# ---- design 1 ----
==> design_1/met2.png <==
Bar = 20 um.
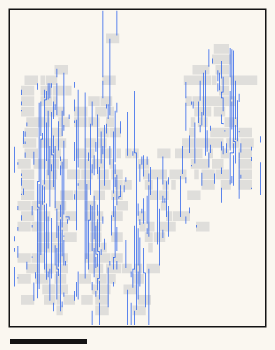

--- src/rtl/hazard_ctrl_pkg.sv ---
`default_nettype none
// ============================================================================
// Module   : hazard_ctrl_pkg
// Purpose  : Shared constants, FSM state type and helper functions for the
//            5-stage MIPS hazard controller.
// Revision : 1.0 - initial release
// ============================================================================
package hazard_ctrl_pkg;

  // Operand source selects used by both the D-stage and E-stage muxes
  localparam logic [1:0] FWD_NONE = 2'd0;
  localparam logic [1:0] FWD_M    = 2'd1;
  localparam logic [1:0] FWD_W    = 2'd2;

  // Tuse encoding for "operand not read by this instruction"
  localparam logic [1:0] TUSE_NONE = 2'd3;

  // Default latencies of the iterative multiply/divide unit
  localparam int MULT_CYCLES_DEF = 5;
  localparam int DIV_CYCLES_DEF  = 10;

  typedef enum logic [0:0] {
    MD_IDLE = 1'b0,
    MD_BUSY = 1'b1
  } md_state_e;

  // M wins over W; M only when its result already exists; $0 never forwards
  function automatic logic [1:0] fwd_select(input logic [4:0] src,
                                            input logic [4:0] wa_m,
                                            input logic [1:0] tnew_m,
                                            input logic [4:0] wa_w);
    logic [1:0] sel;
    sel = FWD_NONE;
    if (src != 5'd0) begin
      if ((src == wa_m) && (tnew_m == 2'd0)) begin
        sel = FWD_M;
      end else if (src == wa_w) begin
        sel = FWD_W;
      end
    end
    return sel;
  endfunction

  // Producer in a later stage will not have the value by the time it is used
  function automatic logic data_hazard(input logic [4:0] src,
                                       input logic [1:0] tuse,
                                       input logic [4:0] wa,
                                       input logic [1:0] tnew);
    return (src != 5'd0) && (tuse != TUSE_NONE) && (src == wa) && (tuse < tnew);
  endfunction

endpackage
`default_nettype wire

--- src/rtl/hazard_ctrl_if.sv ---
`default_nettype none
// ============================================================================
// Module   : hazard_ctrl_if
// Purpose  : Datapath <-> hazard controller signal bundle.
//            master = datapath side, slave = hazard controller side.
// Revision : 1.0 - initial release
// ============================================================================
interface hazard_ctrl_if;
  logic [4:0] rs_d;
  logic [4:0] rt_d;
  logic [1:0] tuse_rs_d;
  logic [1:0] tuse_rt_d;
  logic [4:0] rs_e;
  logic [4:0] rt_e;
  logic [4:0] wa_e;
  logic [4:0] wa_m;
  logic [4:0] wa_w;
  logic [1:0] tnew_e;
  logic [1:0] tnew_m;
  logic       md_start_e;
  logic       md_is_div_e;
  logic       md_use_d;

  logic       en_pc;
  logic       en_fd;
  logic       clr_de;
  logic [1:0] fwd_rs_d;
  logic [1:0] fwd_rt_d;
  logic [1:0] fwd_rs_e;
  logic [1:0] fwd_rt_e;
  logic       md_busy;

  modport master (
    output rs_d, rt_d, tuse_rs_d, tuse_rt_d, rs_e, rt_e,
           wa_e, wa_m, wa_w, tnew_e, tnew_m,
           md_start_e, md_is_div_e, md_use_d,
    input  en_pc, en_fd, clr_de,
           fwd_rs_d, fwd_rt_d, fwd_rs_e, fwd_rt_e, md_busy
  );

  modport slave (
    input  rs_d, rt_d, tuse_rs_d, tuse_rt_d, rs_e, rt_e,
           wa_e, wa_m, wa_w, tnew_e, tnew_m,
           md_start_e, md_is_div_e, md_use_d,
    output en_pc, en_fd, clr_de,
           fwd_rs_d, fwd_rt_d, fwd_rs_e, fwd_rt_e, md_busy
  );
endinterface
`default_nettype wire

--- src/rtl/hazard_ctrl_md_busy_seq.sv ---
`default_nettype none
// ============================================================================
// Module   : md_busy_seq
// Purpose  : Busy sequencer for the iterative mult/div unit. Busy rises the
//            cycle after a start and stays high for exactly N cycles.
// Revision : 1.0 - initial release
// ============================================================================
module md_busy_seq
  import hazard_ctrl_pkg::*;
#(
  parameter int MULT_CYCLES = MULT_CYCLES_DEF,
  parameter int DIV_CYCLES  = DIV_CYCLES_DEF
) (
  input  wire logic clk,
  input  wire logic reset,
  input  wire logic md_start_i,
  input  wire logic md_is_div_i,
  output logic      md_busy_o
);

  localparam int MAX_CYCLES = (MULT_CYCLES > DIV_CYCLES) ? MULT_CYCLES : DIV_CYCLES;
  localparam int CNT_W      = $clog2(MAX_CYCLES + 1);
  localparam logic [CNT_W-1:0] MULT_LOAD = CNT_W'(MULT_CYCLES);
  localparam logic [CNT_W-1:0] DIV_LOAD  = CNT_W'(DIV_CYCLES);
  localparam logic [CNT_W-1:0] CNT_ONE   = CNT_W'(1);

  md_state_e        state_q, state_d;
  logic [CNT_W-1:0] count_q, count_d;

  // State and counter registers with synchronous reset
  always_ff @(posedge clk) begin
    if (reset) begin
      state_q <= MD_IDLE;
      count_q <= '0;
    end else begin
      state_q <= state_d;
      count_q <= count_d;
    end
  end

  // Next state: a start (re)loads the counter; BUSY ends on the count-1 cycle
  always_comb begin
    state_d = state_q;
    count_d = count_q;
    if (md_start_i) begin
      state_d = MD_BUSY;
      count_d = md_is_div_i ? DIV_LOAD : MULT_LOAD;
    end else begin
      case (state_q)
        MD_IDLE: begin
          count_d = '0;
        end
        MD_BUSY: begin
          if (count_q == CNT_ONE) begin
            state_d = MD_IDLE;
            count_d = '0;
          end else begin
            count_d = count_q - CNT_ONE;
          end
        end
        default: begin
          state_d = MD_IDLE;
          count_d = '0;
        end
      endcase
    end
  end

  assign md_busy_o = (state_q == MD_BUSY);

endmodule
`default_nettype wire

--- src/rtl/hazard_ctrl.sv ---
`default_nettype none
// ============================================================================
// Module   : hazard_ctrl
// Purpose  : Stall, bubble and forwarding control for the 5-stage MIPS core,
//            plus the mult/div busy sequencer.
// Revision : 1.0 - initial release
// ============================================================================
module hazard_ctrl
  import hazard_ctrl_pkg::*;
#(
  parameter int MULT_CYCLES = MULT_CYCLES_DEF,
  parameter int DIV_CYCLES  = DIV_CYCLES_DEF
) (
  input wire logic     clk,
  input wire logic     reset,
  hazard_ctrl_if.slave hz
);

  logic w_md_busy;
  logic w_data_stall;
  logic w_md_stall;
  logic w_stall;

  md_busy_seq #(
    .MULT_CYCLES (MULT_CYCLES),
    .DIV_CYCLES  (DIV_CYCLES)
  ) u_md_busy_seq (
    .clk         (clk),
    .reset       (reset),
    .md_start_i  (hz.md_start_e),
    .md_is_div_i (hz.md_is_div_e),
    .md_busy_o   (w_md_busy)
  );

  // Stall decision: either operand waits on E or M, or the mult/div unit is occupied
  always_comb begin
    w_data_stall = data_hazard(hz.rs_d, hz.tuse_rs_d, hz.wa_e, hz.tnew_e) |
                   data_hazard(hz.rs_d, hz.tuse_rs_d, hz.wa_m, hz.tnew_m) |
                   data_hazard(hz.rt_d, hz.tuse_rt_d, hz.wa_e, hz.tnew_e) |
                   data_hazard(hz.rt_d, hz.tuse_rt_d, hz.wa_m, hz.tnew_m);
    w_md_stall   = hz.md_use_d & (w_md_busy | hz.md_start_e);
    w_stall      = w_data_stall | w_md_stall;
  end

  // A single stall freezes PC and F/D and injects one bubble into D/E
  assign hz.en_pc   = ~w_stall;
  assign hz.en_fd   = ~w_stall;
  assign hz.clr_de  = w_stall;
  assign hz.md_busy = w_md_busy;

  assign hz.fwd_rs_d = fwd_select(hz.rs_d, hz.wa_m, hz.tnew_m, hz.wa_w);
  assign hz.fwd_rt_d = fwd_select(hz.rt_d, hz.wa_m, hz.tnew_m, hz.wa_w);
  assign hz.fwd_rs_e = fwd_select(hz.rs_e, hz.wa_m, hz.tnew_m, hz.wa_w);
  assign hz.fwd_rt_e = fwd_select(hz.rt_e, hz.wa_m, hz.tnew_m, hz.wa_w);

endmodule
`default_nettype wire

--- src/flat_wrapper.sv ---
// flat-port wrapper written by rule: the top's interface ports become plain ports
module hazard_ctrl_flat import hazard_ctrl_pkg::*;
#(
  parameter int MULT_CYCLES = MULT_CYCLES_DEF,
  parameter int DIV_CYCLES  = DIV_CYCLES_DEF
)
  (clk, reset, hz_rs_d, hz_rt_d, hz_tuse_rs_d, hz_tuse_rt_d, hz_rs_e, hz_rt_e, hz_wa_e, hz_wa_m, hz_wa_w, hz_tnew_e, hz_tnew_m, hz_md_start_e, hz_md_is_div_e, hz_md_use_d, hz_en_pc, hz_en_fd, hz_clr_de, hz_fwd_rs_d, hz_fwd_rt_d, hz_fwd_rs_e, hz_fwd_rt_e, hz_md_busy);
  hazard_ctrl_if hz_i ();
  input wire logic clk;
  input wire logic reset;
  input wire logic [$bits(hz_i.rs_d)-1:0] hz_rs_d;
  input wire logic [$bits(hz_i.rt_d)-1:0] hz_rt_d;
  input wire logic [$bits(hz_i.tuse_rs_d)-1:0] hz_tuse_rs_d;
  input wire logic [$bits(hz_i.tuse_rt_d)-1:0] hz_tuse_rt_d;
  input wire logic [$bits(hz_i.rs_e)-1:0] hz_rs_e;
  input wire logic [$bits(hz_i.rt_e)-1:0] hz_rt_e;
  input wire logic [$bits(hz_i.wa_e)-1:0] hz_wa_e;
  input wire logic [$bits(hz_i.wa_m)-1:0] hz_wa_m;
  input wire logic [$bits(hz_i.wa_w)-1:0] hz_wa_w;
  input wire logic [$bits(hz_i.tnew_e)-1:0] hz_tnew_e;
  input wire logic [$bits(hz_i.tnew_m)-1:0] hz_tnew_m;
  input wire logic [$bits(hz_i.md_start_e)-1:0] hz_md_start_e;
  input wire logic [$bits(hz_i.md_is_div_e)-1:0] hz_md_is_div_e;
  input wire logic [$bits(hz_i.md_use_d)-1:0] hz_md_use_d;
  output wire logic [$bits(hz_i.en_pc)-1:0] hz_en_pc;
  output wire logic [$bits(hz_i.en_fd)-1:0] hz_en_fd;
  output wire logic [$bits(hz_i.clr_de)-1:0] hz_clr_de;
  output wire logic [$bits(hz_i.fwd_rs_d)-1:0] hz_fwd_rs_d;
  output wire logic [$bits(hz_i.fwd_rt_d)-1:0] hz_fwd_rt_d;
  output wire logic [$bits(hz_i.fwd_rs_e)-1:0] hz_fwd_rs_e;
  output wire logic [$bits(hz_i.fwd_rt_e)-1:0] hz_fwd_rt_e;
  output wire logic [$bits(hz_i.md_busy)-1:0] hz_md_busy;
  assign hz_i.rs_d = hz_rs_d;
  assign hz_i.rt_d = hz_rt_d;
  assign hz_i.tuse_rs_d = hz_tuse_rs_d;
  assign hz_i.tuse_rt_d = hz_tuse_rt_d;
  assign hz_i.rs_e = hz_rs_e;
  assign hz_i.rt_e = hz_rt_e;
  assign hz_i.wa_e = hz_wa_e;
  assign hz_i.wa_m = hz_wa_m;
  assign hz_i.wa_w = hz_wa_w;
  assign hz_i.tnew_e = hz_tnew_e;
  assign hz_i.tnew_m = hz_tnew_m;
  assign hz_i.md_start_e = hz_md_start_e;
  assign hz_i.md_is_div_e = hz_md_is_div_e;
  assign hz_i.md_use_d = hz_md_use_d;
  assign hz_en_pc = hz_i.en_pc;
  assign hz_en_fd = hz_i.en_fd;
  assign hz_clr_de = hz_i.clr_de;
  assign hz_fwd_rs_d = hz_i.fwd_rs_d;
  assign hz_fwd_rt_d = hz_i.fwd_rt_d;
  assign hz_fwd_rs_e = hz_i.fwd_rs_e;
  assign hz_fwd_rt_e = hz_i.fwd_rt_e;
  assign hz_md_busy = hz_i.md_busy;
  hazard_ctrl #(.MULT_CYCLES(MULT_CYCLES), .DIV_CYCLES(DIV_CYCLES)) u_core (.clk(clk), .reset(reset), .hz(hz_i));
endmodule
--- config.mk ---
export PLATFORM = sky130hd
export DESIGN_NAME = hazard_ctrl_flat
export DESIGN_NICKNAME = d
export VERILOG_FILES = /design/src/rtl/hazard_ctrl_pkg.sv /design/src/rtl/hazard_ctrl_if.sv /design/src/rtl/hazard_ctrl_md_busy_seq.sv /design/src/rtl/hazard_ctrl.sv /design/src/flat_wrapper.sv
export SDC_FILE = /design/constraint.sdc
export NUM_CORES = 1
export LEC_CHECK = 0
export ABC_CLOCK_PERIOD_IN_PS = 6700
export CAP_MARGIN = 5
export CELL_PAD_IN_SITES_DETAIL_PLACEMENT = 0
export CELL_PAD_IN_SITES_GLOBAL_PLACEMENT = 2
export CORE_ASPECT_RATIO = 1.25
export CORE_MARGIN = 1.5
export CORE_UTILIZATION = 21
export CTS_CLUSTER_DIAMETER = 120
export CTS_CLUSTER_SIZE = 24
export DETAILED_ROUTE_END_ITERATION = 7
export HOLD_SLACK_MARGIN = 0.02
export PLACE_DENSITY = 0.92
export RECOVER_POWER = 50
export SLEW_MARGIN = 40
export SYNTH_ARGS = -nofsm -noshare
export SYNTH_HDL_FRONTEND = slang
export SYNTH_HIERARCHICAL = 1
export SYNTH_SLANG_ARGS = --single-unit
--- constraint.sdc ---
create_clock -name clk -period 6.7 [get_ports clk]
set_input_delay 1.675 -clock clk [delete_from_list [all_inputs] [get_ports clk]]
set_output_delay 1.675 -clock clk [all_outputs]
set_load 0.05 [all_outputs]
# ---- design 2 ----
$ cat src/rtl/keypot_pkg.sv
// -----------------------------------------------------------------------------
// keypot_pkg
// Shared types and constants for the POKEY key / pot responder.
//   pot_state_e     : pot sequencer states (dump, count, done)
//   POT_MAX_DEFAULT : default last pot count and target clamp ceiling
//   HOLD_SCANS      : keyboard visits a key must get before a release lands
//                     (only used when KEYPOT_HOLD_EN is defined)
//   clamp_target()  : clamps an 8-bit host target to the pot ceiling
// -----------------------------------------------------------------------------
package keypot_pkg;

    typedef enum logic [1:0] {
        StDump  = 2'd0,
        StCount = 2'd1,
        StDone  = 2'd2
    } pot_state_e;

    localparam int unsigned POT_MAX_DEFAULT = 228;
    localparam int unsigned HOLD_SCANS      = 2;

    function automatic logic [7:0] clamp_target(input logic [7:0] target,
                                                input logic [7:0] ceiling);
        return (target > ceiling) ? ceiling : target;
    endfunction

endpackage

$ cat src/rtl/keypot_pot_seq.sv
// -----------------------------------------------------------------------------
// keypot_pot_seq
// Emulates the four POKEY pot capacitor lines. While the dump transistors are
// on the lines read 0; when they are released the block counts pot ticks and
// raises each line once the count reaches that line's (clamped) host target.
// Targets are latched when counting starts, so host writes mid-scan only take
// effect on the next scan.
//
// Ports
//   clk179      in   single clock, rising edge
//   rst         in   synchronous active-high reset
//   pot_rel     in   1 = capacitors dumped; its registered 1->0 edge starts a scan
//   pot_tick    in   one-cycle strobe per POKEY pot count
//   pot_val     in   four 8-bit targets, byte i belongs to line i
//   pot_scan_in out  registered comparator lines to POKEY
//   pot_busy    out  high while counting
// -----------------------------------------------------------------------------
module keypot_pot_seq
    import keypot_pkg::*;
#(
    parameter int unsigned POT_MAX = POT_MAX_DEFAULT
) (
    input  logic        clk179,
    input  logic        rst,
    input  logic        pot_rel,
    input  logic        pot_tick,
    input  logic [31:0] pot_val,
    output logic [3:0]  pot_scan_in,
    output logic        pot_busy
);

    localparam logic [7:0] PotMax = 8'(POT_MAX);

    pot_state_e       state;
    logic [7:0]       cnt;
    logic [3:0][7:0]  sh;
    logic             rel_q;

    logic [7:0]       cnt_inc;
    logic [3:0][7:0]  tgt;
    logic [3:0]       hit_next;
    logic [3:0]       hit_zero;

    always_comb begin
        cnt_inc  = (pot_tick && (cnt < PotMax)) ? cnt + 8'd1 : cnt;
        tgt      = '0;
        hit_next = '0;
        hit_zero = '0;
        for (int i = 0; i < 4; i++) begin
            tgt[i]      = clamp_target(pot_val[8*i +: 8], PotMax);
            // Compare against the post-tick count so a line rises in the
            // same cycle the count reaches its target.
            hit_next[i] = (cnt_inc >= sh[i]);
            // Zero targets must read high in the very first counting cycle.
            hit_zero[i] = (tgt[i] == 8'd0);
        end
    end

    always_ff @(posedge clk179) begin
        if (rst) begin
            state       <= StDump;
            cnt         <= '0;
            sh          <= '0;
            rel_q       <= 1'b0;
            pot_scan_in <= '0;
            pot_busy    <= 1'b0;
        end else begin
            rel_q <= pot_rel;
            if (pot_rel) begin
                // Dumping overrides everything, abandoning any scan in flight.
                state       <= StDump;
                cnt         <= '0;
                pot_scan_in <= '0;
                pot_busy    <= 1'b0;
            end else begin
                case (state)
                    StDump: begin
                        cnt         <= '0;
                        pot_scan_in <= '0;
                        if (rel_q) begin
                            state       <= StCount;
                            sh          <= tgt;
                            pot_scan_in <= hit_zero;
                            pot_busy    <= 1'b1;
                        end
                    end
                    StCount: begin
                        if ((cnt == PotMax) || (&pot_scan_in)) begin
                            state       <= StDone;
                            pot_scan_in <= 4'hF;
                            pot_busy    <= 1'b0;
                        end else begin
                            cnt         <= cnt_inc;
                            pot_scan_in <= hit_next;
                        end
                    end
                    StDone: begin
                        pot_scan_in <= 4'hF;
                        pot_busy    <= 1'b0;
                    end
                    default: begin
                        state       <= StDump;
                        cnt         <= '0;
                        pot_scan_in <= '0;
                        pot_busy    <= 1'b0;
                    end
                endcase
            end
        end
    end

endmodule

$ cat src/rtl/keypot_responder.sv
// -----------------------------------------------------------------------------
// keypot_responder
// Answers POKEY's keyboard scan and pot comparator lines on behalf of a host.
// The host posts key press/release events; the block returns the active-low
// key-return line for whichever key index POKEY is scanning. Pot handling
// lives in keypot_pot_seq.
//
// Build option: define KEYPOT_HOLD_EN to hold a released key until POKEY has
// visited it HOLD_SCANS times since its press, so the two-pass debounce never
// misses a short tap. Without it a release clears the key immediately.
//
// Ports
//   clk179       in   single clock, rising edge
//   rst          in   synchronous active-high reset
//   key_scan_L   in   active-low key scan index from POKEY
//   kr1_L        out  registered active-low key-return line
//   key_wr_valid in   host key-event strobe
//   key_wr_code  in   key index of the event
//   key_wr_down  in   1 = press, 0 = release
//   key_wr_ready out  1 whenever rst is low
//   pot_rel      in   POKEY dump-transistor control, 1 = dumped
//   pot_tick     in   one-cycle strobe per pot count
//   pot_val      in   four 8-bit pot targets
//   pot_scan_in  out  pot comparator lines to POKEY
//   pot_busy     out  high while the pot sequencer is counting
// -----------------------------------------------------------------------------
module keypot_responder
    import keypot_pkg::*;
#(
    parameter int unsigned POT_MAX = POT_MAX_DEFAULT
) (
    input  logic        clk179,
    input  logic        rst,
    input  logic [3:0]  key_scan_L,
    output logic        kr1_L,
    input  logic        key_wr_valid,
    input  logic [3:0]  key_wr_code,
    input  logic        key_wr_down,
    output logic        key_wr_ready,
    input  logic        pot_rel,
    input  logic        pot_tick,
    input  logic [31:0] pot_val,
    output logic [3:0]  pot_scan_in,
    output logic        pot_busy
);

    logic [15:0] key_state;
    logic [3:0]  scan_idx;
    logic        key_accept;

    // Combinational so an event can be taken in the first cycle out of reset.
    assign key_wr_ready = ~rst;
    assign key_accept   = key_wr_valid & key_wr_ready;
    assign scan_idx     = ~key_scan_L;

    always_ff @(posedge clk179) begin
        if (rst) begin
            kr1_L <= 1'b1;
        end else begin
            kr1_L <= ~key_state[scan_idx];
        end
    end

`ifdef KEYPOT_HOLD_EN
    localparam logic [1:0] HoldScans = 2'(HOLD_SCANS);

    logic [15:0][1:0] hold_cnt;
    logic [15:0]      pend_rel;

    // Later assignments in this block win, so a host event on the same edge
    // as a visit or a deferred release takes priority over both.
    always_ff @(posedge clk179) begin
        if (rst) begin
            key_state <= '0;
            hold_cnt  <= '0;
            pend_rel  <= '0;
        end else begin
            for (int k = 0; k < 16; k++) begin
                if (key_state[k] && (scan_idx == 4'(k)) && (hold_cnt[k] < HoldScans)) begin
                    hold_cnt[k] <= hold_cnt[k] + 2'd1;
                end
                if (pend_rel[k] && (hold_cnt[k] >= HoldScans)) begin
                    key_state[k] <= 1'b0;
                    pend_rel[k]  <= 1'b0;
                end
            end
            if (key_accept) begin
                if (key_wr_down) begin
                    key_state[key_wr_code] <= 1'b1;
                    hold_cnt[key_wr_code]  <= 2'd0;
                    pend_rel[key_wr_code]  <= 1'b0;
                end else if (!key_state[key_wr_code] ||
                             (hold_cnt[key_wr_code] >= HoldScans)) begin
                    key_state[key_wr_code] <= 1'b0;
                    pend_rel[key_wr_code]  <= 1'b0;
                end else begin
                    // Not seen often enough yet: remember the release.
                    pend_rel[key_wr_code] <= 1'b1;
                end
            end
        end
    end
`else
    always_ff @(posedge clk179) begin
        if (rst) begin
            key_state <= '0;
        end else if (key_accept) begin
            key_state[key_wr_code] <= key_wr_down;
        end
    end
`endif

    keypot_pot_seq #(
        .POT_MAX (POT_MAX)
    ) u_pot_seq (
        .clk179      (clk179),
        .rst         (rst),
        .pot_rel     (pot_rel),
        .pot_tick    (pot_tick),
        .pot_val     (pot_val),
        .pot_scan_in (pot_scan_in),
        .pot_busy    (pot_busy)
    );

endmodule

$ cat config.mk
export PLATFORM = sky130hd
export DESIGN_NAME = keypot_responder
export DESIGN_NICKNAME = d
export VERILOG_FILES = /design/src/rtl/keypot_pkg.sv /design/src/rtl/keypot_pot_seq.sv /design/src/rtl/keypot_responder.sv
export SDC_FILE = /design/constraint.sdc
export NUM_CORES = 1
export LEC_CHECK = 0
export CAP_MARGIN = 20
export CORE_MARGIN = 2
export CORE_UTILIZATION = 30
export CTS_CLUSTER_SIZE = 24
export DETAILED_ROUTE_END_ITERATION = 10
export GPL_TIMING_DRIVEN = 0
export MAX_ROUTING_LAYER = met4
export PLACE_DENSITY_LB_ADDON = 0.2
export SLEW_MARGIN = 5
export SYNTH_ARGS = -nofsm -noshare
export SYNTH_HDL_FRONTEND = slang
export SYNTH_SLANG_ARGS = --single-unit
$ cat constraint.sdc
create_clock -name clk179 -period 2.7 [get_ports clk179]
set_input_delay 0.405 -clock clk179 [delete_from_list [all_inputs] [get_ports clk179]]
set_output_delay 0.405 -clock clk179 [all_outputs]
set_load 0.03 [all_outputs]
==> design_1/met3.png <==
Bar = 20 um.
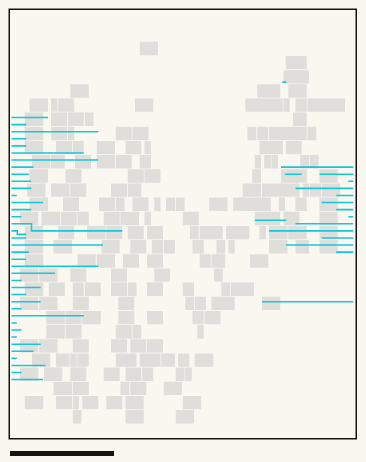
53 nets have wire on it. The layer holds 9.8% of the routed length. The layer carries 335 um of wire. The wires run mostly horizontal. The longest straight run is 17.3 um.
global routing met3 resource utilization: 0.0420
Vias: 1168
Total Wirelength: 3.42 mm

## Picture notes: design_1/met2.png
The longest straight run is 48.3 um. 212 nets have wire on it.
met2 Use GR: 0.237

==> results.json, design 1 <==
{
  "status": "finished clean",
  "wl_met3_um": 335,
  "start_kind": "input port",
  "top_cells_by_area": "xor2_1, xnor2_1, dfxtp_1",
  "cpPeakStageDelay_ns": 0.89,
  "synth-async-reset-ratio": 0,
  "crit_slowest_cell": "clkdlybuf4s50_1",
  "met2_length_mm": 1.64,
  "crit_family": "buffers and inverters",
  "cts_tree": "yes",
  "cp.depth": 6,
  "ff2ff_setup_slack_ns": 5.44,
  "diodes": 0,
  "cts_setup_buffers": 0,
  "yosysChipArea_um2": 1050,
  "worst_pin_slew_ns": 0.516,
  "synth_top_cell_by_area": "xor2_1",
  "gr-usage-met1": 0.146,
  "logic_family": "XOR/XNOR gates",
  "power_mw": 0.194,
  "hold_depth": 2,
  "chipWidth_um": 66.4,
  "avgSynthCellArea_um2": 7.80,
  "hold_path_end": "u_core/u_md_busy_seq/md_busy_o",
  "crit_end": "hz_en_pc",
  "nets": 250,
  "drc_errors": 0,
  "grt.busiest_layer": "met2",
  "rsz0062_at_grt": "false",
  "switching_share": 0.350,
  "clk_latency_ns": 0.22,
  "xor_share": 0.424,
  "cts_hold_buf": 0,
  "syn_inst": 135,
  "clkSinkCount": 5,
  "slew_viol_final": 0,
  "finClkSkew_ns": 0.000982,
  "crit_buf_inv": 2,
  "arrival_ns": 4.32,
  "min_period_ns": 6.00,
  "dp.cells": 251
}
[design 1: area by class of cell]
class / instances / area (um2) / area share
timing repair buffer: 59 / 591 / 0.338
sequential: 5 / 100 / 0.0572
inverter: 5 / 18.8 / 0.0107
tap: 60 / 75.1 / 0.0429
multi-input combinational: 122 / 920 / 0.526
clock buffer: 4 / 45.0 / 0.0258
[design 1: flip-flops by register name (all words and copies together), names as in the netlist]
register	flops
u_core/u_md_busy_seq/count_q	4
u_core/u_md_busy_seq/md_busy_o	1
==> design_2/met1.png <==
Bar = 20 um.
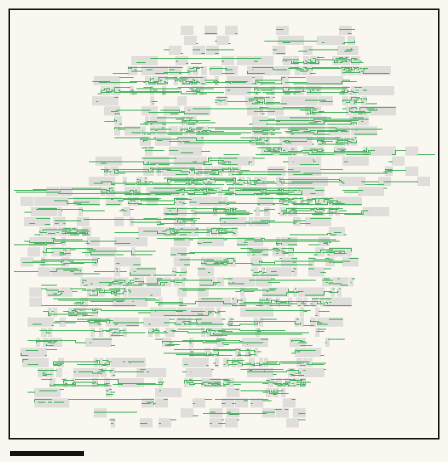
The layer holds 46% of the routed length. The longest straight run is 46.5 um. 557 nets have wire on it. The layer carries 4920 um of wire.
Total Wirelength: 10.8 mm
Vias: 3474
met1 usage: 0.221

==> design_2/met3.png <==
Bar = 20 um.
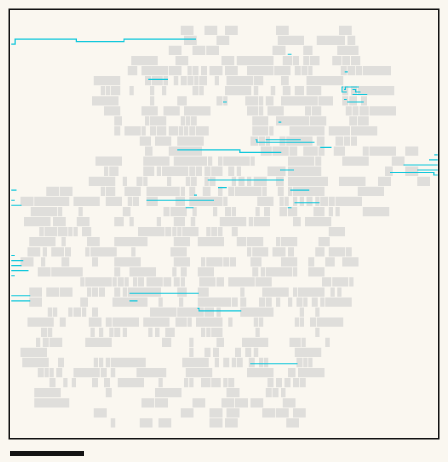
The longest straight run is 20.2 um. The wires run mostly horizontal.
global routing met3 resource utilization: 0.0298

==> results.json, design 2 <==
{
  "crit_buf_inv": 0,
  "nonClockInverterCount": 38,
  "top_cell_area_share": 0.348,
  "fill_cells": 1272,
  "power_frac_comb": 0.109,
  "logic_area_um2": 2310,
  "worst_pin_slew_ns": 0.636,
  "fin_cells": 689,
  "clock_path_buffers": 2,
  "num-clock-buffers": 10,
  "synth_top_cell_by_area": "dfxtp_1",
  "sh_seq_area": 0.267,
  "xor_share": 0.0141,
  "status": "finished clean",
  "worst_hold_path_type": "in2reg",
  "max_freq_mhz": 390,
  "crit_end": "u_pot_seq.pot_scan_in[1]",
  "arrival_ns": 2.77,
  "pg_seq_mw": 0.994,
  "buffers": 74,
  "track_usage": 0.176,
  "io_pins": 53,
  "ys_sh_simple": 0.216,
  "area_growth_syn_to_layout_pct": 30.7,
  "crit_slowest_cell": "dfxtp_1",
  "holdCritStartpoint": "key_wr_down",
  "num_rows": 40,
  "hold_depth": 3,
  "synth-async-reset-ratio": 0,
  "antenna_left": 0,
  "grt_max_degree": 13,
  "nWellTaps": 168,
  "wl_per_cell_um": 15.7,
  "register_area_um2": 1300,
  "flop-count": 65,
  "clk-power_mw": 1.20,
  "cts_setup_buffers": 0,
  "final-nonclk-buf-share": 0.125,
  "largest_reg_flops": 32,
  "syn_area_um2": 3740,
  "synth-seq-cells": 65,
  "dp.cells": 672,
  "cts.htree.levels": 3,
  "dpl_cell_area_um2": 4440,
  "wl_met3_um": 291,
  "ys_seq_frac": 0.348,
  "mux_area_frac": 0.0529,
  "antenna_found_initial": 0,
  "drive_gt1_frac": 0.0825,
  "hold_path_end": "key_state[9]",
  "use_met2": 0.288,
  "warnings": 28,
  "syn_inst": 455,
  "critPathMaxFanout": 5,
  "gp_congestion": 0.819,
  "pwr-share-clk": 0.487,
  "cpPeakStageDelay_ns": 0.49,
  "postCtsResizedCells": 6,
  "p_per_area_nw_per_um2": 503,
  "top_power_group": "clock",
  "ys_cells": 455,
  "yosysChipArea_um2": 3740,
  "core-area_um2": 12100,
  "cts_hold_buf": 0,
  "met2_length_mm": 5.41,
  "chipWidth_um": 116,
  "chipArea_um2": 13400,
  "cp.depth": 8,
  "rr_startpoint": "u_pot_seq.cnt[0]"
}
==> design 2: cell usage in the layout, fill, tap and decap left out, types with 4 or more instances in the layout <==
cell and n:
nor3_1 4, clkbuf_1 13, o21a_1 4, inv_1 38, a21oi_1 48, clkbuf_16 9
nor2b_1 7, mux4_1 4, o21ai_0 14, ha_1 33, o31ai_1 4, mux2i_1 7
and3_1 5, nor4_1 4, clkdlybuf4s50_1 49, buf_2 5, nand4_1 4, xnor2_4 4
nand2_1 63, buf_4 4, a22oi_1 8, dfxtp_1 63, nor2_1 33, nand3_1 31

# ---- design 3 ----
==> design_3/met4.png <==
Bar = 20 um.
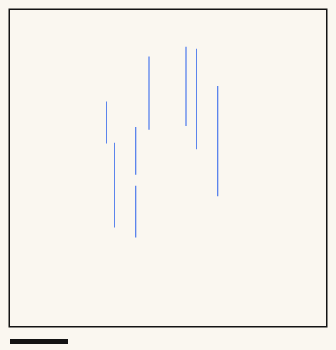

## src/rtl/argmax_classifier.sv

```systemverilog
// Argmax classifier: captures a score vector, scans it one element
// per cycle and hands off the winning class on a valid/ready port.
module argmax_classifier #(
  parameter int BitSize    = 32,
  parameter int NumClasses = 2,
  parameter int CountW     = 8,
  localparam int IdxW =
    (NumClasses > 1) ? $clog2(NumClasses) : 1
) (
  input  logic                                clk,
  input  logic                                res_n,
  input  logic                                in_valid,
  input  logic [NumClasses-1:0][BitSize-1:0]  in_data,
  input  logic                                in_done,
  output logic                                in_ready,
  output logic                                out_valid,
  input  logic                                out_ready,
  output logic [IdxW-1:0]                     out_class,
  output logic [BitSize-1:0]                  out_score,
  output logic                                out_last,
  output logic [CountW-1:0]                   out_count
);

  typedef enum logic [1:0] {
    IDLE,
    SCAN,
    HOLD
  } state_e;

  typedef logic [NumClasses-1:0][BitSize-1:0] vec_t;

  localparam logic [IdxW-1:0] LastPtr =
    IdxW'(NumClasses - 1);
  localparam logic [IdxW-1:0] FirstPtr =
    IdxW'(1);

  state_e             state_q, state_d;
  vec_t               buf_q, buf_d;
  logic [BitSize-1:0] best_q, best_d;
  logic [IdxW-1:0]    idx_q, idx_d;
  logic [IdxW-1:0]    ptr_q, ptr_d;
  logic               done_q, done_d;
  logic [CountW-1:0]  cnt_q, cnt_d;

  logic [BitSize-1:0] elem;
  logic               gt;

  assign elem = buf_q[ptr_q];
  assign gt   = $signed(elem) > $signed(best_q);

  always_comb begin
    state_d   = state_q;
    buf_d     = buf_q;
    best_d    = best_q;
    idx_d     = idx_q;
    ptr_d     = ptr_q;
    cnt_d     = cnt_q;
    done_d    = done_q | in_done;
    in_ready  = 1'b0;
    out_valid = 1'b0;
    unique case (state_q)
      IDLE: begin
        in_ready = 1'b1;
        if (in_valid) begin
          buf_d   = in_data;
          best_d  = in_data[0];
          idx_d   = '0;
          ptr_d   = FirstPtr;
          state_d = (NumClasses == 1) ? HOLD : SCAN;
        end
      end
      SCAN: begin
        // strict compare keeps the lower index on ties
        if (gt) begin
          best_d = elem;
          idx_d  = ptr_q;
        end
        ptr_d = ptr_q + 1'b1;
        if (ptr_q == LastPtr) begin
          state_d = HOLD;
        end
      end
      HOLD: begin
        out_valid = 1'b1;
        if (out_ready) begin
          cnt_d   = cnt_q + 1'b1;
          state_d = IDLE;
          if (done_q) begin
            done_d = 1'b0;
          end
        end
      end
      default: begin
        state_d = IDLE;
      end
    endcase
  end

  always_ff @(posedge clk or negedge res_n) begin
    if (!res_n) begin
      state_q <= IDLE;
      buf_q   <= '0;
      best_q  <= '0;
      idx_q   <= '0;
      ptr_q   <= '0;
      done_q  <= 1'b0;
      cnt_q   <= '0;
    end else begin
      state_q <= state_d;
      buf_q   <= buf_d;
      best_q  <= best_d;
      idx_q   <= idx_d;
      ptr_q   <= ptr_d;
      done_q  <= done_d;
      cnt_q   <= cnt_d;
    end
  end

  assign out_class = idx_q;
  assign out_score = best_q;
  assign out_last  = out_valid & done_q;
  assign out_count = cnt_q;

endmodule

```

## config.mk

```make
export PLATFORM = sky130hd
export DESIGN_NAME = argmax_classifier
export DESIGN_NICKNAME = d
export VERILOG_FILES = /design/src/rtl/argmax_classifier.sv
export SDC_FILE = /design/constraint.sdc
export NUM_CORES = 1
export LEC_CHECK = 0
export CAP_MARGIN = 20
export CORE_UTILIZATION = 50
export DETAILED_ROUTE_END_ITERATION = 8
export PLACE_DENSITY = 0.84
export SYNTH_ARGS = -nofsm -noshare
export SYNTH_HDL_FRONTEND = slang
export SYNTH_SLANG_ARGS = --single-unit
```

## constraint.sdc

```tcl
create_clock -name clk -period 5.29 [get_ports clk]
set_input_delay 0.529 -clock clk [delete_from_list [all_inputs] [get_ports clk]]
set_output_delay 0.529 -clock clk [all_outputs]
set_load 0.02 [all_outputs]
```

# ---- design 4 ----
[config.mk]
export PLATFORM = sky130hd
export DESIGN_NAME = half_adder
export DESIGN_NICKNAME = d
export VERILOG_FILES = /design/src/rtl/half_adder.sv
export SDC_FILE = /design/constraint.sdc
export NUM_CORES = 1
export LEC_CHECK = 0
export CORE_MARGIN = 2
export CORE_UTILIZATION = 44
export DETAILED_ROUTE_END_ITERATION = 8
export PLACE_DENSITY = 0.75
export SYNTH_ARGS = -nofsm -noshare
export SYNTH_HDL_FRONTEND = slang
export SYNTH_SLANG_ARGS = --single-unit
export TNS_END_PERCENT = 1
[constraint.sdc]
create_clock -name clk -period 1.9 [get_ports clk]
set_clock_uncertainty 0.15 [all_clocks]
set_input_delay 0.38 -clock clk [delete_from_list [all_inputs] [get_ports clk]]
set_output_delay 0.38 -clock clk [all_outputs]
set_load 0.005 [all_outputs]
[src/rtl/half_adder.sv]
// half_adder: registered per-bit half adder with valid flag and a saturating carry-event counter.
module half_adder #(
    parameter int WIDTH = 1,
    parameter int CNT_W = 16
) (
    input  logic             clk,
    input  logic             rst_n,
    input  logic             en,
    input  logic             clr,
    input  logic [WIDTH-1:0] x,
    input  logic [WIDTH-1:0] y,
    output logic [WIDTH-1:0] s,
    output logic [WIDTH-1:0] c,
    output logic             valid,
    output logic [CNT_W-1:0] carry_cnt
);
    logic [WIDTH-1:0] s_q, s_d, c_q, c_d;
    logic             valid_q, valid_d;
    logic [CNT_W-1:0] cnt_q, cnt_d;
    logic             carry_evt;

    always_comb begin
        carry_evt = en && |(x & y);
        s_d       = en ? x ^ y : s_q;
        c_d       = en ? x & y : c_q;
        valid_d   = en;
        // clr beats an increment; the counter sticks at all-ones
        cnt_d     = clr ? '0 : (carry_evt && !(&cnt_q)) ? cnt_q + CNT_W'(1) : cnt_q;
    end

    always_ff @(posedge clk or negedge rst_n) begin
        if (!rst_n) begin
            s_q     <= '0;
            c_q     <= '0;
            valid_q <= 1'b0;
            cnt_q   <= '0;
        end else begin
            s_q     <= s_d;
            c_q     <= c_d;
            valid_q <= valid_d;
            cnt_q   <= cnt_d;
        end
    end

    assign s         = s_q;
    assign c         = c_q;
    assign valid     = valid_q;
    assign carry_cnt = cnt_q;
endmodule

==> design_3/met3.png <==
Bar = 20 um.
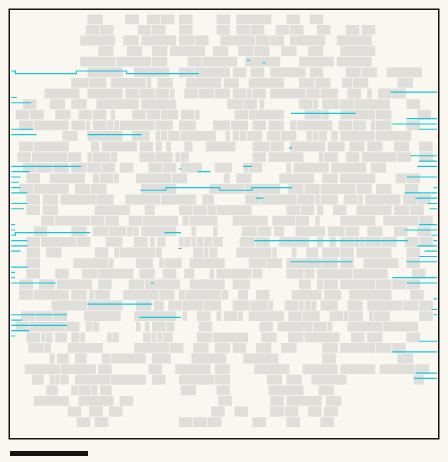
The longest straight run is 39.1 um. The layer carries 510 um of wire. The wires run mostly horizontal. 64 nets have wire on it. The layer holds 4.3% of the routed length.
Vias: 3846
Total Wirelength: 11.8 mm
global routing met3 resource utilization: 0.0462

Notes on design_3/met4.png above:
The wires run mostly vertical. The layer holds 1.7% of the routed length.

==> results.json, design 3 <==
{
  "antenna_found_initial": 0,
  "dpl_cell_area_um2": 7000,
  "final_area_um2": 7340,
  "status": "finished clean",
  "rsz0062_at_grt": "false",
  "p_per_area_nw_per_um2": 707,
  "cts_tree": "yes",
  "final_layout_top_logic_cell": "clkdlybuf4s50_1",
  "ff2ff_setup_slack_ns": 1.42,
  "worst_hold_path_type": "in2async",
  "chipWidth_um": 110,
  "fin_setup_tns_ns": 0,
  "dominant_cells": "multi-input combinational cells",
  "max_flop_register": "buf_q",
  "cts.htree.levels": 3,
  "register_area_um2": 2730,
  "cts_setup_buffers": 0,
  "logic_family": "multiplexers",
  "gp_congestion": 0.811,
  "flop-count": 109,
  "start_kind": "register",
  "first_pass_iters": 4,
  "drt-initial-drc-count": 112,
  "num-clock-buffers": 10,
  "ys_sh_adder": 0.0710,
  "ff_type": "dfrtp_1",
  "worstPathRequired_ns": 5.55,
  "die_h_um": 110,
  "max_slew_margin": 0.409,
  "track_usage": 0.211,
  "grt_max_degree": 65,
  "post-route-period-util": 0.732,
  "drive_gt1_frac": 0.212,
  "power.leakage_nw": 3.24,
  "clock_path_buffers": 2,
  "timing.hold.ws_ns": 0.235,
  "mux_area_frac": 0.302,
  "largest_reg_flops": 64,
  "wl_per_cell_um": 16.7,
  "syn_area_um2": 5810,
  "synth_cell_types": 45,
  "layout_top_cells": "clkdlybuf4s50_1, dfrtp_1, mux2_2",
  "worst_pin_slew_ns": 0.886,
  "critPathMaxFanout": 36
}
[design 3: worst max-delay path, cell delays in order, from the launching register on]
cell and delay (ns):
dfrtp_2 0.94, mux2_2 0.43, ha_1 0.34, nand4_1 0.15, or3_1 0.40, o221ai_2 0.22, a21oi_2 0.10, a211oi_4 0.57
buf_4 0.38, mux2i_1 0.23
[design 3: metal layers]
layer	GRT usage	wire, um	part of all wire
met3	0.0462	510	0.043
met5	0	0	0
met1	0.252	5020	0.42
met4	0.0629	202	0.017
met2	0.379	6120	0.52
[design 3: power by group]
part,internal [mW],switching [mW]
clock network,0.463,0.296
registers,1.26,0.304
logic,1.45,1.42
==> design_4/final_congestion.png <==
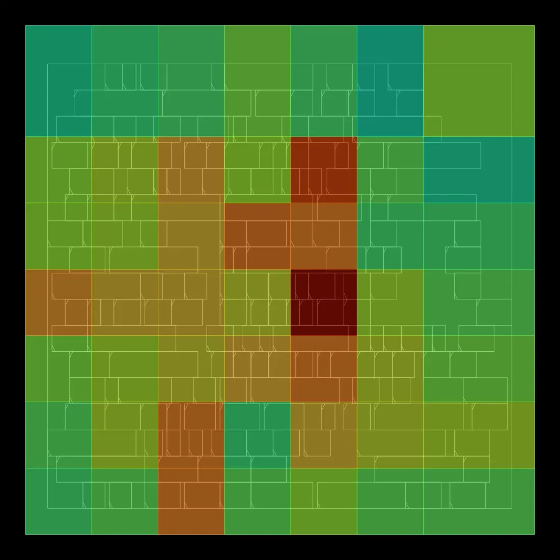
wire per inst: 13.8 um
Core Util, Final: 0.725

==> results.json, design 4 <==
{
  "status": "finished clean",
  "fill_cells": 182,
  "dp.cells": 190,
  "root_buffer": "clkbuf_4",
  "synthAoiAreaFrac": 0.129,
  "syn_area_um2": 1050,
  "logic_family": "simple AND/OR/NAND/NOR gates",
  "pwr-share-seq": 0.607,
  "worst_pin_slew_ns": 0.262,
  "yosysChipArea_um2": 1050,
  "cts_buffers": 3,
  "grt_pass1_vias": 1036,
  "dp_hpwl_mm": 2.07,
  "max_slew_margin": 0.824,
  "ys_seq_frac": 0.451,
  "worstSetupPathType": "in2reg",
  "pwr-share-clk": 0.298,
  "pg_seq_mw": 0.416,
  "wl_met3_um": 111,
  "r2r-end": "carry_cnt[15]",
  "layout_top_cells": "buf_4, clkdlybuf4s50_1, dfrtp_1",
  "synth-seq-cells": 19,
  "drc_errors": 0,
  "postCtsResizedCells": 8,
  "rsz0062_at_grt": "false",
  "logic_area_um2": 593,
  "drt-initial-drc-count": 8,
  "final_layout_top_logic_cell": "buf_4",
  "fin_cells": 196,
  "clock_path_buffers": 2,
  "drive_gt1_frac": 0.286,
  "crit_chain": "clkdlybuf4s50_1 > and4_4 > buf_6 > nand4_1 > or4_1 > a21oi_1",
  "rr_startpoint": "carry_cnt[5]",
  "grt_first_pass_wirelength_mm": 4.47,
  "max_freq_mhz": 537,
  "num_rows": 17,
  "crit_family": "simple AND/OR/NAND/NOR gates",
  "ff2ff_setup_slack_ns": 0.08,
  "ff2ff_path_depth": 4,
  "power_combinational_mw": 0.0655,
  "power_frac_comb": 0.096,
  "register_area_um2": 477,
  "highest_layer": "met4",
  "dpl_cell_area_um2": 1530,
  "setup_ws_ns": 0.0386,
  "top_power_group": "sequential cells",
  "avgSynthCellArea_um2": 9.33,
  "vias": 1087,
  "cts.htree.levels": 1,
  "track_usage": 0.223,
  "clk_latency_ns": 0.29,
  "antenna_left": 0,
  "arrival_ns": 1.94,
  "diodes": 0,
  "chipWidth_um": 53.0,
  "grt_max_degree": 20,
  "ys_sh_adder": 0.0237,
  "dp_slack_ns": -0.488,
  "min_period_ns": 1.86,
  "critPathLaunch": "en",
  "crit_slowest_cell": "or4_1",
  "gp_congestion": 0.800,
  "core-area_um2": 2230,
  "vdd_ir_drop_max_mv": 0.368,
  "power_mw": 0.686,
  "final_area_um2": 1620
}
[design 4: synthesized netlist by cell type (all sizes together) (4+ instances only)]
library cell	n	share of area
nand2b	5	0.030
or4	6	0.046
a21oi	7	0.033
nor3	5	0.024
dfrtp	19	0.45
nor4	4	0.030
mux2	4	0.043
nand3	4	0.024
nand4	5	0.030
nor2	11	0.039
inv	5	0.018
o21ai	5	0.024
nand2	8	0.028
[design 4: area by class of cell]
cell class | count | area share
sequential | 19 | 0.294
tap | 28 | 0.0216
inverter | 5 | 0.0116
multi-input combinational | 87 | 0.366
timing repair buffer | 53 | 0.290
clock buffer | 4 | 0.0162

==> notes/layouts.md <==
Pictures saved along the way, in no particular order.

Metal 1.
Bar = 20 um.
shot_01.png
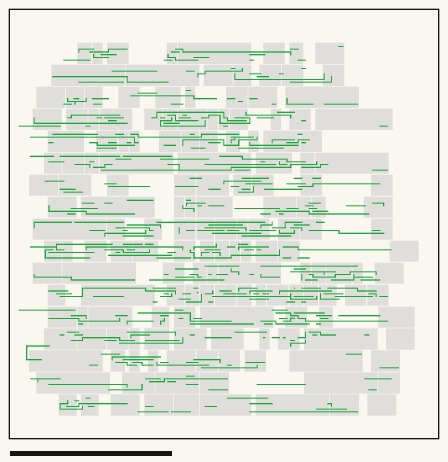
shot_02.png
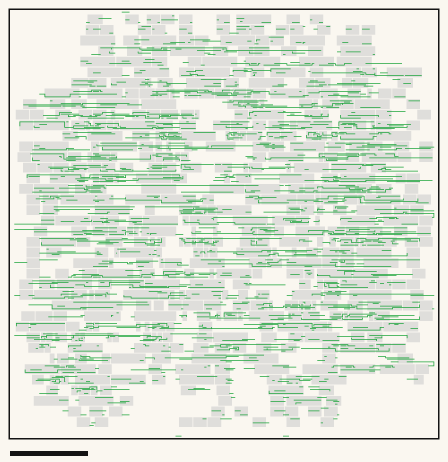
| picture | from |
|---|---|
| shot_02.png | design 3 |
| shot_01.png | design 4 |
- largest die: shot_02.png

Key to shot_01.png:
The wires run mostly horizontal. The longest straight run is 16.1 um. The layer carries 1160 um of wire. The layer holds 43% of the routed length. 160 nets have wire on it.


# ---- design 5 ----
==> design_5/met3.png <==
Bar = 50 um.
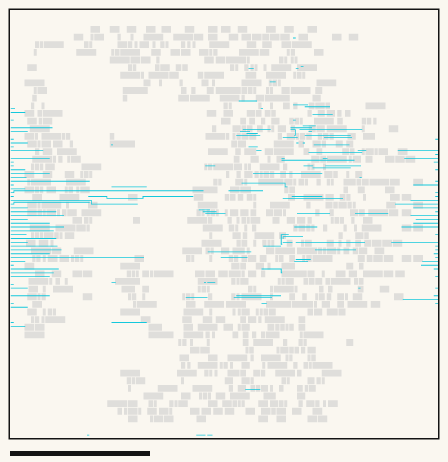

[config.mk]
export PLATFORM = sky130hd
export DESIGN_NAME = pc_sequencer
export DESIGN_NICKNAME = d
export VERILOG_FILES = /design/src/rtl/pc_seq_pkg.sv /design/src/rtl/pc_sequencer_pc_reg.sv /design/src/rtl/pc_sequencer.sv
export SDC_FILE = /design/constraint.sdc
export NUM_CORES = 1
export LEC_CHECK = 0
export CORE_MARGIN = 5
export CORE_UTILIZATION = 25
export CTS_BUF_LIST = sky130_fd_sc_hd__clkbuf_4 sky130_fd_sc_hd__clkbuf_8 sky130_fd_sc_hd__clkbuf_16
export CTS_CLUSTER_SIZE = 30
export DETAILED_ROUTE_END_ITERATION = 8
export SLEW_MARGIN = 40
export SYNTH_ARGS = -nofsm -noshare
export SYNTH_HDL_FRONTEND = slang
export SYNTH_SLANG_ARGS = --single-unit
[constraint.sdc]
create_clock -name Clk -period 5.3 [get_ports Clk]
set_input_delay 0.795 -clock Clk [delete_from_list [all_inputs] [get_ports Clk]]
set_output_delay 0.795 -clock Clk [all_outputs]
set_load 0.03 [all_outputs]
[src/rtl/pc_seq_pkg.sv]
// Shared types and constants for the instruction-fetch sequencer.
package pc_seq_pkg;

  localparam int          INST_W       = 32;
  localparam logic [31:0] RESET_PC_DEF = 32'h0000_0000;
  localparam logic [31:0] EXC_VEC_DEF  = 32'h0000_0080;

  typedef enum logic [1:0] {
    BOOT  = 2'd0,
    FETCH = 2'd1,
    ISSUE = 2'd2,
    HALT  = 2'd3
  } state_t;

  function automatic logic [INST_W-1:0] word_align(input logic [INST_W-1:0] addr);
    return {addr[INST_W-1:2], 2'b00};
  endfunction

endpackage

[src/rtl/pc_sequencer_pc_reg.sv]
// Program-counter register: synchronous clear to RESET_PC, load enable.
module pc_reg
  import pc_seq_pkg::*;
#(
  parameter logic [INST_W-1:0] RESET_PC = RESET_PC_DEF
) (
  input  logic              Clk,
  input  logic              Clr,
  input  logic              ld,
  input  logic [INST_W-1:0] d,
  output logic [INST_W-1:0] q
);

  always_ff @(posedge Clk) begin
    if (Clr)
      q <= RESET_PC;
    else if (ld)
      q <= d;
  end

endmodule

[src/rtl/pc_sequencer.sv]
// Instruction-fetch sequencer: owns the PC, runs the imem req/ack and core valid/ready handshakes.
// Optional exception redirect (Exc/Epc ports, EXC_VEC) enabled by defining PC_SEQ_EXC_EN.
module pc_sequencer
  import pc_seq_pkg::*;
#(
  parameter logic [INST_W-1:0] RESET_PC = RESET_PC_DEF
`ifdef PC_SEQ_EXC_EN
  , parameter logic [INST_W-1:0] EXC_VEC = EXC_VEC_DEF
`endif
) (
  input  logic              Clk,
  input  logic              Clr,
  output logic              Imem_req,
  output logic [INST_W-1:0] Imem_addr,
  input  logic              Imem_ack,
  input  logic [INST_W-1:0] Imem_data,
  output logic              Inst_valid,
  output logic [INST_W-1:0] Inst,
  output logic [INST_W-1:0] Inst_pc,
  input  logic              Inst_ready,
  input  logic              Redirect,
  input  logic [INST_W-1:0] Redirect_addr,
  input  logic              Halt,
`ifdef PC_SEQ_EXC_EN
  input  logic              Exc,
  output logic [INST_W-1:0] Epc,
`endif
  output logic              Halted
);

  state_t            state, state_nxt;
  logic [INST_W-1:0] pc, pc_d;
  logic              pc_ld;
  logic              hs;
  logic              fetch_done;

  assign hs         = (state == ISSUE) && Inst_ready;
  assign fetch_done = (state == FETCH) && Imem_ack;

  pc_reg #(.RESET_PC(RESET_PC)) u_pc (
    .Clk (Clk),
    .Clr (Clr),
    .ld  (pc_ld),
    .d   (pc_d),
    .q   (pc)
  );

  always_ff @(posedge Clk) begin
    if (Clr)
      state <= BOOT;
    else
      state <= state_nxt;
  end

  // Next state and next PC; redirect sources are only honoured on the handshake cycle.
  always_comb begin
    state_nxt = state;
    pc_ld     = 1'b0;
    pc_d      = pc;
    case (state)
      BOOT:  state_nxt = FETCH;
      FETCH: if (Imem_ack) state_nxt = ISSUE;
      ISSUE: begin
        if (hs) begin
          pc_ld     = 1'b1;
          state_nxt = FETCH;
`ifdef PC_SEQ_EXC_EN
          if (Exc)
            pc_d = EXC_VEC;
          else
`endif
          if (Halt) begin
            pc_d      = Inst_pc + 32'd4;
            state_nxt = HALT;
          end else if (Redirect)
            pc_d = word_align(Redirect_addr);
          else
            pc_d = pc + 32'd4;
        end
      end
      HALT:    state_nxt = HALT;
      default: state_nxt = BOOT;
    endcase
  end

  always_comb begin
    Imem_req   = (state == FETCH);
    Inst_valid = (state == ISSUE);
    Halted     = (state == HALT);
  end

  assign Imem_addr = pc;

  always_ff @(posedge Clk) begin
    if (Clr) begin
      Inst    <= '0;
      Inst_pc <= '0;
    end else if (fetch_done) begin
      Inst    <= Imem_data;
      Inst_pc <= pc;
    end
  end

`ifdef PC_SEQ_EXC_EN
  always_ff @(posedge Clk) begin
    if (Clr)
      Epc <= '0;
    else if (hs && Exc)
      Epc <= Inst_pc;
  end
`endif

endmodule
# ---- design 6 ----
<file path="src/rtl/seqdet_ctx_scheduler_if.sv">
// Bus bundle for seqdet_ctx_scheduler: per-channel request/bit/clear inputs and grant/match/update outputs.
// hit_cnt exists only when SEQDET_HIT_COUNT_EN is defined.
interface seqdet_ctx_scheduler_if #(
  parameter int N_CH  = 4,
  parameter int CNT_W = 8
);
  localparam int CHW = $clog2(N_CH);

  logic [N_CH-1:0] req;
  logic [N_CH-1:0] w;
  logic [N_CH-1:0] clr;
  logic [N_CH-1:0] gnt;
  logic [N_CH-1:0] z;
  logic            upd_valid;
  logic [CHW-1:0]  upd_chan;
  logic            upd_z;
`ifdef SEQDET_HIT_COUNT_EN
  logic [N_CH*CNT_W-1:0] hit_cnt;

  modport master (output req, w, clr, input gnt, z, upd_valid, upd_chan, upd_z, hit_cnt);
  modport slave  (input req, w, clr, output gnt, z, upd_valid, upd_chan, upd_z, hit_cnt);
`else
  modport master (output req, w, clr, input gnt, z, upd_valid, upd_chan, upd_z);
  modport slave  (input req, w, clr, output gnt, z, upd_valid, upd_chan, upd_z);
`endif
endinterface

</file>
<file path="src/rtl/seqdet_ctx_scheduler.sv">
// One 6-state Moore pattern detector time-shared across N_CH channels via a round-robin arbiter.
// Optional per-channel saturating hit counters are enabled by defining SEQDET_HIT_COUNT_EN.
module seqdet_ctx_scheduler #(
  parameter int N_CH  = 4,
  parameter int CNT_W = 8
) (
  input  logic                   clk,
  input  logic                   reset,
  seqdet_ctx_scheduler_if.slave  bus
);
  localparam int          CHW = $clog2(N_CH);
  localparam int unsigned NU  = N_CH;

  typedef enum logic [2:0] {
    ST_A = 3'd0, ST_B = 3'd1, ST_C = 3'd2, ST_D = 3'd3, ST_E = 3'd4, ST_F = 3'd5
  } state_t;

  state_t          ctx_q [N_CH];
  state_t          ctx_d [N_CH];
  logic [CHW-1:0]  rr_ptr_q, rr_ptr_d;
  logic [CHW-1:0]  upd_chan_q, upd_chan_d;
  logic            upd_valid_q, upd_valid_d;
  logic            upd_z_q, upd_z_d;
  logic [CHW-1:0]  gnt_idx, cand;
  logic            gnt_any;
  logic [N_CH-1:0] gnt_c, z_c;

  function automatic logic is_ef(state_t s);
    return (s == ST_E) || (s == ST_F);
  endfunction

  // Codes 6 and 7 fall through to default and recover to A.
  function automatic state_t next_state(state_t s, logic wb);
    case (s)
      ST_A:    return wb ? ST_A : ST_B;
      ST_B:    return wb ? ST_D : ST_C;
      ST_C:    return wb ? ST_D : ST_E;
      ST_D:    return wb ? ST_A : ST_F;
      ST_E:    return wb ? ST_D : ST_E;
      ST_F:    return wb ? ST_D : ST_C;
      default: return ST_A;
    endcase
  endfunction

  always_comb begin
    gnt_c   = '0;
    gnt_any = 1'b0;
    gnt_idx = '0;
    cand    = '0;
    for (int unsigned i = 0; i < NU; i++) begin
      cand = CHW'((32'(rr_ptr_q) + i) % NU);
      if (!gnt_any && bus.req[cand]) begin
        gnt_any      = 1'b1;
        gnt_idx      = cand;
        gnt_c[cand]  = 1'b1;
      end
    end
  end

  always_comb begin
    for (int unsigned c = 0; c < NU; c++) begin
      ctx_d[c] = ctx_q[c];
      if (bus.clr[c])
        ctx_d[c] = ST_A;
      else if (gnt_c[c])
        ctx_d[c] = next_state(ctx_q[c], bus.w[c]);
      z_c[c] = is_ef(ctx_q[c]);
    end
    rr_ptr_d = rr_ptr_q;
    if (gnt_any)
      rr_ptr_d = (gnt_idx == CHW'(N_CH - 1)) ? '0 : gnt_idx + 1'b1;
    upd_valid_d = gnt_any;
    upd_chan_d  = gnt_any ? gnt_idx : upd_chan_q;
    upd_z_d     = gnt_any && is_ef(ctx_d[gnt_idx]);
  end

  always_ff @(posedge clk) begin
    if (reset) begin
      for (int unsigned c = 0; c < NU; c++) ctx_q[c] <= ST_A;
      rr_ptr_q    <= '0;
      upd_valid_q <= 1'b0;
      upd_chan_q  <= '0;
      upd_z_q     <= 1'b0;
    end else begin
      for (int unsigned c = 0; c < NU; c++) ctx_q[c] <= ctx_d[c];
      rr_ptr_q    <= rr_ptr_d;
      upd_valid_q <= upd_valid_d;
      upd_chan_q  <= upd_chan_d;
      upd_z_q     <= upd_z_d;
    end
  end

  assign bus.gnt       = gnt_c;
  assign bus.z         = z_c;
  assign bus.upd_valid = upd_valid_q;
  assign bus.upd_chan  = upd_chan_q;
  assign bus.upd_z     = upd_z_q;

`ifdef SEQDET_HIT_COUNT_EN
  logic [CNT_W-1:0] cnt_q [N_CH];
  logic [CNT_W-1:0] cnt_d [N_CH];

  // A hit is an entry into {E,F} from outside it; staying in E/F does not count.
  always_comb begin
    for (int unsigned c = 0; c < NU; c++) begin
      cnt_d[c] = cnt_q[c];
      if (bus.clr[c])
        cnt_d[c] = '0;
      else if (gnt_c[c] && !is_ef(ctx_q[c]) && is_ef(ctx_d[c]) && (cnt_q[c] != '1))
        cnt_d[c] = cnt_q[c] + 1'b1;
    end
  end

  always_ff @(posedge clk) begin
    if (reset) begin
      for (int unsigned c = 0; c < NU; c++) cnt_q[c] <= '0;
    end else begin
      for (int unsigned c = 0; c < NU; c++) cnt_q[c] <= cnt_d[c];
    end
  end

  always_comb begin
    bus.hit_cnt = '0;
    for (int unsigned c = 0; c < NU; c++)
      bus.hit_cnt[c*CNT_W +: CNT_W] = cnt_q[c];
  end
`endif
endmodule

</file>
<file path="src/flat_wrapper.sv">
// flat-port wrapper written by rule: the top's interface ports become plain ports
module seqdet_ctx_scheduler_flat 
#(
  parameter int N_CH  = 4,
  parameter int CNT_W = 8
)
  (clk, reset, bus_req, bus_w, bus_clr, bus_gnt, bus_z, bus_upd_valid, bus_upd_chan, bus_upd_z);
  seqdet_ctx_scheduler_if #(.N_CH(N_CH), .CNT_W(CNT_W)) bus_i ();
  input  logic clk;
  input  logic reset;
  input wire logic [$bits(bus_i.req)-1:0] bus_req;
  input wire logic [$bits(bus_i.w)-1:0] bus_w;
  input wire logic [$bits(bus_i.clr)-1:0] bus_clr;
  output wire logic [$bits(bus_i.gnt)-1:0] bus_gnt;
  output wire logic [$bits(bus_i.z)-1:0] bus_z;
  output wire logic [$bits(bus_i.upd_valid)-1:0] bus_upd_valid;
  output wire logic [$bits(bus_i.upd_chan)-1:0] bus_upd_chan;
  output wire logic [$bits(bus_i.upd_z)-1:0] bus_upd_z;
  assign bus_i.req = bus_req;
  assign bus_i.w = bus_w;
  assign bus_i.clr = bus_clr;
  assign bus_gnt = bus_i.gnt;
  assign bus_z = bus_i.z;
  assign bus_upd_valid = bus_i.upd_valid;
  assign bus_upd_chan = bus_i.upd_chan;
  assign bus_upd_z = bus_i.upd_z;
  seqdet_ctx_scheduler #(.N_CH(N_CH), .CNT_W(CNT_W)) u_core (.clk(clk), .reset(reset), .bus(bus_i));
endmodule
</file>
<file path="config.mk">
export PLATFORM = sky130hd
export DESIGN_NAME = seqdet_ctx_scheduler_flat
export DESIGN_NICKNAME = d
export VERILOG_FILES = /design/src/rtl/seqdet_ctx_scheduler_if.sv /design/src/rtl/seqdet_ctx_scheduler.sv /design/src/flat_wrapper.sv
export SDC_FILE = /design/constraint.sdc
export NUM_CORES = 1
export LEC_CHECK = 0
export ABC_AREA = 1
export CAP_MARGIN = 0
export CORE_MARGIN = 1.5
export CORE_UTILIZATION = 53
export CTS_BUF_LIST = sky130_fd_sc_hd__clkbuf_4 sky130_fd_sc_hd__clkbuf_8 sky130_fd_sc_hd__clkbuf_16
export DETAILED_ROUTE_END_ITERATION = 10
export PLACE_DENSITY = 0.8
export REMOVE_ABC_BUFFERS = 1
export SYNTH_ARGS = -nofsm -noshare
export SYNTH_HDL_FRONTEND = slang
export SYNTH_SLANG_ARGS = --single-unit
</file>
<file path="constraint.sdc">
create_clock -name clk -period 2.5 [get_ports clk]
set_clock_uncertainty 0.2 [all_clocks]
set_input_delay 0.5 -clock clk [delete_from_list [all_inputs] [get_ports clk]]
set_output_delay 0.5 -clock clk [all_outputs]
set_load 0.05 [all_outputs]
</file>
# ---- design 7 ----
===== src/rtl/jtag_bscan_multi.sv =====
// IEEE 1149.1 TAP controller with BYPASS/IDCODE registers and NUM_USER
// externally implemented user scan chains, each selected by its own IR code.
module jtag_bscan_multi #(
  parameter int          IR_WIDTH   = 5,
  parameter int          NUM_USER   = 4,
  parameter int          USER_BASE  = 2,
  parameter int          IDCODE_IR  = 9,
  parameter logic [31:0] IDCODE_VAL = 32'h0061_8093
) (
  input  logic                TCK,
  input  logic                TRST,
  input  logic                TMS,
  input  logic                TDI,
  input  logic [NUM_USER-1:0] TDO_USER,
  output logic                TDO,
  output logic                TDO_EN,
  output logic                BTDI,
  output logic [NUM_USER-1:0] SEL,
  output logic [NUM_USER-1:0] DRCK_EN,
  output logic                CAPTURE,
  output logic                SHIFT,
  output logic                UPDATE,
  output logic                RESET,
  output logic                RTI,
  output logic [IR_WIDTH-1:0] IR_OUT
);

  if (IR_WIDTH < 4 || IR_WIDTH > 8) begin : g_err_irw
    $error("jtag_bscan_multi: IR_WIDTH out of range 4..8");
  end
  if (NUM_USER < 1 || NUM_USER > 8) begin : g_err_nu
    $error("jtag_bscan_multi: NUM_USER out of range 1..8");
  end
  if (USER_BASE + NUM_USER - 1 >= (1 << IR_WIDTH) - 1) begin : g_err_range
    $error("jtag_bscan_multi: user codes collide with BYPASS or overflow IR");
  end
  if (IDCODE_IR >= USER_BASE && IDCODE_IR <= USER_BASE + NUM_USER - 1) begin : g_err_idu
    $error("jtag_bscan_multi: IDCODE_IR inside user code range");
  end
  if (IDCODE_IR == (1 << IR_WIDTH) - 1) begin : g_err_idb
    $error("jtag_bscan_multi: IDCODE_IR equals BYPASS code");
  end

  localparam logic [IR_WIDTH-1:0] IDC    = IR_WIDTH'(IDCODE_IR);
  localparam logic [IR_WIDTH-1:0] IR_CAP = {{(IR_WIDTH-2){1'b0}}, 2'b01};

  typedef enum logic [3:0] {
    ST_TLR, ST_RTI, ST_SEL_DR, ST_CAP_DR, ST_SH_DR, ST_EX1_DR, ST_PAU_DR, ST_EX2_DR,
    ST_UPD_DR, ST_SEL_IR, ST_CAP_IR, ST_SH_IR, ST_EX1_IR, ST_PAU_IR, ST_EX2_IR, ST_UPD_IR
  } tap_e;

  tap_e                state_q, state_d;
  logic [IR_WIDTH-1:0] ir_q, ir_d;
  logic [IR_WIDTH-1:0] irsr_q, irsr_d;
  logic                byp_q, byp_d;
  logic [31:0]         id_q, id_d;

  logic [NUM_USER-1:0] sel;
  logic                is_user, is_id, is_byp;

  for (genvar k = 0; k < NUM_USER; k++) begin : g_sel
    assign sel[k] = (ir_q == IR_WIDTH'(USER_BASE + k));
  end

  // Any code that is neither a user channel nor IDCODE falls back to BYPASS.
  assign is_user = |sel;
  assign is_id   = (ir_q == IDC);
  assign is_byp  = !is_user && !is_id;

  always_ff @(posedge TCK) begin
    if (TRST) begin
      state_q <= ST_TLR;
      ir_q    <= IDC;
      irsr_q  <= IDC;
      byp_q   <= 1'b0;
      id_q    <= IDCODE_VAL;
    end else begin
      state_q <= state_d;
      ir_q    <= ir_d;
      irsr_q  <= irsr_d;
      byp_q   <= byp_d;
      id_q    <= id_d;
    end
  end

  always_comb begin
    state_d = state_q;
    unique case (state_q)
      ST_TLR:    state_d = TMS ? ST_TLR    : ST_RTI;
      ST_RTI:    state_d = TMS ? ST_SEL_DR : ST_RTI;
      ST_SEL_DR: state_d = TMS ? ST_SEL_IR : ST_CAP_DR;
      ST_CAP_DR: state_d = TMS ? ST_EX1_DR : ST_SH_DR;
      ST_SH_DR:  state_d = TMS ? ST_EX1_DR : ST_SH_DR;
      ST_EX1_DR: state_d = TMS ? ST_UPD_DR : ST_PAU_DR;
      ST_PAU_DR: state_d = TMS ? ST_EX2_DR : ST_PAU_DR;
      ST_EX2_DR: state_d = TMS ? ST_UPD_DR : ST_SH_DR;
      ST_UPD_DR: state_d = TMS ? ST_SEL_DR : ST_RTI;
      ST_SEL_IR: state_d = TMS ? ST_TLR    : ST_CAP_IR;
      ST_CAP_IR: state_d = TMS ? ST_EX1_IR : ST_SH_IR;
      ST_SH_IR:  state_d = TMS ? ST_EX1_IR : ST_SH_IR;
      ST_EX1_IR: state_d = TMS ? ST_UPD_IR : ST_PAU_IR;
      ST_PAU_IR: state_d = TMS ? ST_EX2_IR : ST_PAU_IR;
      ST_EX2_IR: state_d = TMS ? ST_UPD_IR : ST_SH_IR;
      ST_UPD_IR: state_d = TMS ? ST_SEL_DR : ST_RTI;
      default:   state_d = ST_TLR;
    endcase
  end

  always_comb begin
    ir_d   = ir_q;
    irsr_d = irsr_q;
    byp_d  = byp_q;
    id_d   = id_q;
    unique case (state_q)
      ST_CAP_IR: irsr_d = IR_CAP;
      ST_SH_IR:  irsr_d = {TDI, irsr_q[IR_WIDTH-1:1]};
      ST_UPD_IR: ir_d   = irsr_q;
      ST_CAP_DR: begin
        if (is_id)       id_d  = IDCODE_VAL;
        else if (is_byp) byp_d = 1'b0;
      end
      ST_SH_DR: begin
        if (is_id)       id_d  = {TDI, id_q[31:1]};
        else if (is_byp) byp_d = TDI;
      end
      default: ;
    endcase
    // Load IDCODE on entry so the IR already reads IDCODE_IR in the first TLR cycle.
    if (state_d == ST_TLR) ir_d = IDC;
  end

  always_comb begin
    TDO = 1'b0;
    if (state_q == ST_SH_IR) begin
      TDO = irsr_q[0];
    end else if (state_q == ST_SH_DR) begin
      if (is_user)    TDO = |(sel & TDO_USER);
      else if (is_id) TDO = id_q[0];
      else            TDO = byp_q;
    end
  end

  assign TDO_EN  = (state_q == ST_SH_IR) || (state_q == ST_SH_DR);
  assign BTDI    = TDI;
  assign SEL     = sel;
  assign CAPTURE = (state_q == ST_CAP_DR);
  assign SHIFT   = (state_q == ST_SH_DR);
  assign UPDATE  = (state_q == ST_UPD_DR);
  assign RESET   = (state_q == ST_TLR);
  assign RTI     = (state_q == ST_RTI);
  assign DRCK_EN = sel & {NUM_USER{CAPTURE | SHIFT}};
  assign IR_OUT  = ir_q;

endmodule


===== config.mk =====
export PLATFORM = sky130hd
export DESIGN_NAME = jtag_bscan_multi
export DESIGN_NICKNAME = d
export VERILOG_FILES = /design/src/rtl/jtag_bscan_multi.sv
export SDC_FILE = /design/constraint.sdc
export NUM_CORES = 1
export LEC_CHECK = 0
export CAP_MARGIN = 25
export CORE_MARGIN = 3
export CORE_UTILIZATION = 40
export DETAILED_ROUTE_END_ITERATION = 8
export GPL_TIMING_DRIVEN = 0
export PLACE_DENSITY = 0.7
export REMOVE_ABC_BUFFERS = 1
export SLEW_MARGIN = 20
export SYNTH_ARGS = -nofsm -noshare
export SYNTH_HDL_FRONTEND = slang
export SYNTH_SLANG_ARGS = --single-unit

===== constraint.sdc =====
create_clock -name TCK -period 3.66 [get_ports TCK]
set_input_delay 0.732 -clock TCK [delete_from_list [all_inputs] [get_ports TCK]]
set_output_delay 0.732 -clock TCK [all_outputs]
set_load 0.01 [all_outputs]

==> design_6/met1.png <==
Bar = 20 um.
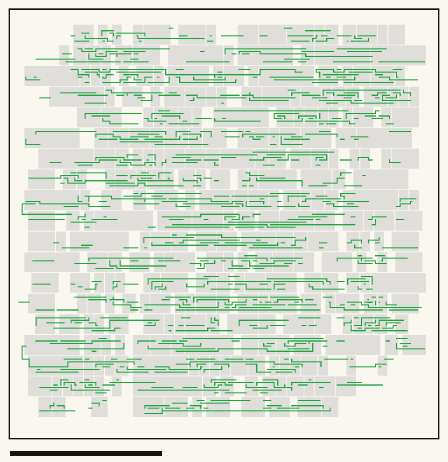
The longest straight run is 22.1 um. 306 nets have wire on it. The wires run mostly horizontal.
Total Wirelength: 4.73 mm
met1 usage: 0.331
Vias: 1880

==> design_6/met3.png <==
Bar = 20 um.
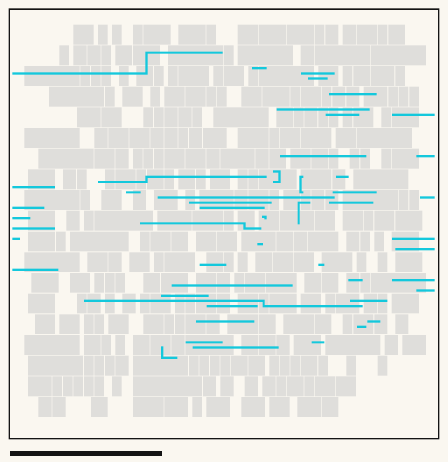
The layer holds 7.0% of the routed length. The layer carries 330 um of wire. The wires run mostly horizontal. 41 nets have wire on it.
global routing met3 resource utilization: 0.0507

==> results.json, design 6 <==
{
  "status": "finished, violations left",
  "violations": "setup timing",
  "nWellTaps": 31,
  "cpPeakStageDelay_ns": 0.35,
  "avgSynthCellArea_um2": 6.19,
  "sh_comb_area": 0.464,
  "worst_hold_path_type": "reg2reg",
  "setup_viol": 4,
  "dp_hpwl_mm": 3.04,
  "drc_errors": 0,
  "grt_max_degree": 12,
  "crit_buf_inv": 2,
  "highest_layer": "met4",
  "syn_inst": 243,
  "min_period_ns": 2.58,
  "logic_area_um2": 1050,
  "postCtsResizedCells": 20,
  "wl_met1_mm": 1.88,
  "clkSinkCount": 18,
  "nonClockInverterCount": 44,
  "io_pins": 26,
  "cts_setup_buffers": 9,
  "cts_hold_buf": 0,
  "synth-async-reset-ratio": 0,
  "drive_gt1_frac": 0.322,
  "chipArea_um2": 3170,
  "rsz0062_at_grt": "true",
  "viasPerCell": 5.45,
  "power.leakage_nw": 1.15,
  "post-route-period-util": 1.03,
  "vdd_ir_drop_max_mv": 1.42,
  "timing.hold.ws_ns": 0.274,
  "grt.busiest_layer": "met2",
  "ff2ff_setup_slack_ns": 0.06,
  "first_pass_iters": 5,
  "slew_viol_final": 0,
  "num_rows": 19,
  "critPathMaxFanout": 8,
  "mux_area_frac": 0,
  "synthAoiAreaFrac": 0.118,
  "register_area_um2": 363,
  "yosysMostFrequentCell": "nand2_1",
  "ff_type": "dfxtp_1",
  "chipWidth_um": 56.3,
  "logic_gates": 180,
  "wl_per_cell_um": 13.7,
  "port_buffers": 25,
  "yosysChipArea_um2": 1500,
  "die_h_um": 56.3,
  "synthTopCellsByCount": "nand2_1, inv_1, nor2_1, nand3_1, dfxtp_1",
  "clk_pin_slew_ns": 0.10,
  "worst_pin_slew_ns": 0.500,
  "xor_share": 0.0291,
  "pwr-share-seq": 0.125,
  "power_frac_comb": 0.821,
  "top_cell_area_share": 0.240,
  "antenna_left": 0,
  "hold_depth": 2,
  "final_area_um2": 2270,
  "setup_ws_ns": -0.0771,
  "cts_tree": "yes",
  "rr_startpoint": "u_core.rr_ptr_q[0]",
  "critPathLaunch": "u_core.rr_ptr_q[0]",
  "met2_length_mm": 2.43,
  "r2r-end": "u_core.bus.upd_z",
  "utilization": 0.830,
  "dp.cells": 326,
  "worstSetupPathType": "reg2out",
  "gp_congestion": 0.972
}
[design 6: sequential cells by signal, indices dropped and copies added, names as in the netlist]
| register | flops |
|---|---|
| u_core.bus.upd_valid | 1 |
| u_core.rr_ptr_q | 2 |
| u_core.ctx_q | 12 |
| u_core.bus.upd_chan | 2 |
| u_core.bus.upd_z | 1 |
[design 6: power groups by stage]
stage / Combinational [mW] / Clock [mW] / Sequential (mW)
CTS: 2.64 / 0.188 / 0.436
global route: 3.08 / 0.200 / 0.447
global placement: 2.36 / 0 / 0.436
floorplan: 1.42 / 0 / 0.503
finish: 2.88 / 0.191 / 0.437
detailed placement: 2.41 / 0 / 0.439
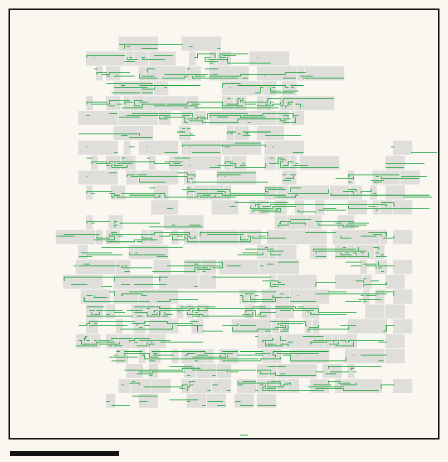
(design_7/met1.png)
Bar = 20 um.
The longest straight run is 26.7 um. The layer carries 2050 um of wire. 233 nets have wire on it.
Vias: 1679
Total Wirelength: 4.10 mm
met1 usage: 0.188

==> design_7/pins.png <==
Bar = 20 um. Pins as bars across the die edge, other pins in grey.
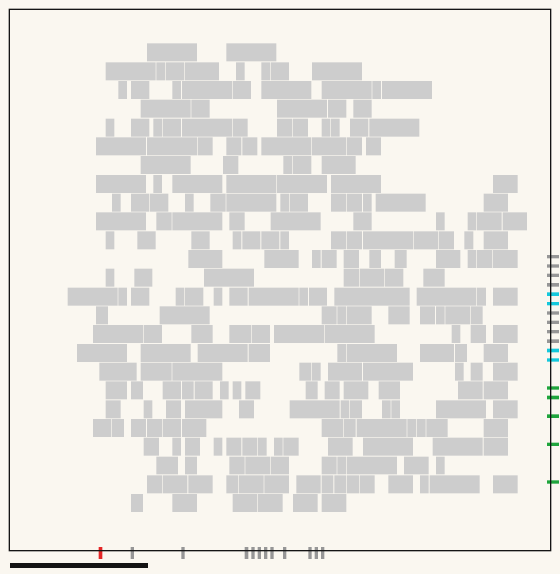
TCK: marked red, pins 1, direction input, edge south. SEL: marked cyan, pins 4, direction output, edge east. IR_OUT: marked green, pins 5, direction output, edge east.
All pins by edge: 17 east, 12 south.
die outline height: 78.2 um
Die X: 78.2 um

==> results.json, design 7 <==
{
  "logic_family": "simple AND/OR/NAND/NOR gates",
  "cts_hold_buf": 0,
  "clk_pin_slew_ns": 0.09,
  "first_pass_iters": 4,
  "warnings": 25,
  "yosysChipArea_um2": 2090,
  "synth_warnings": 0,
  "flop-count": 47,
  "ff_type": "dfxtp_1",
  "num-clock-buffers": 6,
  "critPathLaunch": "IR_OUT[0]",
  "status": "finished clean",
  "ys_cells": 233,
  "power_mw": 1.01,
  "fill_cells": 469,
  "grt_pass1_vias": 1470,
  "p_switching_mw": 0.232,
  "synth_top_cell_by_area": "dfxtp_1",
  "min_period_ns": 3.23,
  "pwr-share-clk": 0.397,
  "dominant_cells": "multi-input combinational cells",
  "cts_setup_buffers": 0,
  "hold_depth": 2,
  "track_usage": 0.143,
  "syn_area_um2": 2090,
  "core_util_floorplan": 0.428,
  "setup_viol": 0,
  "power_combinational_mw": 0.0757,
  "clkSinkCount": 47,
  "drt-initial-drc-count": 146,
  "synth_cell_types": 44,
  "pg_seq_mw": 0.531,
  "cts_tree": "yes",
  "cpPeakStageDelay_ns": 0.60,
  "logic_area_um2": 1000,
  "synthAoiAreaFrac": 0.204,
  "drc_errors": 0,
  "syn_inst": 233,
  "logic_gates": 158,
  "sh_comb_area": 0.410,
  "hold_violations": 0,
  "max_flop_register": "id_q",
  "ff2ff_setup_slack_ns": 1.27,
  "max_slew_margin": 0.419,
  "worst_pin_slew_ns": 0.872,
  "area_growth_syn_to_layout_pct": 17.5,
  "nets": 255,
  "vdd_ir_drop_max_mv": 0.157,
  "worstSetupPathType": "reg2out",
  "worstPathRequired_ns": 2.93,
  "clk-power_mw": 0.400,
  "start_kind": "register",
  "postCtsResizedCells": 0,
  "layout_top_cells": "dfxtp_1, nor2_1, clkdlybuf4s50_1",
  "holdCritStartpoint": "irsr_q[4]",
  "arrival_ns": 2.50,
  "timing.hold.ws_ns": 0.473,
  "grt_overflow": 0,
  "final-clk-cell-share": 0.0495,
  "clk_latency_ns": 0.30
}
## design 7: routing by layer
layer	wire, um	part of all wire	global-route usage
met3	139	0.034	0.0252
met2	1820	0.44	0.222
met5	0	0	0
met1	2050	0.50	0.188
met4	95	0.023	0.0787
## design 7: critical path: cells and delay by family (launching register included)
kind / cells / cell delay (ns)
simple gates: 2 / 0.54
flops: 1 / 0.60
mux: 1 / 0.13
buf+inv: 1 / 0.54
compound gates: 2 / 0.40
## design 7: logic make-up after synthesis
family	Yosys count
and+or+nand+nor	93
AOI/OAI and AO/OA	57
DFF	47
buffers and inverters	28
muxes	6
xor gates and xnor gates	2
==> design_5/met4.png <==
Bar = 50 um.
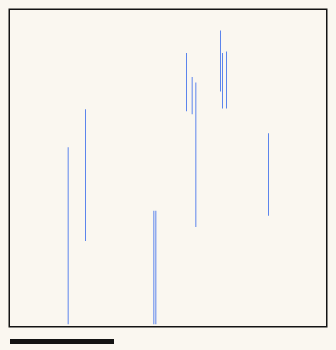
The layer holds 2.6% of the routed length. The wires run mostly vertical. 10 nets have wire on it. The layer carries 494 um of wire. The longest straight run is 85.0 um.
Total Wirelength: 18.8 mm
Vias: 5357

About design_5/met3.png:
The longest straight run is 67.4 um. 132 nets have wire on it. The layer carries 1300 um of wire. The layer holds 6.9% of the routed length.
global routing met3 resource utilization: 0.0375

==> results.json, design 5 <==
{
  "logic_area_um2": 2910,
  "clk-power_mw": 0.662,
  "rr_startpoint": "state[1]",
  "ys_sh_simple": 0.278,
  "switching_share": 0.267,
  "dominant_cells": "multi-input combinational cells",
  "critPathLaunch": "Halt",
  "synthAoiAreaFrac": 0.213,
  "final-clk-cell-share": 0.0400,
  "yosysMostFrequentCell": "nand2_1",
  "mux_area_frac": 0.00814,
  "status": "finished clean",
  "hold_violations": 0,
  "core-area_um2": 20100,
  "top_cells_by_area": "dfxtp_1, nand2_1, a21oi_1",
  "synth_top_cell_by_area": "dfxtp_1",
  "crit_slowest_cell": "clkdlybuf4s50_1",
  "power_mw": 1.67,
  "utilization": 0.361,
  "grt_pass1_vias": 5021,
  "setup_viol": 0,
  "final-nonclk-buf-share": 0.236,
  "root_buffer": "clkbuf_16",
  "nWellTaps": 270,
  "edf_count": 0,
  "largestRegisters": "Inst (32), Inst_pc (32), u_pc.q (32)",
  "clock_path_buffers": 2,
  "sh_comb_area": 0.401,
  "power_frac_comb": 0.140,
  "p_switching_mw": 0.446,
  "syn_inst": 681,
  "pwr-share-seq": 0.463,
  "viasPerCell": 4.90,
  "post-route-period-util": 0.555,
  "sh_seq_area": 0.270,
  "diodes": 0,
  "ys_sh_adder": 0.00493,
  "warnings": 28,
  "chipWidth_um": 152,
  "fin_setup_tns_ns": 0,
  "dpl_cell_area_um2": 6970,
  "maxCapViolations": 0
}
-- design 5: routing by layer --
layer | global-route usage | wire (um)
met1 | 0.218 | 8820
met2 | 0.236 | 8210
met3 | 0.0375 | 1300
met4 | 0.0594 | 494
met5 | 0 | 0
-- design 5: final timing paths --
path | endpoint | slack (ns) | cells past startpoint
hold reg to reg | Inst[9] | 0.45 | 2
setup / recovery | u_pc.q[17] | 2.36 | 5
hold / removal | Inst[9] | 0.45 | 2
setup reg to reg | u_pc.q[16] | 2.68 | 6

# ---- design 8 ----
==> design_8/pins.png <==
Bar = 10 um. Pins as bars across the die edge, other pins in grey.
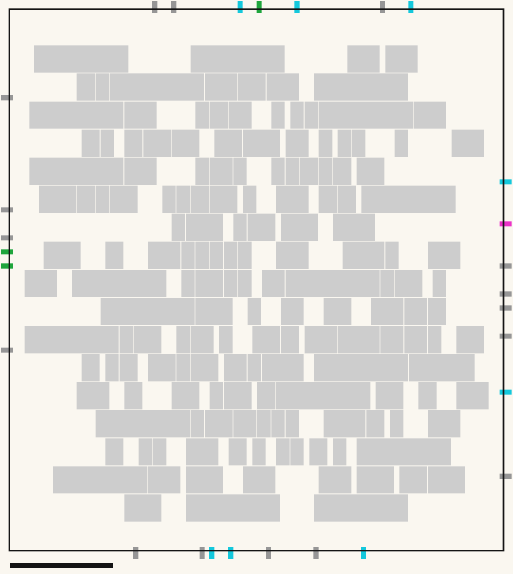

[src/rtl/bit_collector_pkg.sv]
//------------------------------------------------------------------------------
// Module   : bit_collector_pkg
// Purpose  : Shared FSM state type and default width for the bit collector.
// Revision : 1.0 - initial release
//------------------------------------------------------------------------------
`default_nettype none

package bit_collector_pkg;

  localparam int c_DEFAULT_W = 8;

  // FILL: frame being accumulated; HOLD: complete frame presented to consumer.
  typedef enum logic [0:0] {
    FILL = 1'b0,
    HOLD = 1'b1
  } state_e;

endpackage : bit_collector_pkg

`default_nettype wire

[src/rtl/bit_decoder.sv]
//------------------------------------------------------------------------------
// Module   : bit_decoder
// Purpose  : Turns a bit index into an enable-gated one-hot write strobe.
// Revision : 1.0 - initial release
//------------------------------------------------------------------------------
`default_nettype none

module bit_decoder #(
  parameter int W  = 8,
  parameter int SW = 3
) (
  input  logic [SW-1:0] i_sel,
  input  logic          i_en,
  output logic [W-1:0]  o_strobe
);

  // Indices at or above W match no lane, so they yield an all-zero strobe.
  for (genvar i = 0; i < W; i++) begin : g_bit
    assign o_strobe[i] = i_en && (i_sel == SW'(i));
  end

endmodule : bit_decoder

`default_nettype wire

[src/rtl/bit_collector.sv]
//------------------------------------------------------------------------------
// Module   : bit_collector
// Purpose  : Assembles W individually addressed bits into a frame and holds
//            the completed frame until the consumer accepts it.
// Revision : 1.0 - initial release
//------------------------------------------------------------------------------
`default_nettype none

module bit_collector
  import bit_collector_pkg::*;
#(
  parameter int W  = c_DEFAULT_W,
  parameter int SW = (W > 1) ? $clog2(W) : 1
) (
  input  logic          clk,
  input  logic          rst_n,
  input  logic          bit_in,
  input  logic [SW-1:0] sel,
  input  logic          wr_en,
  input  logic          clear,
  input  logic          out_ready,
  output logic [W-1:0]  data_out,
  output logic [W-1:0]  fill_mask,
  output logic          out_valid,
  output logic          wr_drop,
  output logic          overwrite
);

  state_e       r_state;
  logic [W-1:0] r_data;
  logic [W-1:0] r_mask;
  logic         r_valid;
  logic         r_drop;
  logic         r_ovw;

  logic         w_in_hold;
  logic         w_accept;
  logic         w_wr_apply;
  logic         w_drop;
  logic         w_ovw;
  logic         w_full;
  logic [W-1:0] w_strobe;
  logic [W-1:0] w_mask_base;
  logic [W-1:0] w_mask_next;
  logic [W-1:0] w_data_next;
  state_e       w_state_next;

  assign w_in_hold  = (r_state == HOLD);
  assign w_accept   = w_in_hold && out_ready && !clear;
  // In HOLD a write only lands when the held frame is accepted in the same cycle.
  assign w_wr_apply = wr_en && !clear && (!w_in_hold || out_ready);
  assign w_drop     = wr_en && !clear && w_in_hold && !out_ready;

  bit_decoder #(
    .W  (W),
    .SW (SW)
  ) u_bit_decoder (
    .i_sel    (sel),
    .i_en     (w_wr_apply),
    .o_strobe (w_strobe)
  );

  assign w_mask_base = w_accept ? '0 : r_mask;
  assign w_mask_next = clear ? '0 : (w_mask_base | w_strobe);
  assign w_data_next = (r_data & ~w_strobe) | ({W{bit_in}} & w_strobe);
  assign w_ovw       = |(w_mask_base & w_strobe);
  assign w_full      = &w_mask_next;

  always_comb begin
    w_state_next = r_state;
    if (clear) begin
      w_state_next = FILL;
    end else begin
      case (r_state)
        FILL:    w_state_next = w_full ? HOLD : FILL;
        HOLD:    if (out_ready) w_state_next = w_full ? HOLD : FILL;
        default: w_state_next = FILL;
      endcase
    end
  end

  always_ff @(posedge clk or negedge rst_n) begin
    if (!rst_n) begin
      r_state <= FILL;
      r_data  <= '0;
      r_mask  <= '0;
      r_valid <= 1'b0;
      r_drop  <= 1'b0;
      r_ovw   <= 1'b0;
    end else begin
      r_state <= w_state_next;
      r_data  <= w_data_next;
      r_mask  <= w_mask_next;
      r_valid <= (w_state_next == HOLD);
      r_drop  <= w_drop;
      r_ovw   <= w_ovw;
    end
  end

  assign data_out  = r_data;
  assign fill_mask = r_mask;
  assign out_valid = r_valid;
  assign wr_drop   = r_drop;
  assign overwrite = r_ovw;

endmodule : bit_collector

`default_nettype wire

[config.mk]
export PLATFORM = sky130hd
export DESIGN_NAME = bit_collector
export DESIGN_NICKNAME = d
export VERILOG_FILES = /design/src/rtl/bit_collector_pkg.sv /design/src/rtl/bit_decoder.sv /design/src/rtl/bit_collector.sv
export SDC_FILE = /design/constraint.sdc
export NUM_CORES = 1
export LEC_CHECK = 0
export ABC_AREA = 1
export CORE_ASPECT_RATIO = 1.1
export CORE_UTILIZATION = 40
export CTS_CLUSTER_DIAMETER = 60
export DETAILED_ROUTE_END_ITERATION = 7
export PLACE_DENSITY = 0.67
export SLEW_MARGIN = 5
export SYNTH_ARGS = -nofsm -noshare
export SYNTH_HDL_FRONTEND = slang
export SYNTH_SLANG_ARGS = --single-unit
[constraint.sdc]
create_clock -name clk -period 1.5 [get_ports clk]
set_clock_uncertainty 0.15 [all_clocks]
set_input_delay 0.3 -clock clk [delete_from_list [all_inputs] [get_ports clk]]
set_output_delay 0.3 -clock clk [all_outputs]
set_load 0.02 [all_outputs]
# ---- design 9 ----
**src/rtl/search_mem_pkg.sv**
```systemverilog
// Shared constants, requester indices and FSM state encoding for the
// search RAM port arbiter.
package search_mem_pkg;

  localparam int N_REQ  = 3;
  localparam int ADDR_W = 5;
  localparam int DATA_W = 8;
  localparam int IDX_W  = 2;

  localparam logic [IDX_W-1:0] REQ_LOADER = 2'd0;
  localparam logic [IDX_W-1:0] REQ_SEARCH = 2'd1;
  localparam logic [IDX_W-1:0] REQ_HOST   = 2'd2;

  typedef logic [0:0] state_t;
  localparam state_t S_IDLE = 1'b0;
  localparam state_t S_OWN  = 1'b1;

  function automatic logic [IDX_W-1:0] next_idx(input logic [IDX_W-1:0] idx);
    logic [IDX_W-1:0] nxt;
    if (idx == IDX_W'(N_REQ - 1)) begin
      nxt = '0;
    end else begin
      nxt = idx + IDX_W'(1);
    end
    return nxt;
  endfunction

  function automatic logic [N_REQ-1:0] idx_onehot(input logic [IDX_W-1:0] idx);
    return N_REQ'(1) << idx;
  endfunction

endpackage

```
**src/rtl/rr_priority_picker.sv**
```systemverilog
// Combinational rotating-priority picker: first eligible requester at or
// after rr_ptr, wrapping, with an exclusion mask.
module rr_priority_picker
  import search_mem_pkg::*;
(
  input  logic [N_REQ-1:0] req,
  input  logic [IDX_W-1:0] rr_ptr,
  input  logic [N_REQ-1:0] exclude,
  output logic [N_REQ-1:0] sel_onehot,
  output logic [IDX_W-1:0] sel_idx,
  output logic             sel_valid
);

  logic [N_REQ-1:0] eligible_s;
  logic [IDX_W-1:0] scan_s;
  logic             hit_s;

  // Walk the ring once from rr_ptr; the first eligible hit wins.
  always_comb begin
    eligible_s = req & ~exclude;
    sel_onehot = '0;
    sel_idx    = '0;
    sel_valid  = 1'b0;
    hit_s      = 1'b0;
    scan_s     = rr_ptr;
    for (int k = 0; k < N_REQ; k++) begin
      hit_s      = !sel_valid && eligible_s[scan_s];
      sel_idx    = hit_s ? scan_s : sel_idx;
      sel_onehot = hit_s ? idx_onehot(scan_s) : sel_onehot;
      sel_valid  = sel_valid | hit_s;
      scan_s     = next_idx(scan_s);
    end
  end

endmodule

```
**src/rtl/search_ram_arbiter.sv**
```systemverilog
// Single-port search RAM arbiter: rotating priority among loader, search
// engine and host, with bounded lock ownership and a 1-cycle read tag.
module search_ram_arbiter
  import search_mem_pkg::*;
#(
  parameter int MAX_HOLD = 8
) (
  input  logic                    clock,
  input  logic                    reset,
  input  logic [N_REQ-1:0]        req,
  input  logic [N_REQ-1:0]        lock,
  input  logic [N_REQ-1:0]        we,
  input  logic [N_REQ*ADDR_W-1:0] addr,
  input  logic [N_REQ*DATA_W-1:0] wdata,
  output logic [N_REQ-1:0]        gnt,
  output logic [N_REQ-1:0]        rvalid,
  output logic [DATA_W-1:0]       rdata,
  output logic [ADDR_W-1:0]       ram_addr,
  output logic                    ram_we,
  output logic [DATA_W-1:0]       ram_wdata,
  input  logic [DATA_W-1:0]       ram_rdata,
  output logic                    busy
);

  localparam int HOLD_W = $clog2(MAX_HOLD + 1);

  state_t            state_r, state_n;
  logic [IDX_W-1:0]  owner_r, owner_n;
  logic [HOLD_W-1:0] hold_r, hold_n;
  logic [IDX_W-1:0]  rr_ptr_r, rr_ptr_n;
  logic [N_REQ-1:0]  rvalid_r;

  logic              keep_s;
  logic [N_REQ-1:0]  exclude_s;
  logic [N_REQ-1:0]  pick_onehot_s;
  logic [IDX_W-1:0]  pick_idx_s;
  logic              pick_valid_s;
  logic [N_REQ-1:0]  gnt_s;
  logic [IDX_W-1:0]  sel_s;

  // An owner that has used up its hold budget sits out the re-arbitration.
  assign keep_s    = (state_r == S_OWN) && req[owner_r] && (hold_r < HOLD_W'(MAX_HOLD));
  assign exclude_s = ((state_r == S_OWN) && (hold_r >= HOLD_W'(MAX_HOLD))) ?
                     idx_onehot(owner_r) : '0;

  rr_priority_picker u_picker (
    .req        (req),
    .rr_ptr     (rr_ptr_r),
    .exclude    (exclude_s),
    .sel_onehot (pick_onehot_s),
    .sel_idx    (pick_idx_s),
    .sel_valid  (pick_valid_s)
  );

  // Grant selection and next-state for FSM, owner, hold and rr_ptr.
  always_comb begin
    state_n  = S_IDLE;
    owner_n  = owner_r;
    hold_n   = '0;
    rr_ptr_n = rr_ptr_r;
    gnt_s    = '0;
    sel_s    = '0;
    if (keep_s) begin
      gnt_s = idx_onehot(owner_r);
      sel_s = owner_r;
      if (lock[owner_r]) begin
        state_n = S_OWN;
        hold_n  = hold_r + HOLD_W'(1);
      end else begin
        state_n = S_IDLE;
        hold_n  = '0;
      end
    end else if (pick_valid_s) begin
      gnt_s    = pick_onehot_s;
      sel_s    = pick_idx_s;
      rr_ptr_n = next_idx(pick_idx_s);
      if (lock[pick_idx_s]) begin
        state_n = S_OWN;
        owner_n = pick_idx_s;
        hold_n  = HOLD_W'(1);
      end else begin
        state_n = S_IDLE;
        hold_n  = '0;
      end
    end else begin
      state_n = S_IDLE;
      hold_n  = '0;
    end
  end

  // RAM port mux; everything parks at zero when nothing is granted or in reset.
  always_comb begin
    if (reset || (gnt_s == '0)) begin
      gnt       = '0;
      ram_addr  = '0;
      ram_we    = 1'b0;
      ram_wdata = '0;
    end else begin
      gnt       = gnt_s;
      ram_addr  = addr[sel_s*ADDR_W +: ADDR_W];
      ram_we    = we[sel_s];
      ram_wdata = wdata[sel_s*DATA_W +: DATA_W];
    end
  end

  // Arbiter state and read-tag pipeline.
  always_ff @(posedge clock) begin
    if (reset) begin
      state_r  <= S_IDLE;
      owner_r  <= '0;
      hold_r   <= '0;
      rr_ptr_r <= '0;
      rvalid_r <= '0;
    end else begin
      state_r  <= state_n;
      owner_r  <= owner_n;
      hold_r   <= hold_n;
      rr_ptr_r <= rr_ptr_n;
      rvalid_r <= gnt_s & ~we;
    end
  end

  // A tag registered just before reset must not leak out while reset is high.
  assign rvalid = reset ? '0 : rvalid_r;
  assign busy   = !reset && (state_r == S_OWN);
  assign rdata  = ram_rdata;

endmodule

```
**config.mk**
```make
export PLATFORM = sky130hd
export DESIGN_NAME = search_ram_arbiter
export DESIGN_NICKNAME = d
export VERILOG_FILES = /design/src/rtl/search_mem_pkg.sv /design/src/rtl/rr_priority_picker.sv /design/src/rtl/search_ram_arbiter.sv
export SDC_FILE = /design/constraint.sdc
export NUM_CORES = 1
export LEC_CHECK = 0
export ABC_AREA = 1
export CORE_UTILIZATION = 39
export DETAILED_ROUTE_END_ITERATION = 10
export GPL_ROUTABILITY_DRIVEN = 0
export PLACE_DENSITY = 0.8
export SYNTH_ARGS = -nofsm -noshare
export SYNTH_HDL_FRONTEND = slang
export SYNTH_SLANG_ARGS = --single-unit
```
**constraint.sdc**
```tcl
create_clock -name clock -period 2.3 [get_ports clock]
set_clock_uncertainty 0.1 [all_clocks]
set_input_delay 0.23 -clock clock [delete_from_list [all_inputs] [get_ports clock]]
set_output_delay 0.23 -clock clock [all_outputs]
set_load 0.01 [all_outputs]
```
# ---- design 10 ----
`src/rtl/safety_lock_pkg.sv`:
```
// Shared types and constants for the safety-lock block.
package safety_lock_pkg;

    localparam int DATA_W = 4;
    localparam logic [DATA_W-1:0] DEFAULT_CODE = 4'b1011;

    // Comparator states; C3..C0 name the code bit expected next.
    typedef enum logic [2:0] {
        IDLE,
        C3,
        C2,
        C1,
        C0
    } cmp_state_e;

    // Code bit index compared while in a given state.
    function automatic logic [1:0] state_index(input cmp_state_e s);
        case (s)
            C3:      return 2'd3;
            C2:      return 2'd2;
            C1:      return 2'd1;
            default: return 2'd0;
        endcase
    endfunction

endpackage

```
`src/rtl/safety_lock_piso_4.sv`:
```
// 4-bit parallel-in / serial-out shifter, MSB first, with a valid/ready
// entry handshake. Ready only while no bits remain in flight.
module piso_4
    import safety_lock_pkg::*;
(
    input  logic              clk,
    input  logic              rstn,
    input  logic              par_valid,
    input  logic [DATA_W-1:0] par_data,
    output logic              par_ready,
    output logic              serial_valid,
    output logic              serial_bit
);

    logic [DATA_W-1:0] shreg;
    logic [2:0]        count;

    assign par_ready    = (count == 3'd0);
    assign serial_valid = (count != 3'd0);
    assign serial_bit   = shreg[DATA_W-1];

    // Load on handshake, otherwise shift one bit out per clock.
    // NOTE: sequential state uses non-blocking assignments so every register
    // samples pre-edge values regardless of statement order.
    always_ff @(posedge clk or negedge rstn) begin
        if (!rstn) begin
            shreg <= '0;
            count <= 3'd0;
        end else if (par_valid && par_ready) begin
            shreg <= par_data;
            count <= 3'd4;
        end else if (count != 3'd0) begin
            shreg <= {shreg[DATA_W-2:0], 1'b0};
            count <= count - 3'd1;
        end
    end

endmodule

```
`src/rtl/safety_lock_top.sv`:
```
// Safety lock: serializes a 4-bit code entry and compares it bit by bit
// against a fixed unlock code, issuing a one-cycle result pulse.
module safety_lock_top
    import safety_lock_pkg::*;
#(
    parameter logic [DATA_W-1:0] CODE = DEFAULT_CODE
) (
    input  logic              clk,
    input  logic              rstn,
    input  logic              par_valid,
    input  logic [DATA_W-1:0] par_data,
    output logic              par_ready,
    output logic              output_valid,
    output logic              out
);

    logic       serial_valid;
    logic       serial_bit;
    logic       accept;

    cmp_state_e state_q, state_d;
    logic       match_q, match_d;
    logic       out_valid_d, out_d;

    piso_4 u_piso (
        .clk          (clk),
        .rstn         (rstn),
        .par_valid    (par_valid),
        .par_data     (par_data),
        .par_ready    (par_ready),
        .serial_valid (serial_valid),
        .serial_bit   (serial_bit)
    );

    assign accept = par_valid && par_ready;

    // Comparator state, running match flag and registered result outputs.
    always_ff @(posedge clk or negedge rstn) begin
        if (!rstn) begin
            state_q      <= IDLE;
            match_q      <= 1'b0;
            output_valid <= 1'b0;
            out          <= 1'b0;
        end else begin
            state_q      <= state_d;
            match_q      <= match_d;
            output_valid <= out_valid_d;
            out          <= out_d;
        end
    end

    // Next-state, match tracking and result decode; every bit is consumed
    // even after a mismatch so each entry takes the same time.
    // NOTE: every output gets a default first so no path leaves a value
    // unassigned and infers a latch.
    always_comb begin
        state_d     = state_q;
        match_d     = match_q;
        out_valid_d = 1'b0;
        out_d       = 1'b0;
        case (state_q)
            IDLE: begin
                if (accept) begin
                    state_d = C3;
                    match_d = 1'b1;
                end
            end
            default: begin
                if (serial_valid) begin
                    if (serial_bit != CODE[state_index(state_q)]) begin
                        match_d = 1'b0;
                    end
                    case (state_q)
                        C3:      state_d = C2;
                        C2:      state_d = C1;
                        C1:      state_d = C0;
                        default: begin
                            state_d     = IDLE;
                            out_valid_d = 1'b1;
                            out_d       = match_d;
                        end
                    endcase
                end
            end
        endcase
    end

endmodule

```
`config.mk`:
```
export PLATFORM = sky130hd
export DESIGN_NAME = safety_lock_top
export DESIGN_NICKNAME = d
export VERILOG_FILES = /design/src/rtl/safety_lock_pkg.sv /design/src/rtl/safety_lock_piso_4.sv /design/src/rtl/safety_lock_top.sv
export SDC_FILE = /design/constraint.sdc
export NUM_CORES = 1
export LEC_CHECK = 0
export ABC_CLOCK_PERIOD_IN_PS = 1800
export CAP_MARGIN = 15
export CELL_PAD_IN_SITES_DETAIL_PLACEMENT = 1
export CELL_PAD_IN_SITES_GLOBAL_PLACEMENT = 2
export CORE_UTILIZATION = 32
export CTS_CLUSTER_DIAMETER = 120
export DETAILED_ROUTE_END_ITERATION = 8
export GPL_TIMING_DRIVEN = 0
export PLACE_DENSITY_LB_ADDON = 0.1
export RECOVER_POWER = 50
export SYNTH_ARGS = -nofsm -noshare
export SYNTH_HDL_FRONTEND = slang
export SYNTH_SLANG_ARGS = --single-unit
```
`constraint.sdc`:
```
create_clock -name clk -period 1.8 [get_ports clk]
set_clock_uncertainty 0.15 [all_clocks]
set_input_delay 0.36 -clock clk [delete_from_list [all_inputs] [get_ports clk]]
set_output_delay 0.36 -clock clk [all_outputs]
set_load 0.1 [all_outputs]
```

## Gallery

Metal 2.
image #1
Bar = 20 um.
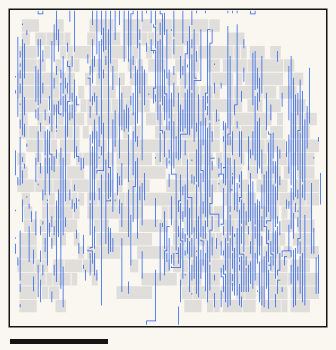
image #2
Bar = 10 um.
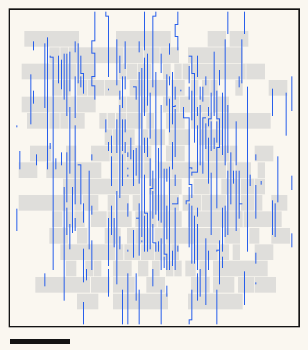
image #3
Bar = 10 um.
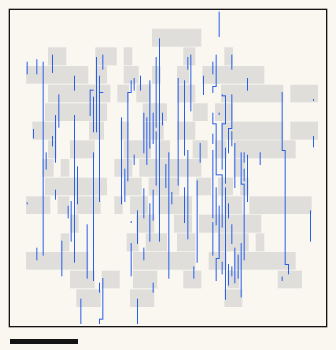
- design 9 = image #1
- design 10 = image #3
- design 8 = image #2

==> design_8/met1.png <==
Bar = 10 um.
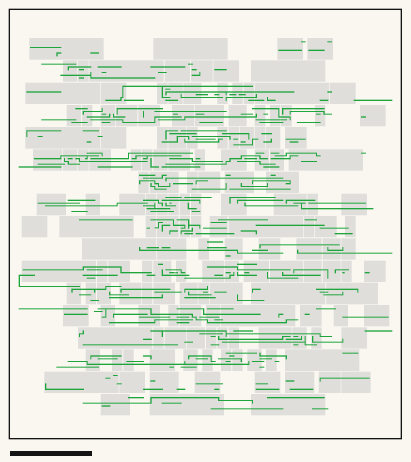
The layer carries 1050 um of wire. The wires run mostly horizontal. The layer holds 44% of the routed length. 155 nets have wire on it.
met1 usage: 0.260
Vias: 923
Total Wirelength: 2.40 mm

==> design_8/met3.png <==
Bar = 10 um.
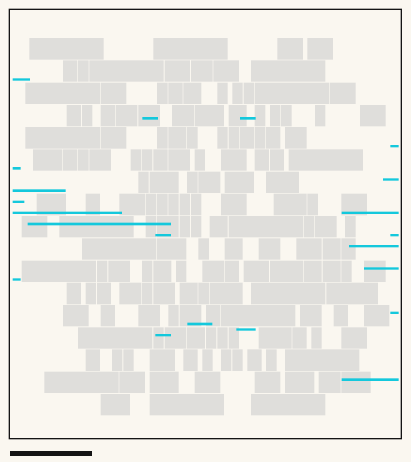
The layer carries 78.9 um of wire. 17 nets have wire on it.
global routing met3 resource utilization: 0.0276

Notes on design_8/pins.png above:
fill_mask: marked cyan, pins 8, direction output, edge 3 north, 3 south, 2 east. wr_drop: marked magenta, pins 1, direction output, edge east. sel: marked green, pins 3, direction input, edge 2 west, 1 north.
All pins by edge: 8 east, 7 south, 7 north, 6 west.
Port Buffer Count: 27
die outline height: 52.4 um
Die X: 47.8 um

==> results.json, design 8 <==
{
  "post-route-period-util": 1.03,
  "setup_ws_ns": -0.0468,
  "min_period_ns": 1.55,
  "vdd_ir_drop_max_mv": 0.607,
  "cpPeakStageDelay_ns": 0.45,
  "logic_family": "simple AND/OR/NAND/NOR gates",
  "syn_area_um2": 922,
  "arrival_ns": 1.64,
  "first_pass_iters": 4,
  "worst_pin_slew_ns": 0.245,
  "core_util_floorplan": 0.442,
  "setup_viol": 2,
  "dp.cells": 184,
  "syn_inst": 113,
  "nonClockInverterCount": 10,
  "synthAoiAreaFrac": 0.125,
  "top_cells_by_area": "dfrtp_1, nand2_1, nor2_1",
  "dominant_cells": "registers",
  "slew_viol_final": 0,
  "mux_area_frac": 0,
  "clkSinkCount": 19,
  "grt_max_degree": 20,
  "core-area_um2": 2080,
  "synthTopCellsByCount": "nand2_1, dfrtp_1, nor2_1, inv_1, a21oi_1",
  "crit_buf_inv": 1,
  "synth-async-reset-ratio": 1.00,
  "violations": "setup timing",
  "rsz0062_at_grt": "true",
  "dp_slack_ns": -0.406,
  "start_kind": "register",
  "ys_seq_frac": 0.516,
  "ys_sh_simple": 0.305,
  "diodes": 0,
  "status": "finished, violations left",
  "power_combinational_mw": 0.292,
  "fill_cells": 197,
  "maxCapViolations": 0,
  "logic_area_um2": 434,
  "final-clk-cell-share": 0.0187,
  "p_switching_mw": 0.368,
  "max_freq_mhz": 647,
  "synth_warnings": 0,
  "clk_latency_ns": 0.30,
  "logic_gates": 83,
  "p_per_area_nw_per_um2": 818
}
design 8: worst paths after layout:
path | to | from | slack (ns) | cells past startpoint
max | out_valid | out_valid | -0.05 | 9
min | fill_mask[4] | rst_n | 0.16 | 2
max reg2reg | out_valid | out_valid | -0.05 | 9
min reg2reg | register | register | 0.35 | 2
max in group asynchronous | fill_mask[3] | rst_n | 0.84 | 2
min in group clk | register | register | 0.35 | 2
design 8: repair_timing:
| item | CTS | global route |
|---|---|---|
| setup endpoints to repair | 20 | 9 |
| buffers inserted | 0 | 3 |
| pin swaps | 4 | 7 |
| cloned | 0 | 0 |
| gates resized | 34 | 13 |
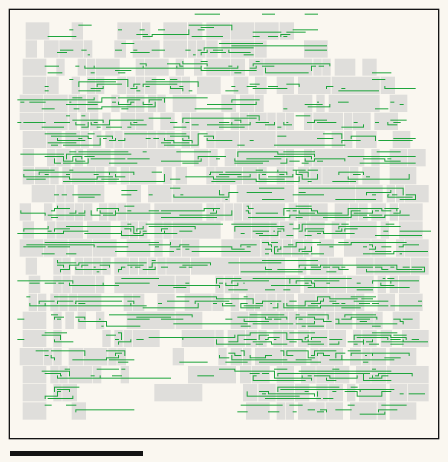
(design_9/met1.png)
Bar = 20 um.
394 nets have wire on it. The longest straight run is 17.5 um. The layer carries 2330 um of wire.
Total Wirelength: 5.93 mm
Vias: 2173
met1 usage: 0.304

==> design_9/final_congestion.png <==
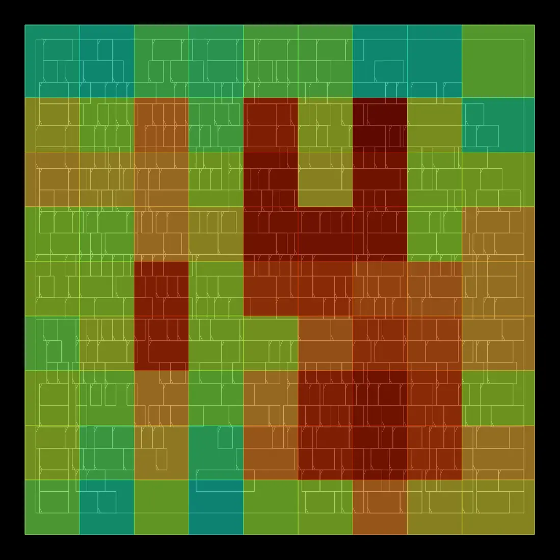
total track usage: 0.270
wire per inst: 13.3 um
global routing met3 resource utilization: 0.0357
Core Util, Final: 0.764

==> results.json, design 9 <==
{
  "logic_family": "simple AND/OR/NAND/NOR gates",
  "crit_chain": "inv_4 > nor2_4 > nand2_4 > nand2_4 > inv_1 > nand4_1 > nand2_1 > inv_2 > nand2_4 > o21ai_4 > buf_12 > buf_16 > nand2_2 > nor2_2 > nor2_2 > nor2_2 > buf_2",
  "syn_area_um2": 1520,
  "pwr-share-seq": 0.080,
  "synthAoiAreaFrac": 0.0454,
  "max_freq_mhz": 379,
  "logic_area_um2": 1160,
  "grt_first_pass_wirelength_mm": 8.81,
  "power_frac_comb": 0.867,
  "nets": 459,
  "fin_cells": 446,
  "violations": "setup timing",
  "num-clock-buffers": 4,
  "slew_viol_final": 0,
  "hold_path_end": "rdata[1]",
  "power_mw": 4.44,
  "ys_seq_frac": 0.158,
  "buffers": 121,
  "status": "finished, violations left",
  "cts_tree": "yes",
  "power.leakage_nw": 1.48,
  "fill_cells": 280,
  "arrival_ns": 2.31,
  "synth-seq-cells": 12,
  "setup_viol": 17,
  "chipArea_um2": 4140,
  "worst_hold_path_type": "in2out",
  "clk-power_mw": 0.236,
  "antenna_left": 0,
  "die_h_um": 64.4,
  "setup_ws_ns": -0.341,
  "dp.cells": 415,
  "clock_path_buffers": 2,
  "start_kind": "register",
  "pg_seq_mw": 0.354,
  "io_pins": 87,
  "post-route-period-util": 1.15,
  "critPathLaunch": "owner_r[1]",
  "logic_gates": 217,
  "dp_slack_ns": -0.663,
  "register_area_um2": 251,
  "ys_sh_simple": 0.569
}
-- design 9: routing by layer --
metal / vias to the layer above / GRT usage / routed length, um
met3: 28 / 0.0357 / 345
met1: 962 / 0.304 / 2330
met5: - / 0 / 0
met4: 0 / 0.122 / 220
met2: 106 / 0.495 / 3040
li1: 1077 / - / -
-- design 9: sequential cells by signal, summed over array words and instances (netlist names) --
name,cells
rr_ptr_r,2
rvalid_r,3
hold_r,4
owner_r,2
state_r,1
==> design_10/met1.png <==
Bar = 10 um.
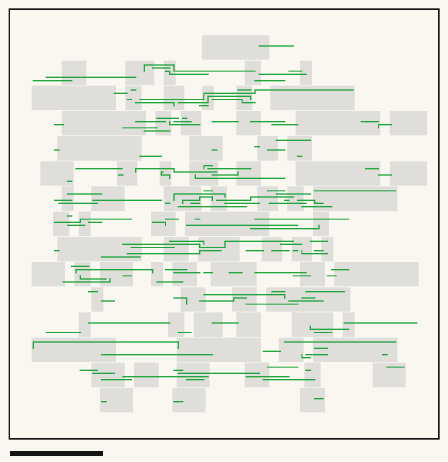
The layer carries 550 um of wire. The wires run mostly horizontal. The layer holds 43% of the routed length.
Vias: 487
met1 usage: 0.169
Total Wirelength: 1.27 mm

==> results.json, design 10 <==
{
  "status": "finished clean",
  "synthAoiAreaFrac": 0.122,
  "io_pins": 10,
  "post-route-period-util": 0.980,
  "final_layout_top_logic_cell": "dfrtp_1",
  "sh_seq_area": 0.381,
  "nWellTaps": 25,
  "final-clk-cell-share": 0.0308,
  "flop-count": 13,
  "num-clock-buffers": 4,
  "hold_depth": 3,
  "syn_area_um2": 626,
  "drc_errors": 0,
  "worst_hold_path_type": "in2reg",
  "ys_seq_frac": 0.520,
  "ff_type": "dfrtp_1",
  "logic_family": "simple AND/OR/NAND/NOR gates",
  "crit_slowest_cell": "dfrtp_1",
  "synth-async-reset-ratio": 1.00,
  "rr_startpoint": "u_piso.count[0]",
  "cts_hold_buf": 0,
  "clkSinkCount": 13,
  "dp_slack_ns": -0.812,
  "fin_cells": 103,
  "xor_share": 0,
  "core_util_floorplan": 0.351,
  "highest_layer": "met4",
  "utilization": 0.479,
  "syn_inst": 58,
  "drive_gt1_frac": 0.308,
  "edf_count": 0,
  "chipWidth_um": 46.2,
  "use_met2": 0.225,
  "max_freq_mhz": 567,
  "critPathLaunch": "u_piso.count[0]",
  "timing.hold.ws_ns": 0.283,
  "start_kind": "register",
  "antenna_found_initial": 0,
  "synth_cell_types": 25,
  "grt_first_pass_wirelength_mm": 2.11,
  "grt_max_degree": 14,
  "synthTopCellsByCount": "dfrtp_1, o21ai_0, nand2_1, mux2i_1",
  "cpPeakStageDelay_ns": 0.40,
  "dp_hpwl_um": 853,
  "gp_congestion": 0.742,
  "clock_path_buffers": 2,
  "grt.busiest_layer": "met2",
  "critPathMaxFanout": 5,
  "maxCapViolations": 0,
  "num_rows": 15,
  "power.leakage_nw": 0.399,
  "vdd_ir_drop_max_mv": 0.694,
  "drt-initial-drc-count": 2,
  "buffers": 18,
  "chipArea_um2": 2140,
  "holdCritStartpoint": "par_valid",
  "grt_pass1_vias": 478
}
-- design 10: flip-flops by register name, summed over array words and instances, names as in the netlist --
name          count
match_q           1
output_valid      1
u_piso.shreg      4
out               1
u_piso.count      3
state_q           3
-- design 10: tightest hold or removal path, cell delays in order --
cell and delay, ns:
buf_4 0.15, mux2i_1 0.09, nor2_1 0.08
-- design 10: power by group --
group	internal [mW]	switching, mW	total, mW	leakage, nW
Clock	0.0862	0.0962	0.182	0.0150
Sequential	0.401	0.0919	0.493	0.170
Combinational	0.326	0.381	0.707	0.214
Total	0.813	0.569	1.38	0.399

# ---- design 11 ----
==> design_11/met1.png <==
Bar = 20 um.
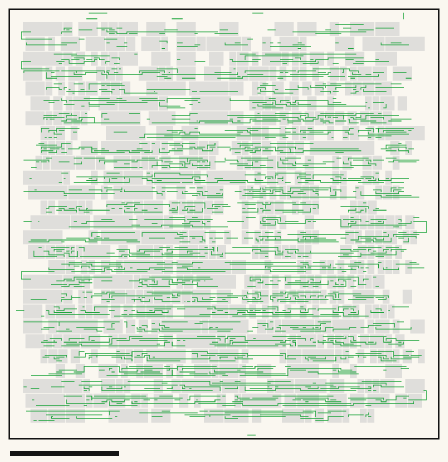
==> design_11/met2.png <==
Bar = 20 um.
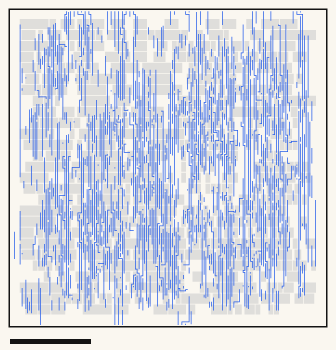
[src/rtl/dsp_issue_ctrl.sv]
// Issue/sequencing controller: pending-write scoreboard, multi-cycle op, memory and branch holds.
// Optional macro DSP_ISSUE_WB_BYPASS_EN lets a dependent instruction issue in its writeback cycle.
`ifndef ALU_ADD
`define ALU_ADD    8'h01
`endif
`ifndef ALU_MUL
`define ALU_MUL    8'h08
`endif
`ifndef ALU_MUL_I
`define ALU_MUL_I  8'h09
`endif
`ifndef ALU_IMUL
`define ALU_IMUL   8'h0A
`endif
`ifndef ALU_IMUL_I
`define ALU_IMUL_I 8'h0B
`endif
`ifndef ALU_SQR
`define ALU_SQR    8'h0C
`endif
`ifndef ALU_MAC
`define ALU_MAC    8'h0D
`endif
`ifndef MEM_NONE
`define MEM_NONE   3'd0
`endif
`ifndef MEM_LD
`define MEM_LD     3'd1
`endif
`ifndef FLOW_NONE
`define FLOW_NONE  3'd0
`endif
`ifndef FLOW_BEQ
`define FLOW_BEQ   3'd1
`endif

module dsp_issue_ctrl #(
  parameter int REG_ADDR_LEN = 5,
  parameter int NUM_REGS     = 32,
  parameter int MUL_LAT      = 3
) (
  input  logic                    clk,
  input  logic                    rst,
  input  logic                    dec_valid,
  output logic                    dec_ready,
  input  logic [7:0]              alu_mode,
  input  logic                    r_w,
  input  logic [2:0]              mem_mode,
  input  logic [2:0]              flow_mode,
  input  logic [REG_ADDR_LEN-1:0] reg_s1,
  input  logic [REG_ADDR_LEN-1:0] reg_s2,
  input  logic [REG_ADDR_LEN-1:0] reg_dest,
  output logic                    ex_issue,
  output logic                    stall,
  output logic                    mem_req,
  input  logic                    mem_ack,
  input  logic                    br_resolve,
  input  logic                    br_taken,
  output logic                    flush,
  input  logic                    wb_valid,
  input  logic [REG_ADDR_LEN-1:0] wb_reg,
  output logic [1:0]              state_o
);

  localparam int CNT_W = (MUL_LAT > 1) ? $clog2(MUL_LAT) : 1;

  typedef enum logic [1:0] {
    IDLE = 2'd0,
    MULB = 2'd1,
    MEMW = 2'd2,
    BRW  = 2'd3
  } state_t;

  state_t              state_q, state_d;
  logic [NUM_REGS-1:0] pend_q, pend_d;
  logic [NUM_REGS-1:0] pend_chk;
  logic [CNT_W-1:0]    cnt_q, cnt_d;
  logic                mem_req_q, mem_req_d;
  logic                flush_q, flush_d;
  logic                hazard;

  function automatic logic is_mul_op(input logic [7:0] mode);
    case (mode)
      `ALU_MUL, `ALU_MUL_I, `ALU_IMUL, `ALU_IMUL_I, `ALU_SQR, `ALU_MAC: is_mul_op = 1'b1;
      default: is_mul_op = 1'b0;
    endcase
  endfunction

  always_comb begin
    pend_chk = pend_q;
`ifdef DSP_ISSUE_WB_BYPASS_EN
    if (wb_valid) pend_chk[wb_reg] = 1'b0;
`endif
    hazard    = pend_chk[reg_s1] | pend_chk[reg_s2] | (r_w & pend_chk[reg_dest]);
    dec_ready = (state_q == IDLE) & ~hazard & ~flush_q;
    ex_issue  = dec_valid & dec_ready;
    stall     = dec_valid & ~dec_ready;
  end

  always_comb begin
    state_d   = state_q;
    cnt_d     = cnt_q;
    mem_req_d = mem_req_q;
    flush_d   = 1'b0;
    pend_d    = pend_q;
    case (state_q)
      IDLE: begin
        if (ex_issue) begin
          if (flow_mode != `FLOW_NONE) begin
            state_d = BRW;
          end else if (mem_mode != `MEM_NONE) begin
            state_d   = MEMW;
            mem_req_d = 1'b1;
          end else if (is_mul_op(alu_mode) && (MUL_LAT > 1)) begin
            state_d = MULB;
            cnt_d   = CNT_W'(MUL_LAT - 1);
          end
        end
      end
      MULB: begin
        cnt_d = cnt_q - CNT_W'(1);
        if (cnt_q == CNT_W'(1)) state_d = IDLE;
      end
      MEMW: begin
        if (mem_ack) begin
          state_d   = IDLE;
          mem_req_d = 1'b0;
        end
      end
      BRW: begin
        if (br_resolve) begin
          state_d = IDLE;
          flush_d = br_taken;
        end
      end
      default: state_d = IDLE;
    endcase
    // A new pending write takes precedence over a same-cycle writeback to that register.
    if (wb_valid) pend_d[wb_reg] = 1'b0;
    if (ex_issue && r_w) pend_d[reg_dest] = 1'b1;
  end

  always_ff @(posedge clk) begin
    if (rst) begin
      state_q   <= IDLE;
      pend_q    <= '0;
      cnt_q     <= '0;
      mem_req_q <= 1'b0;
      flush_q   <= 1'b0;
    end else begin
      state_q   <= state_d;
      pend_q    <= pend_d;
      cnt_q     <= cnt_d;
      mem_req_q <= mem_req_d;
      flush_q   <= flush_d;
    end
  end

  assign mem_req = mem_req_q;
  assign flush   = flush_q;
  assign state_o = state_q;

endmodule

[config.mk]
export PLATFORM = sky130hd
export DESIGN_NAME = dsp_issue_ctrl
export DESIGN_NICKNAME = d
export VERILOG_FILES = /design/src/rtl/dsp_issue_ctrl.sv
export SDC_FILE = /design/constraint.sdc
export NUM_CORES = 1
export LEC_CHECK = 0
export ABC_AREA = 1
export CORE_MARGIN = 2
export CORE_UTILIZATION = 59
export CTS_CLUSTER_SIZE = 30
export DETAILED_ROUTE_END_ITERATION = 8
export PLACE_DENSITY_LB_ADDON = 0.05
export REMOVE_ABC_BUFFERS = 1
export SYNTH_ARGS = -nofsm -noshare
export SYNTH_HDL_FRONTEND = slang
export SYNTH_SLANG_ARGS = --single-unit
[constraint.sdc]
create_clock -name clk -period 2.9 [get_ports clk]
set_clock_uncertainty 0.05 [all_clocks]
set_input_delay 0.58 -clock clk [delete_from_list [all_inputs] [get_ports clk]]
set_output_delay 0.58 -clock clk [all_outputs]
set_load 0.02 [all_outputs]
==> results.json <==
{
  "status": "finished clean",
  "post-route-period-util": 0.979,
  "drc_errors": 0,
  "hold_violations": 0,
  "rr_startpoint": "pend_chk[27]",
  "die_h_um": 78.3,
  "yosysChipArea_um2": 3250,
  "antenna_found_initial": 0,
  "edf_count": 0,
  "worstSetupPathType": "in2out",
  "num_rows": 27,
  "synthAoiAreaFrac": 0.179,
  "p_switching_mw": 0.585,
  "grt_pass1_vias": 3598,
  "clkSinkCount": 38,
  "r2r-end": "pend_chk[21]",
  "met2_length_mm": 4.99
}
About design_11/met1.png:
The layer holds 39% of the routed length. The layer carries 4170 um of wire. 578 nets have wire on it. The longest straight run is 22.1 um.
Vias: 3888
Total Wirelength: 10.7 mm

About design_11/met2.png:
The wires run mostly vertical. 513 nets have wire on it. The layer carries 4990 um of wire. The layer holds 47% of the routed length.
met2 Use GR: 0.573

[worst reg2reg max path: cells and delay by family, from the launching register on]
kind	cells	cell delay (ns)
flip-flops	1	0.32
AND-OR/OR-AND	1	0.17
buffers and inverters	4	0.68
AND/OR/NAND/NOR	11	0.90
[synthesized netlist by cell type, types with 2 or more instances]
library cell and instances:
nor3_1 16, inv_6 2, a21oi_2 19, o211ai_1 4
buf_4 3, nand3_1 70, dfxtp_1 38, nand2_1 128
inv_1 65, nand2_2 6, buf_12 3, nand3_2 23
buf_6 6, a21oi_1 24, inv_2 3, buf_2 4
nor2_1 49, clkbuf_1 7, o21ai_1 11, o21ai_0 37


==> gallery <==
Routing congestion map.
(a)
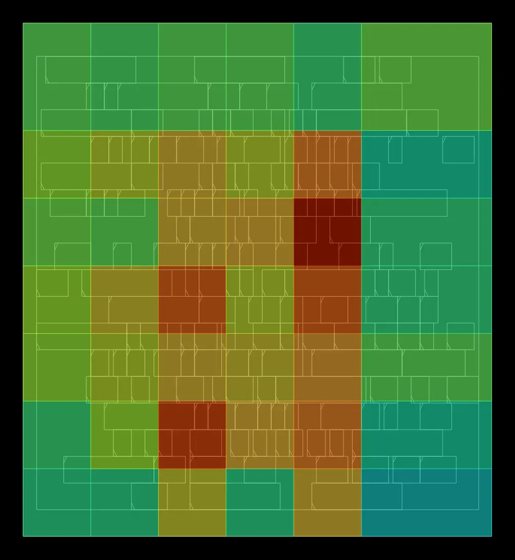
(b)
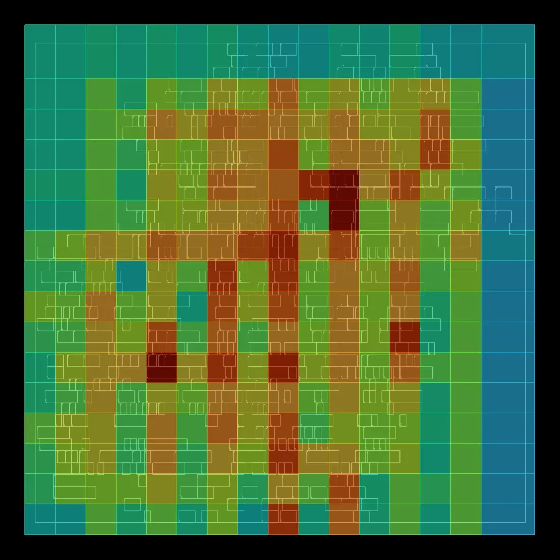
(c)
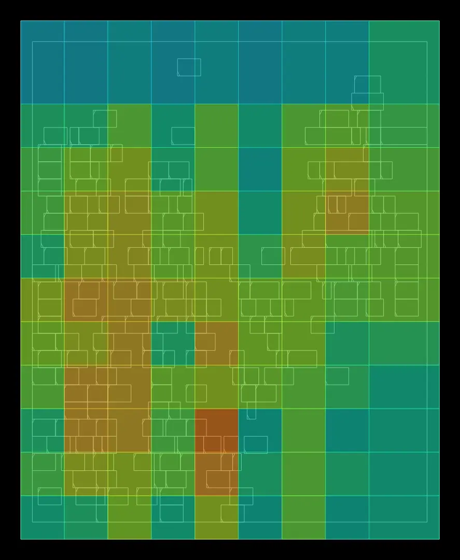
(d)
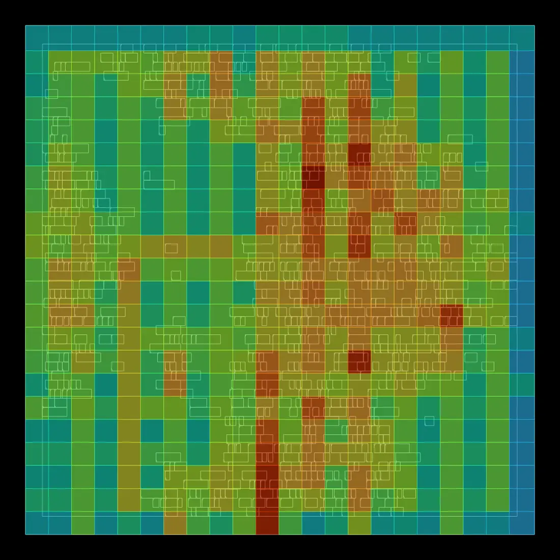
(e)
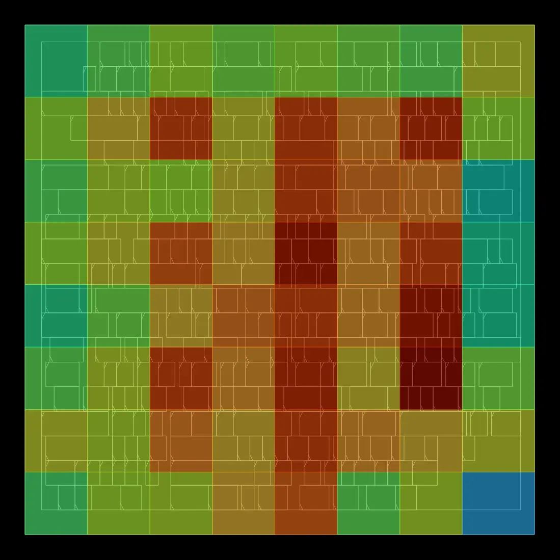
(f)
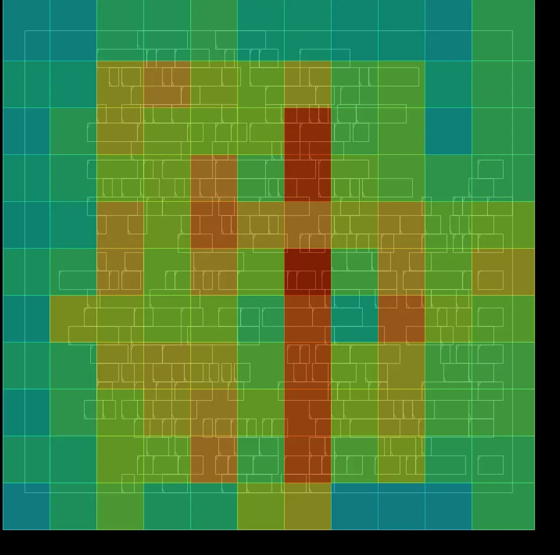
design 5: (d)
design 2: (b)
design 6: (e)
design 1: (c)
design 7: (f)
design 8: (a)


==> gallery <==
Metal 2.
panel A
Bar = 20 um.
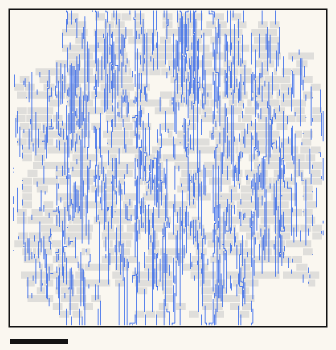
panel B
Bar = 20 um.
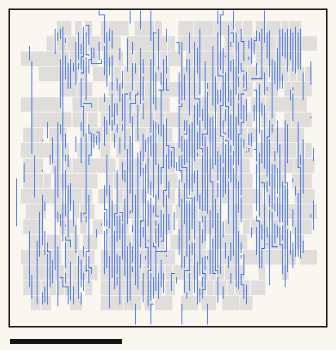
panel C
Bar = 50 um.
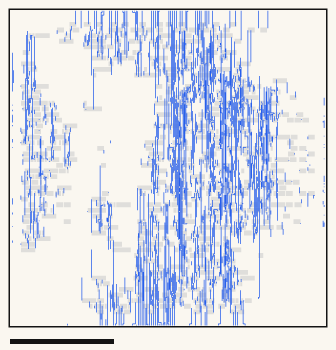
panel D
Bar = 20 um.
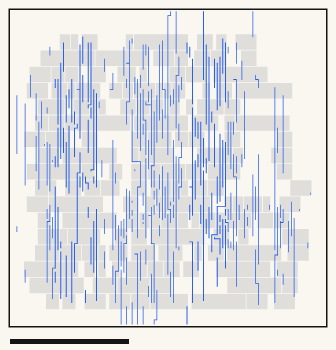
panel E
Bar = 20 um.
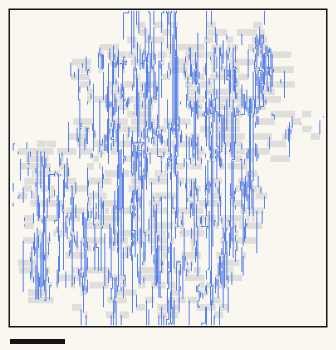
panel F
Bar = 20 um.
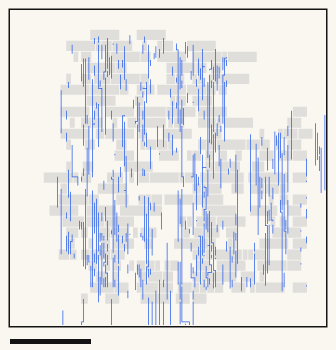
- panel E = design 2
- panel C = design 5
- panel D = design 4
- panel A = design 3
- panel B = design 6
- panel F = design 7
- largest die: panel C

Key to panel B:
The longest straight run is 38.1 um. The layer holds 51% of the routed length. The wires run mostly vertical. The layer carries 2430 um of wire. 297 nets have wire on it.

Power is estimated from default activity; no workload was simulated.
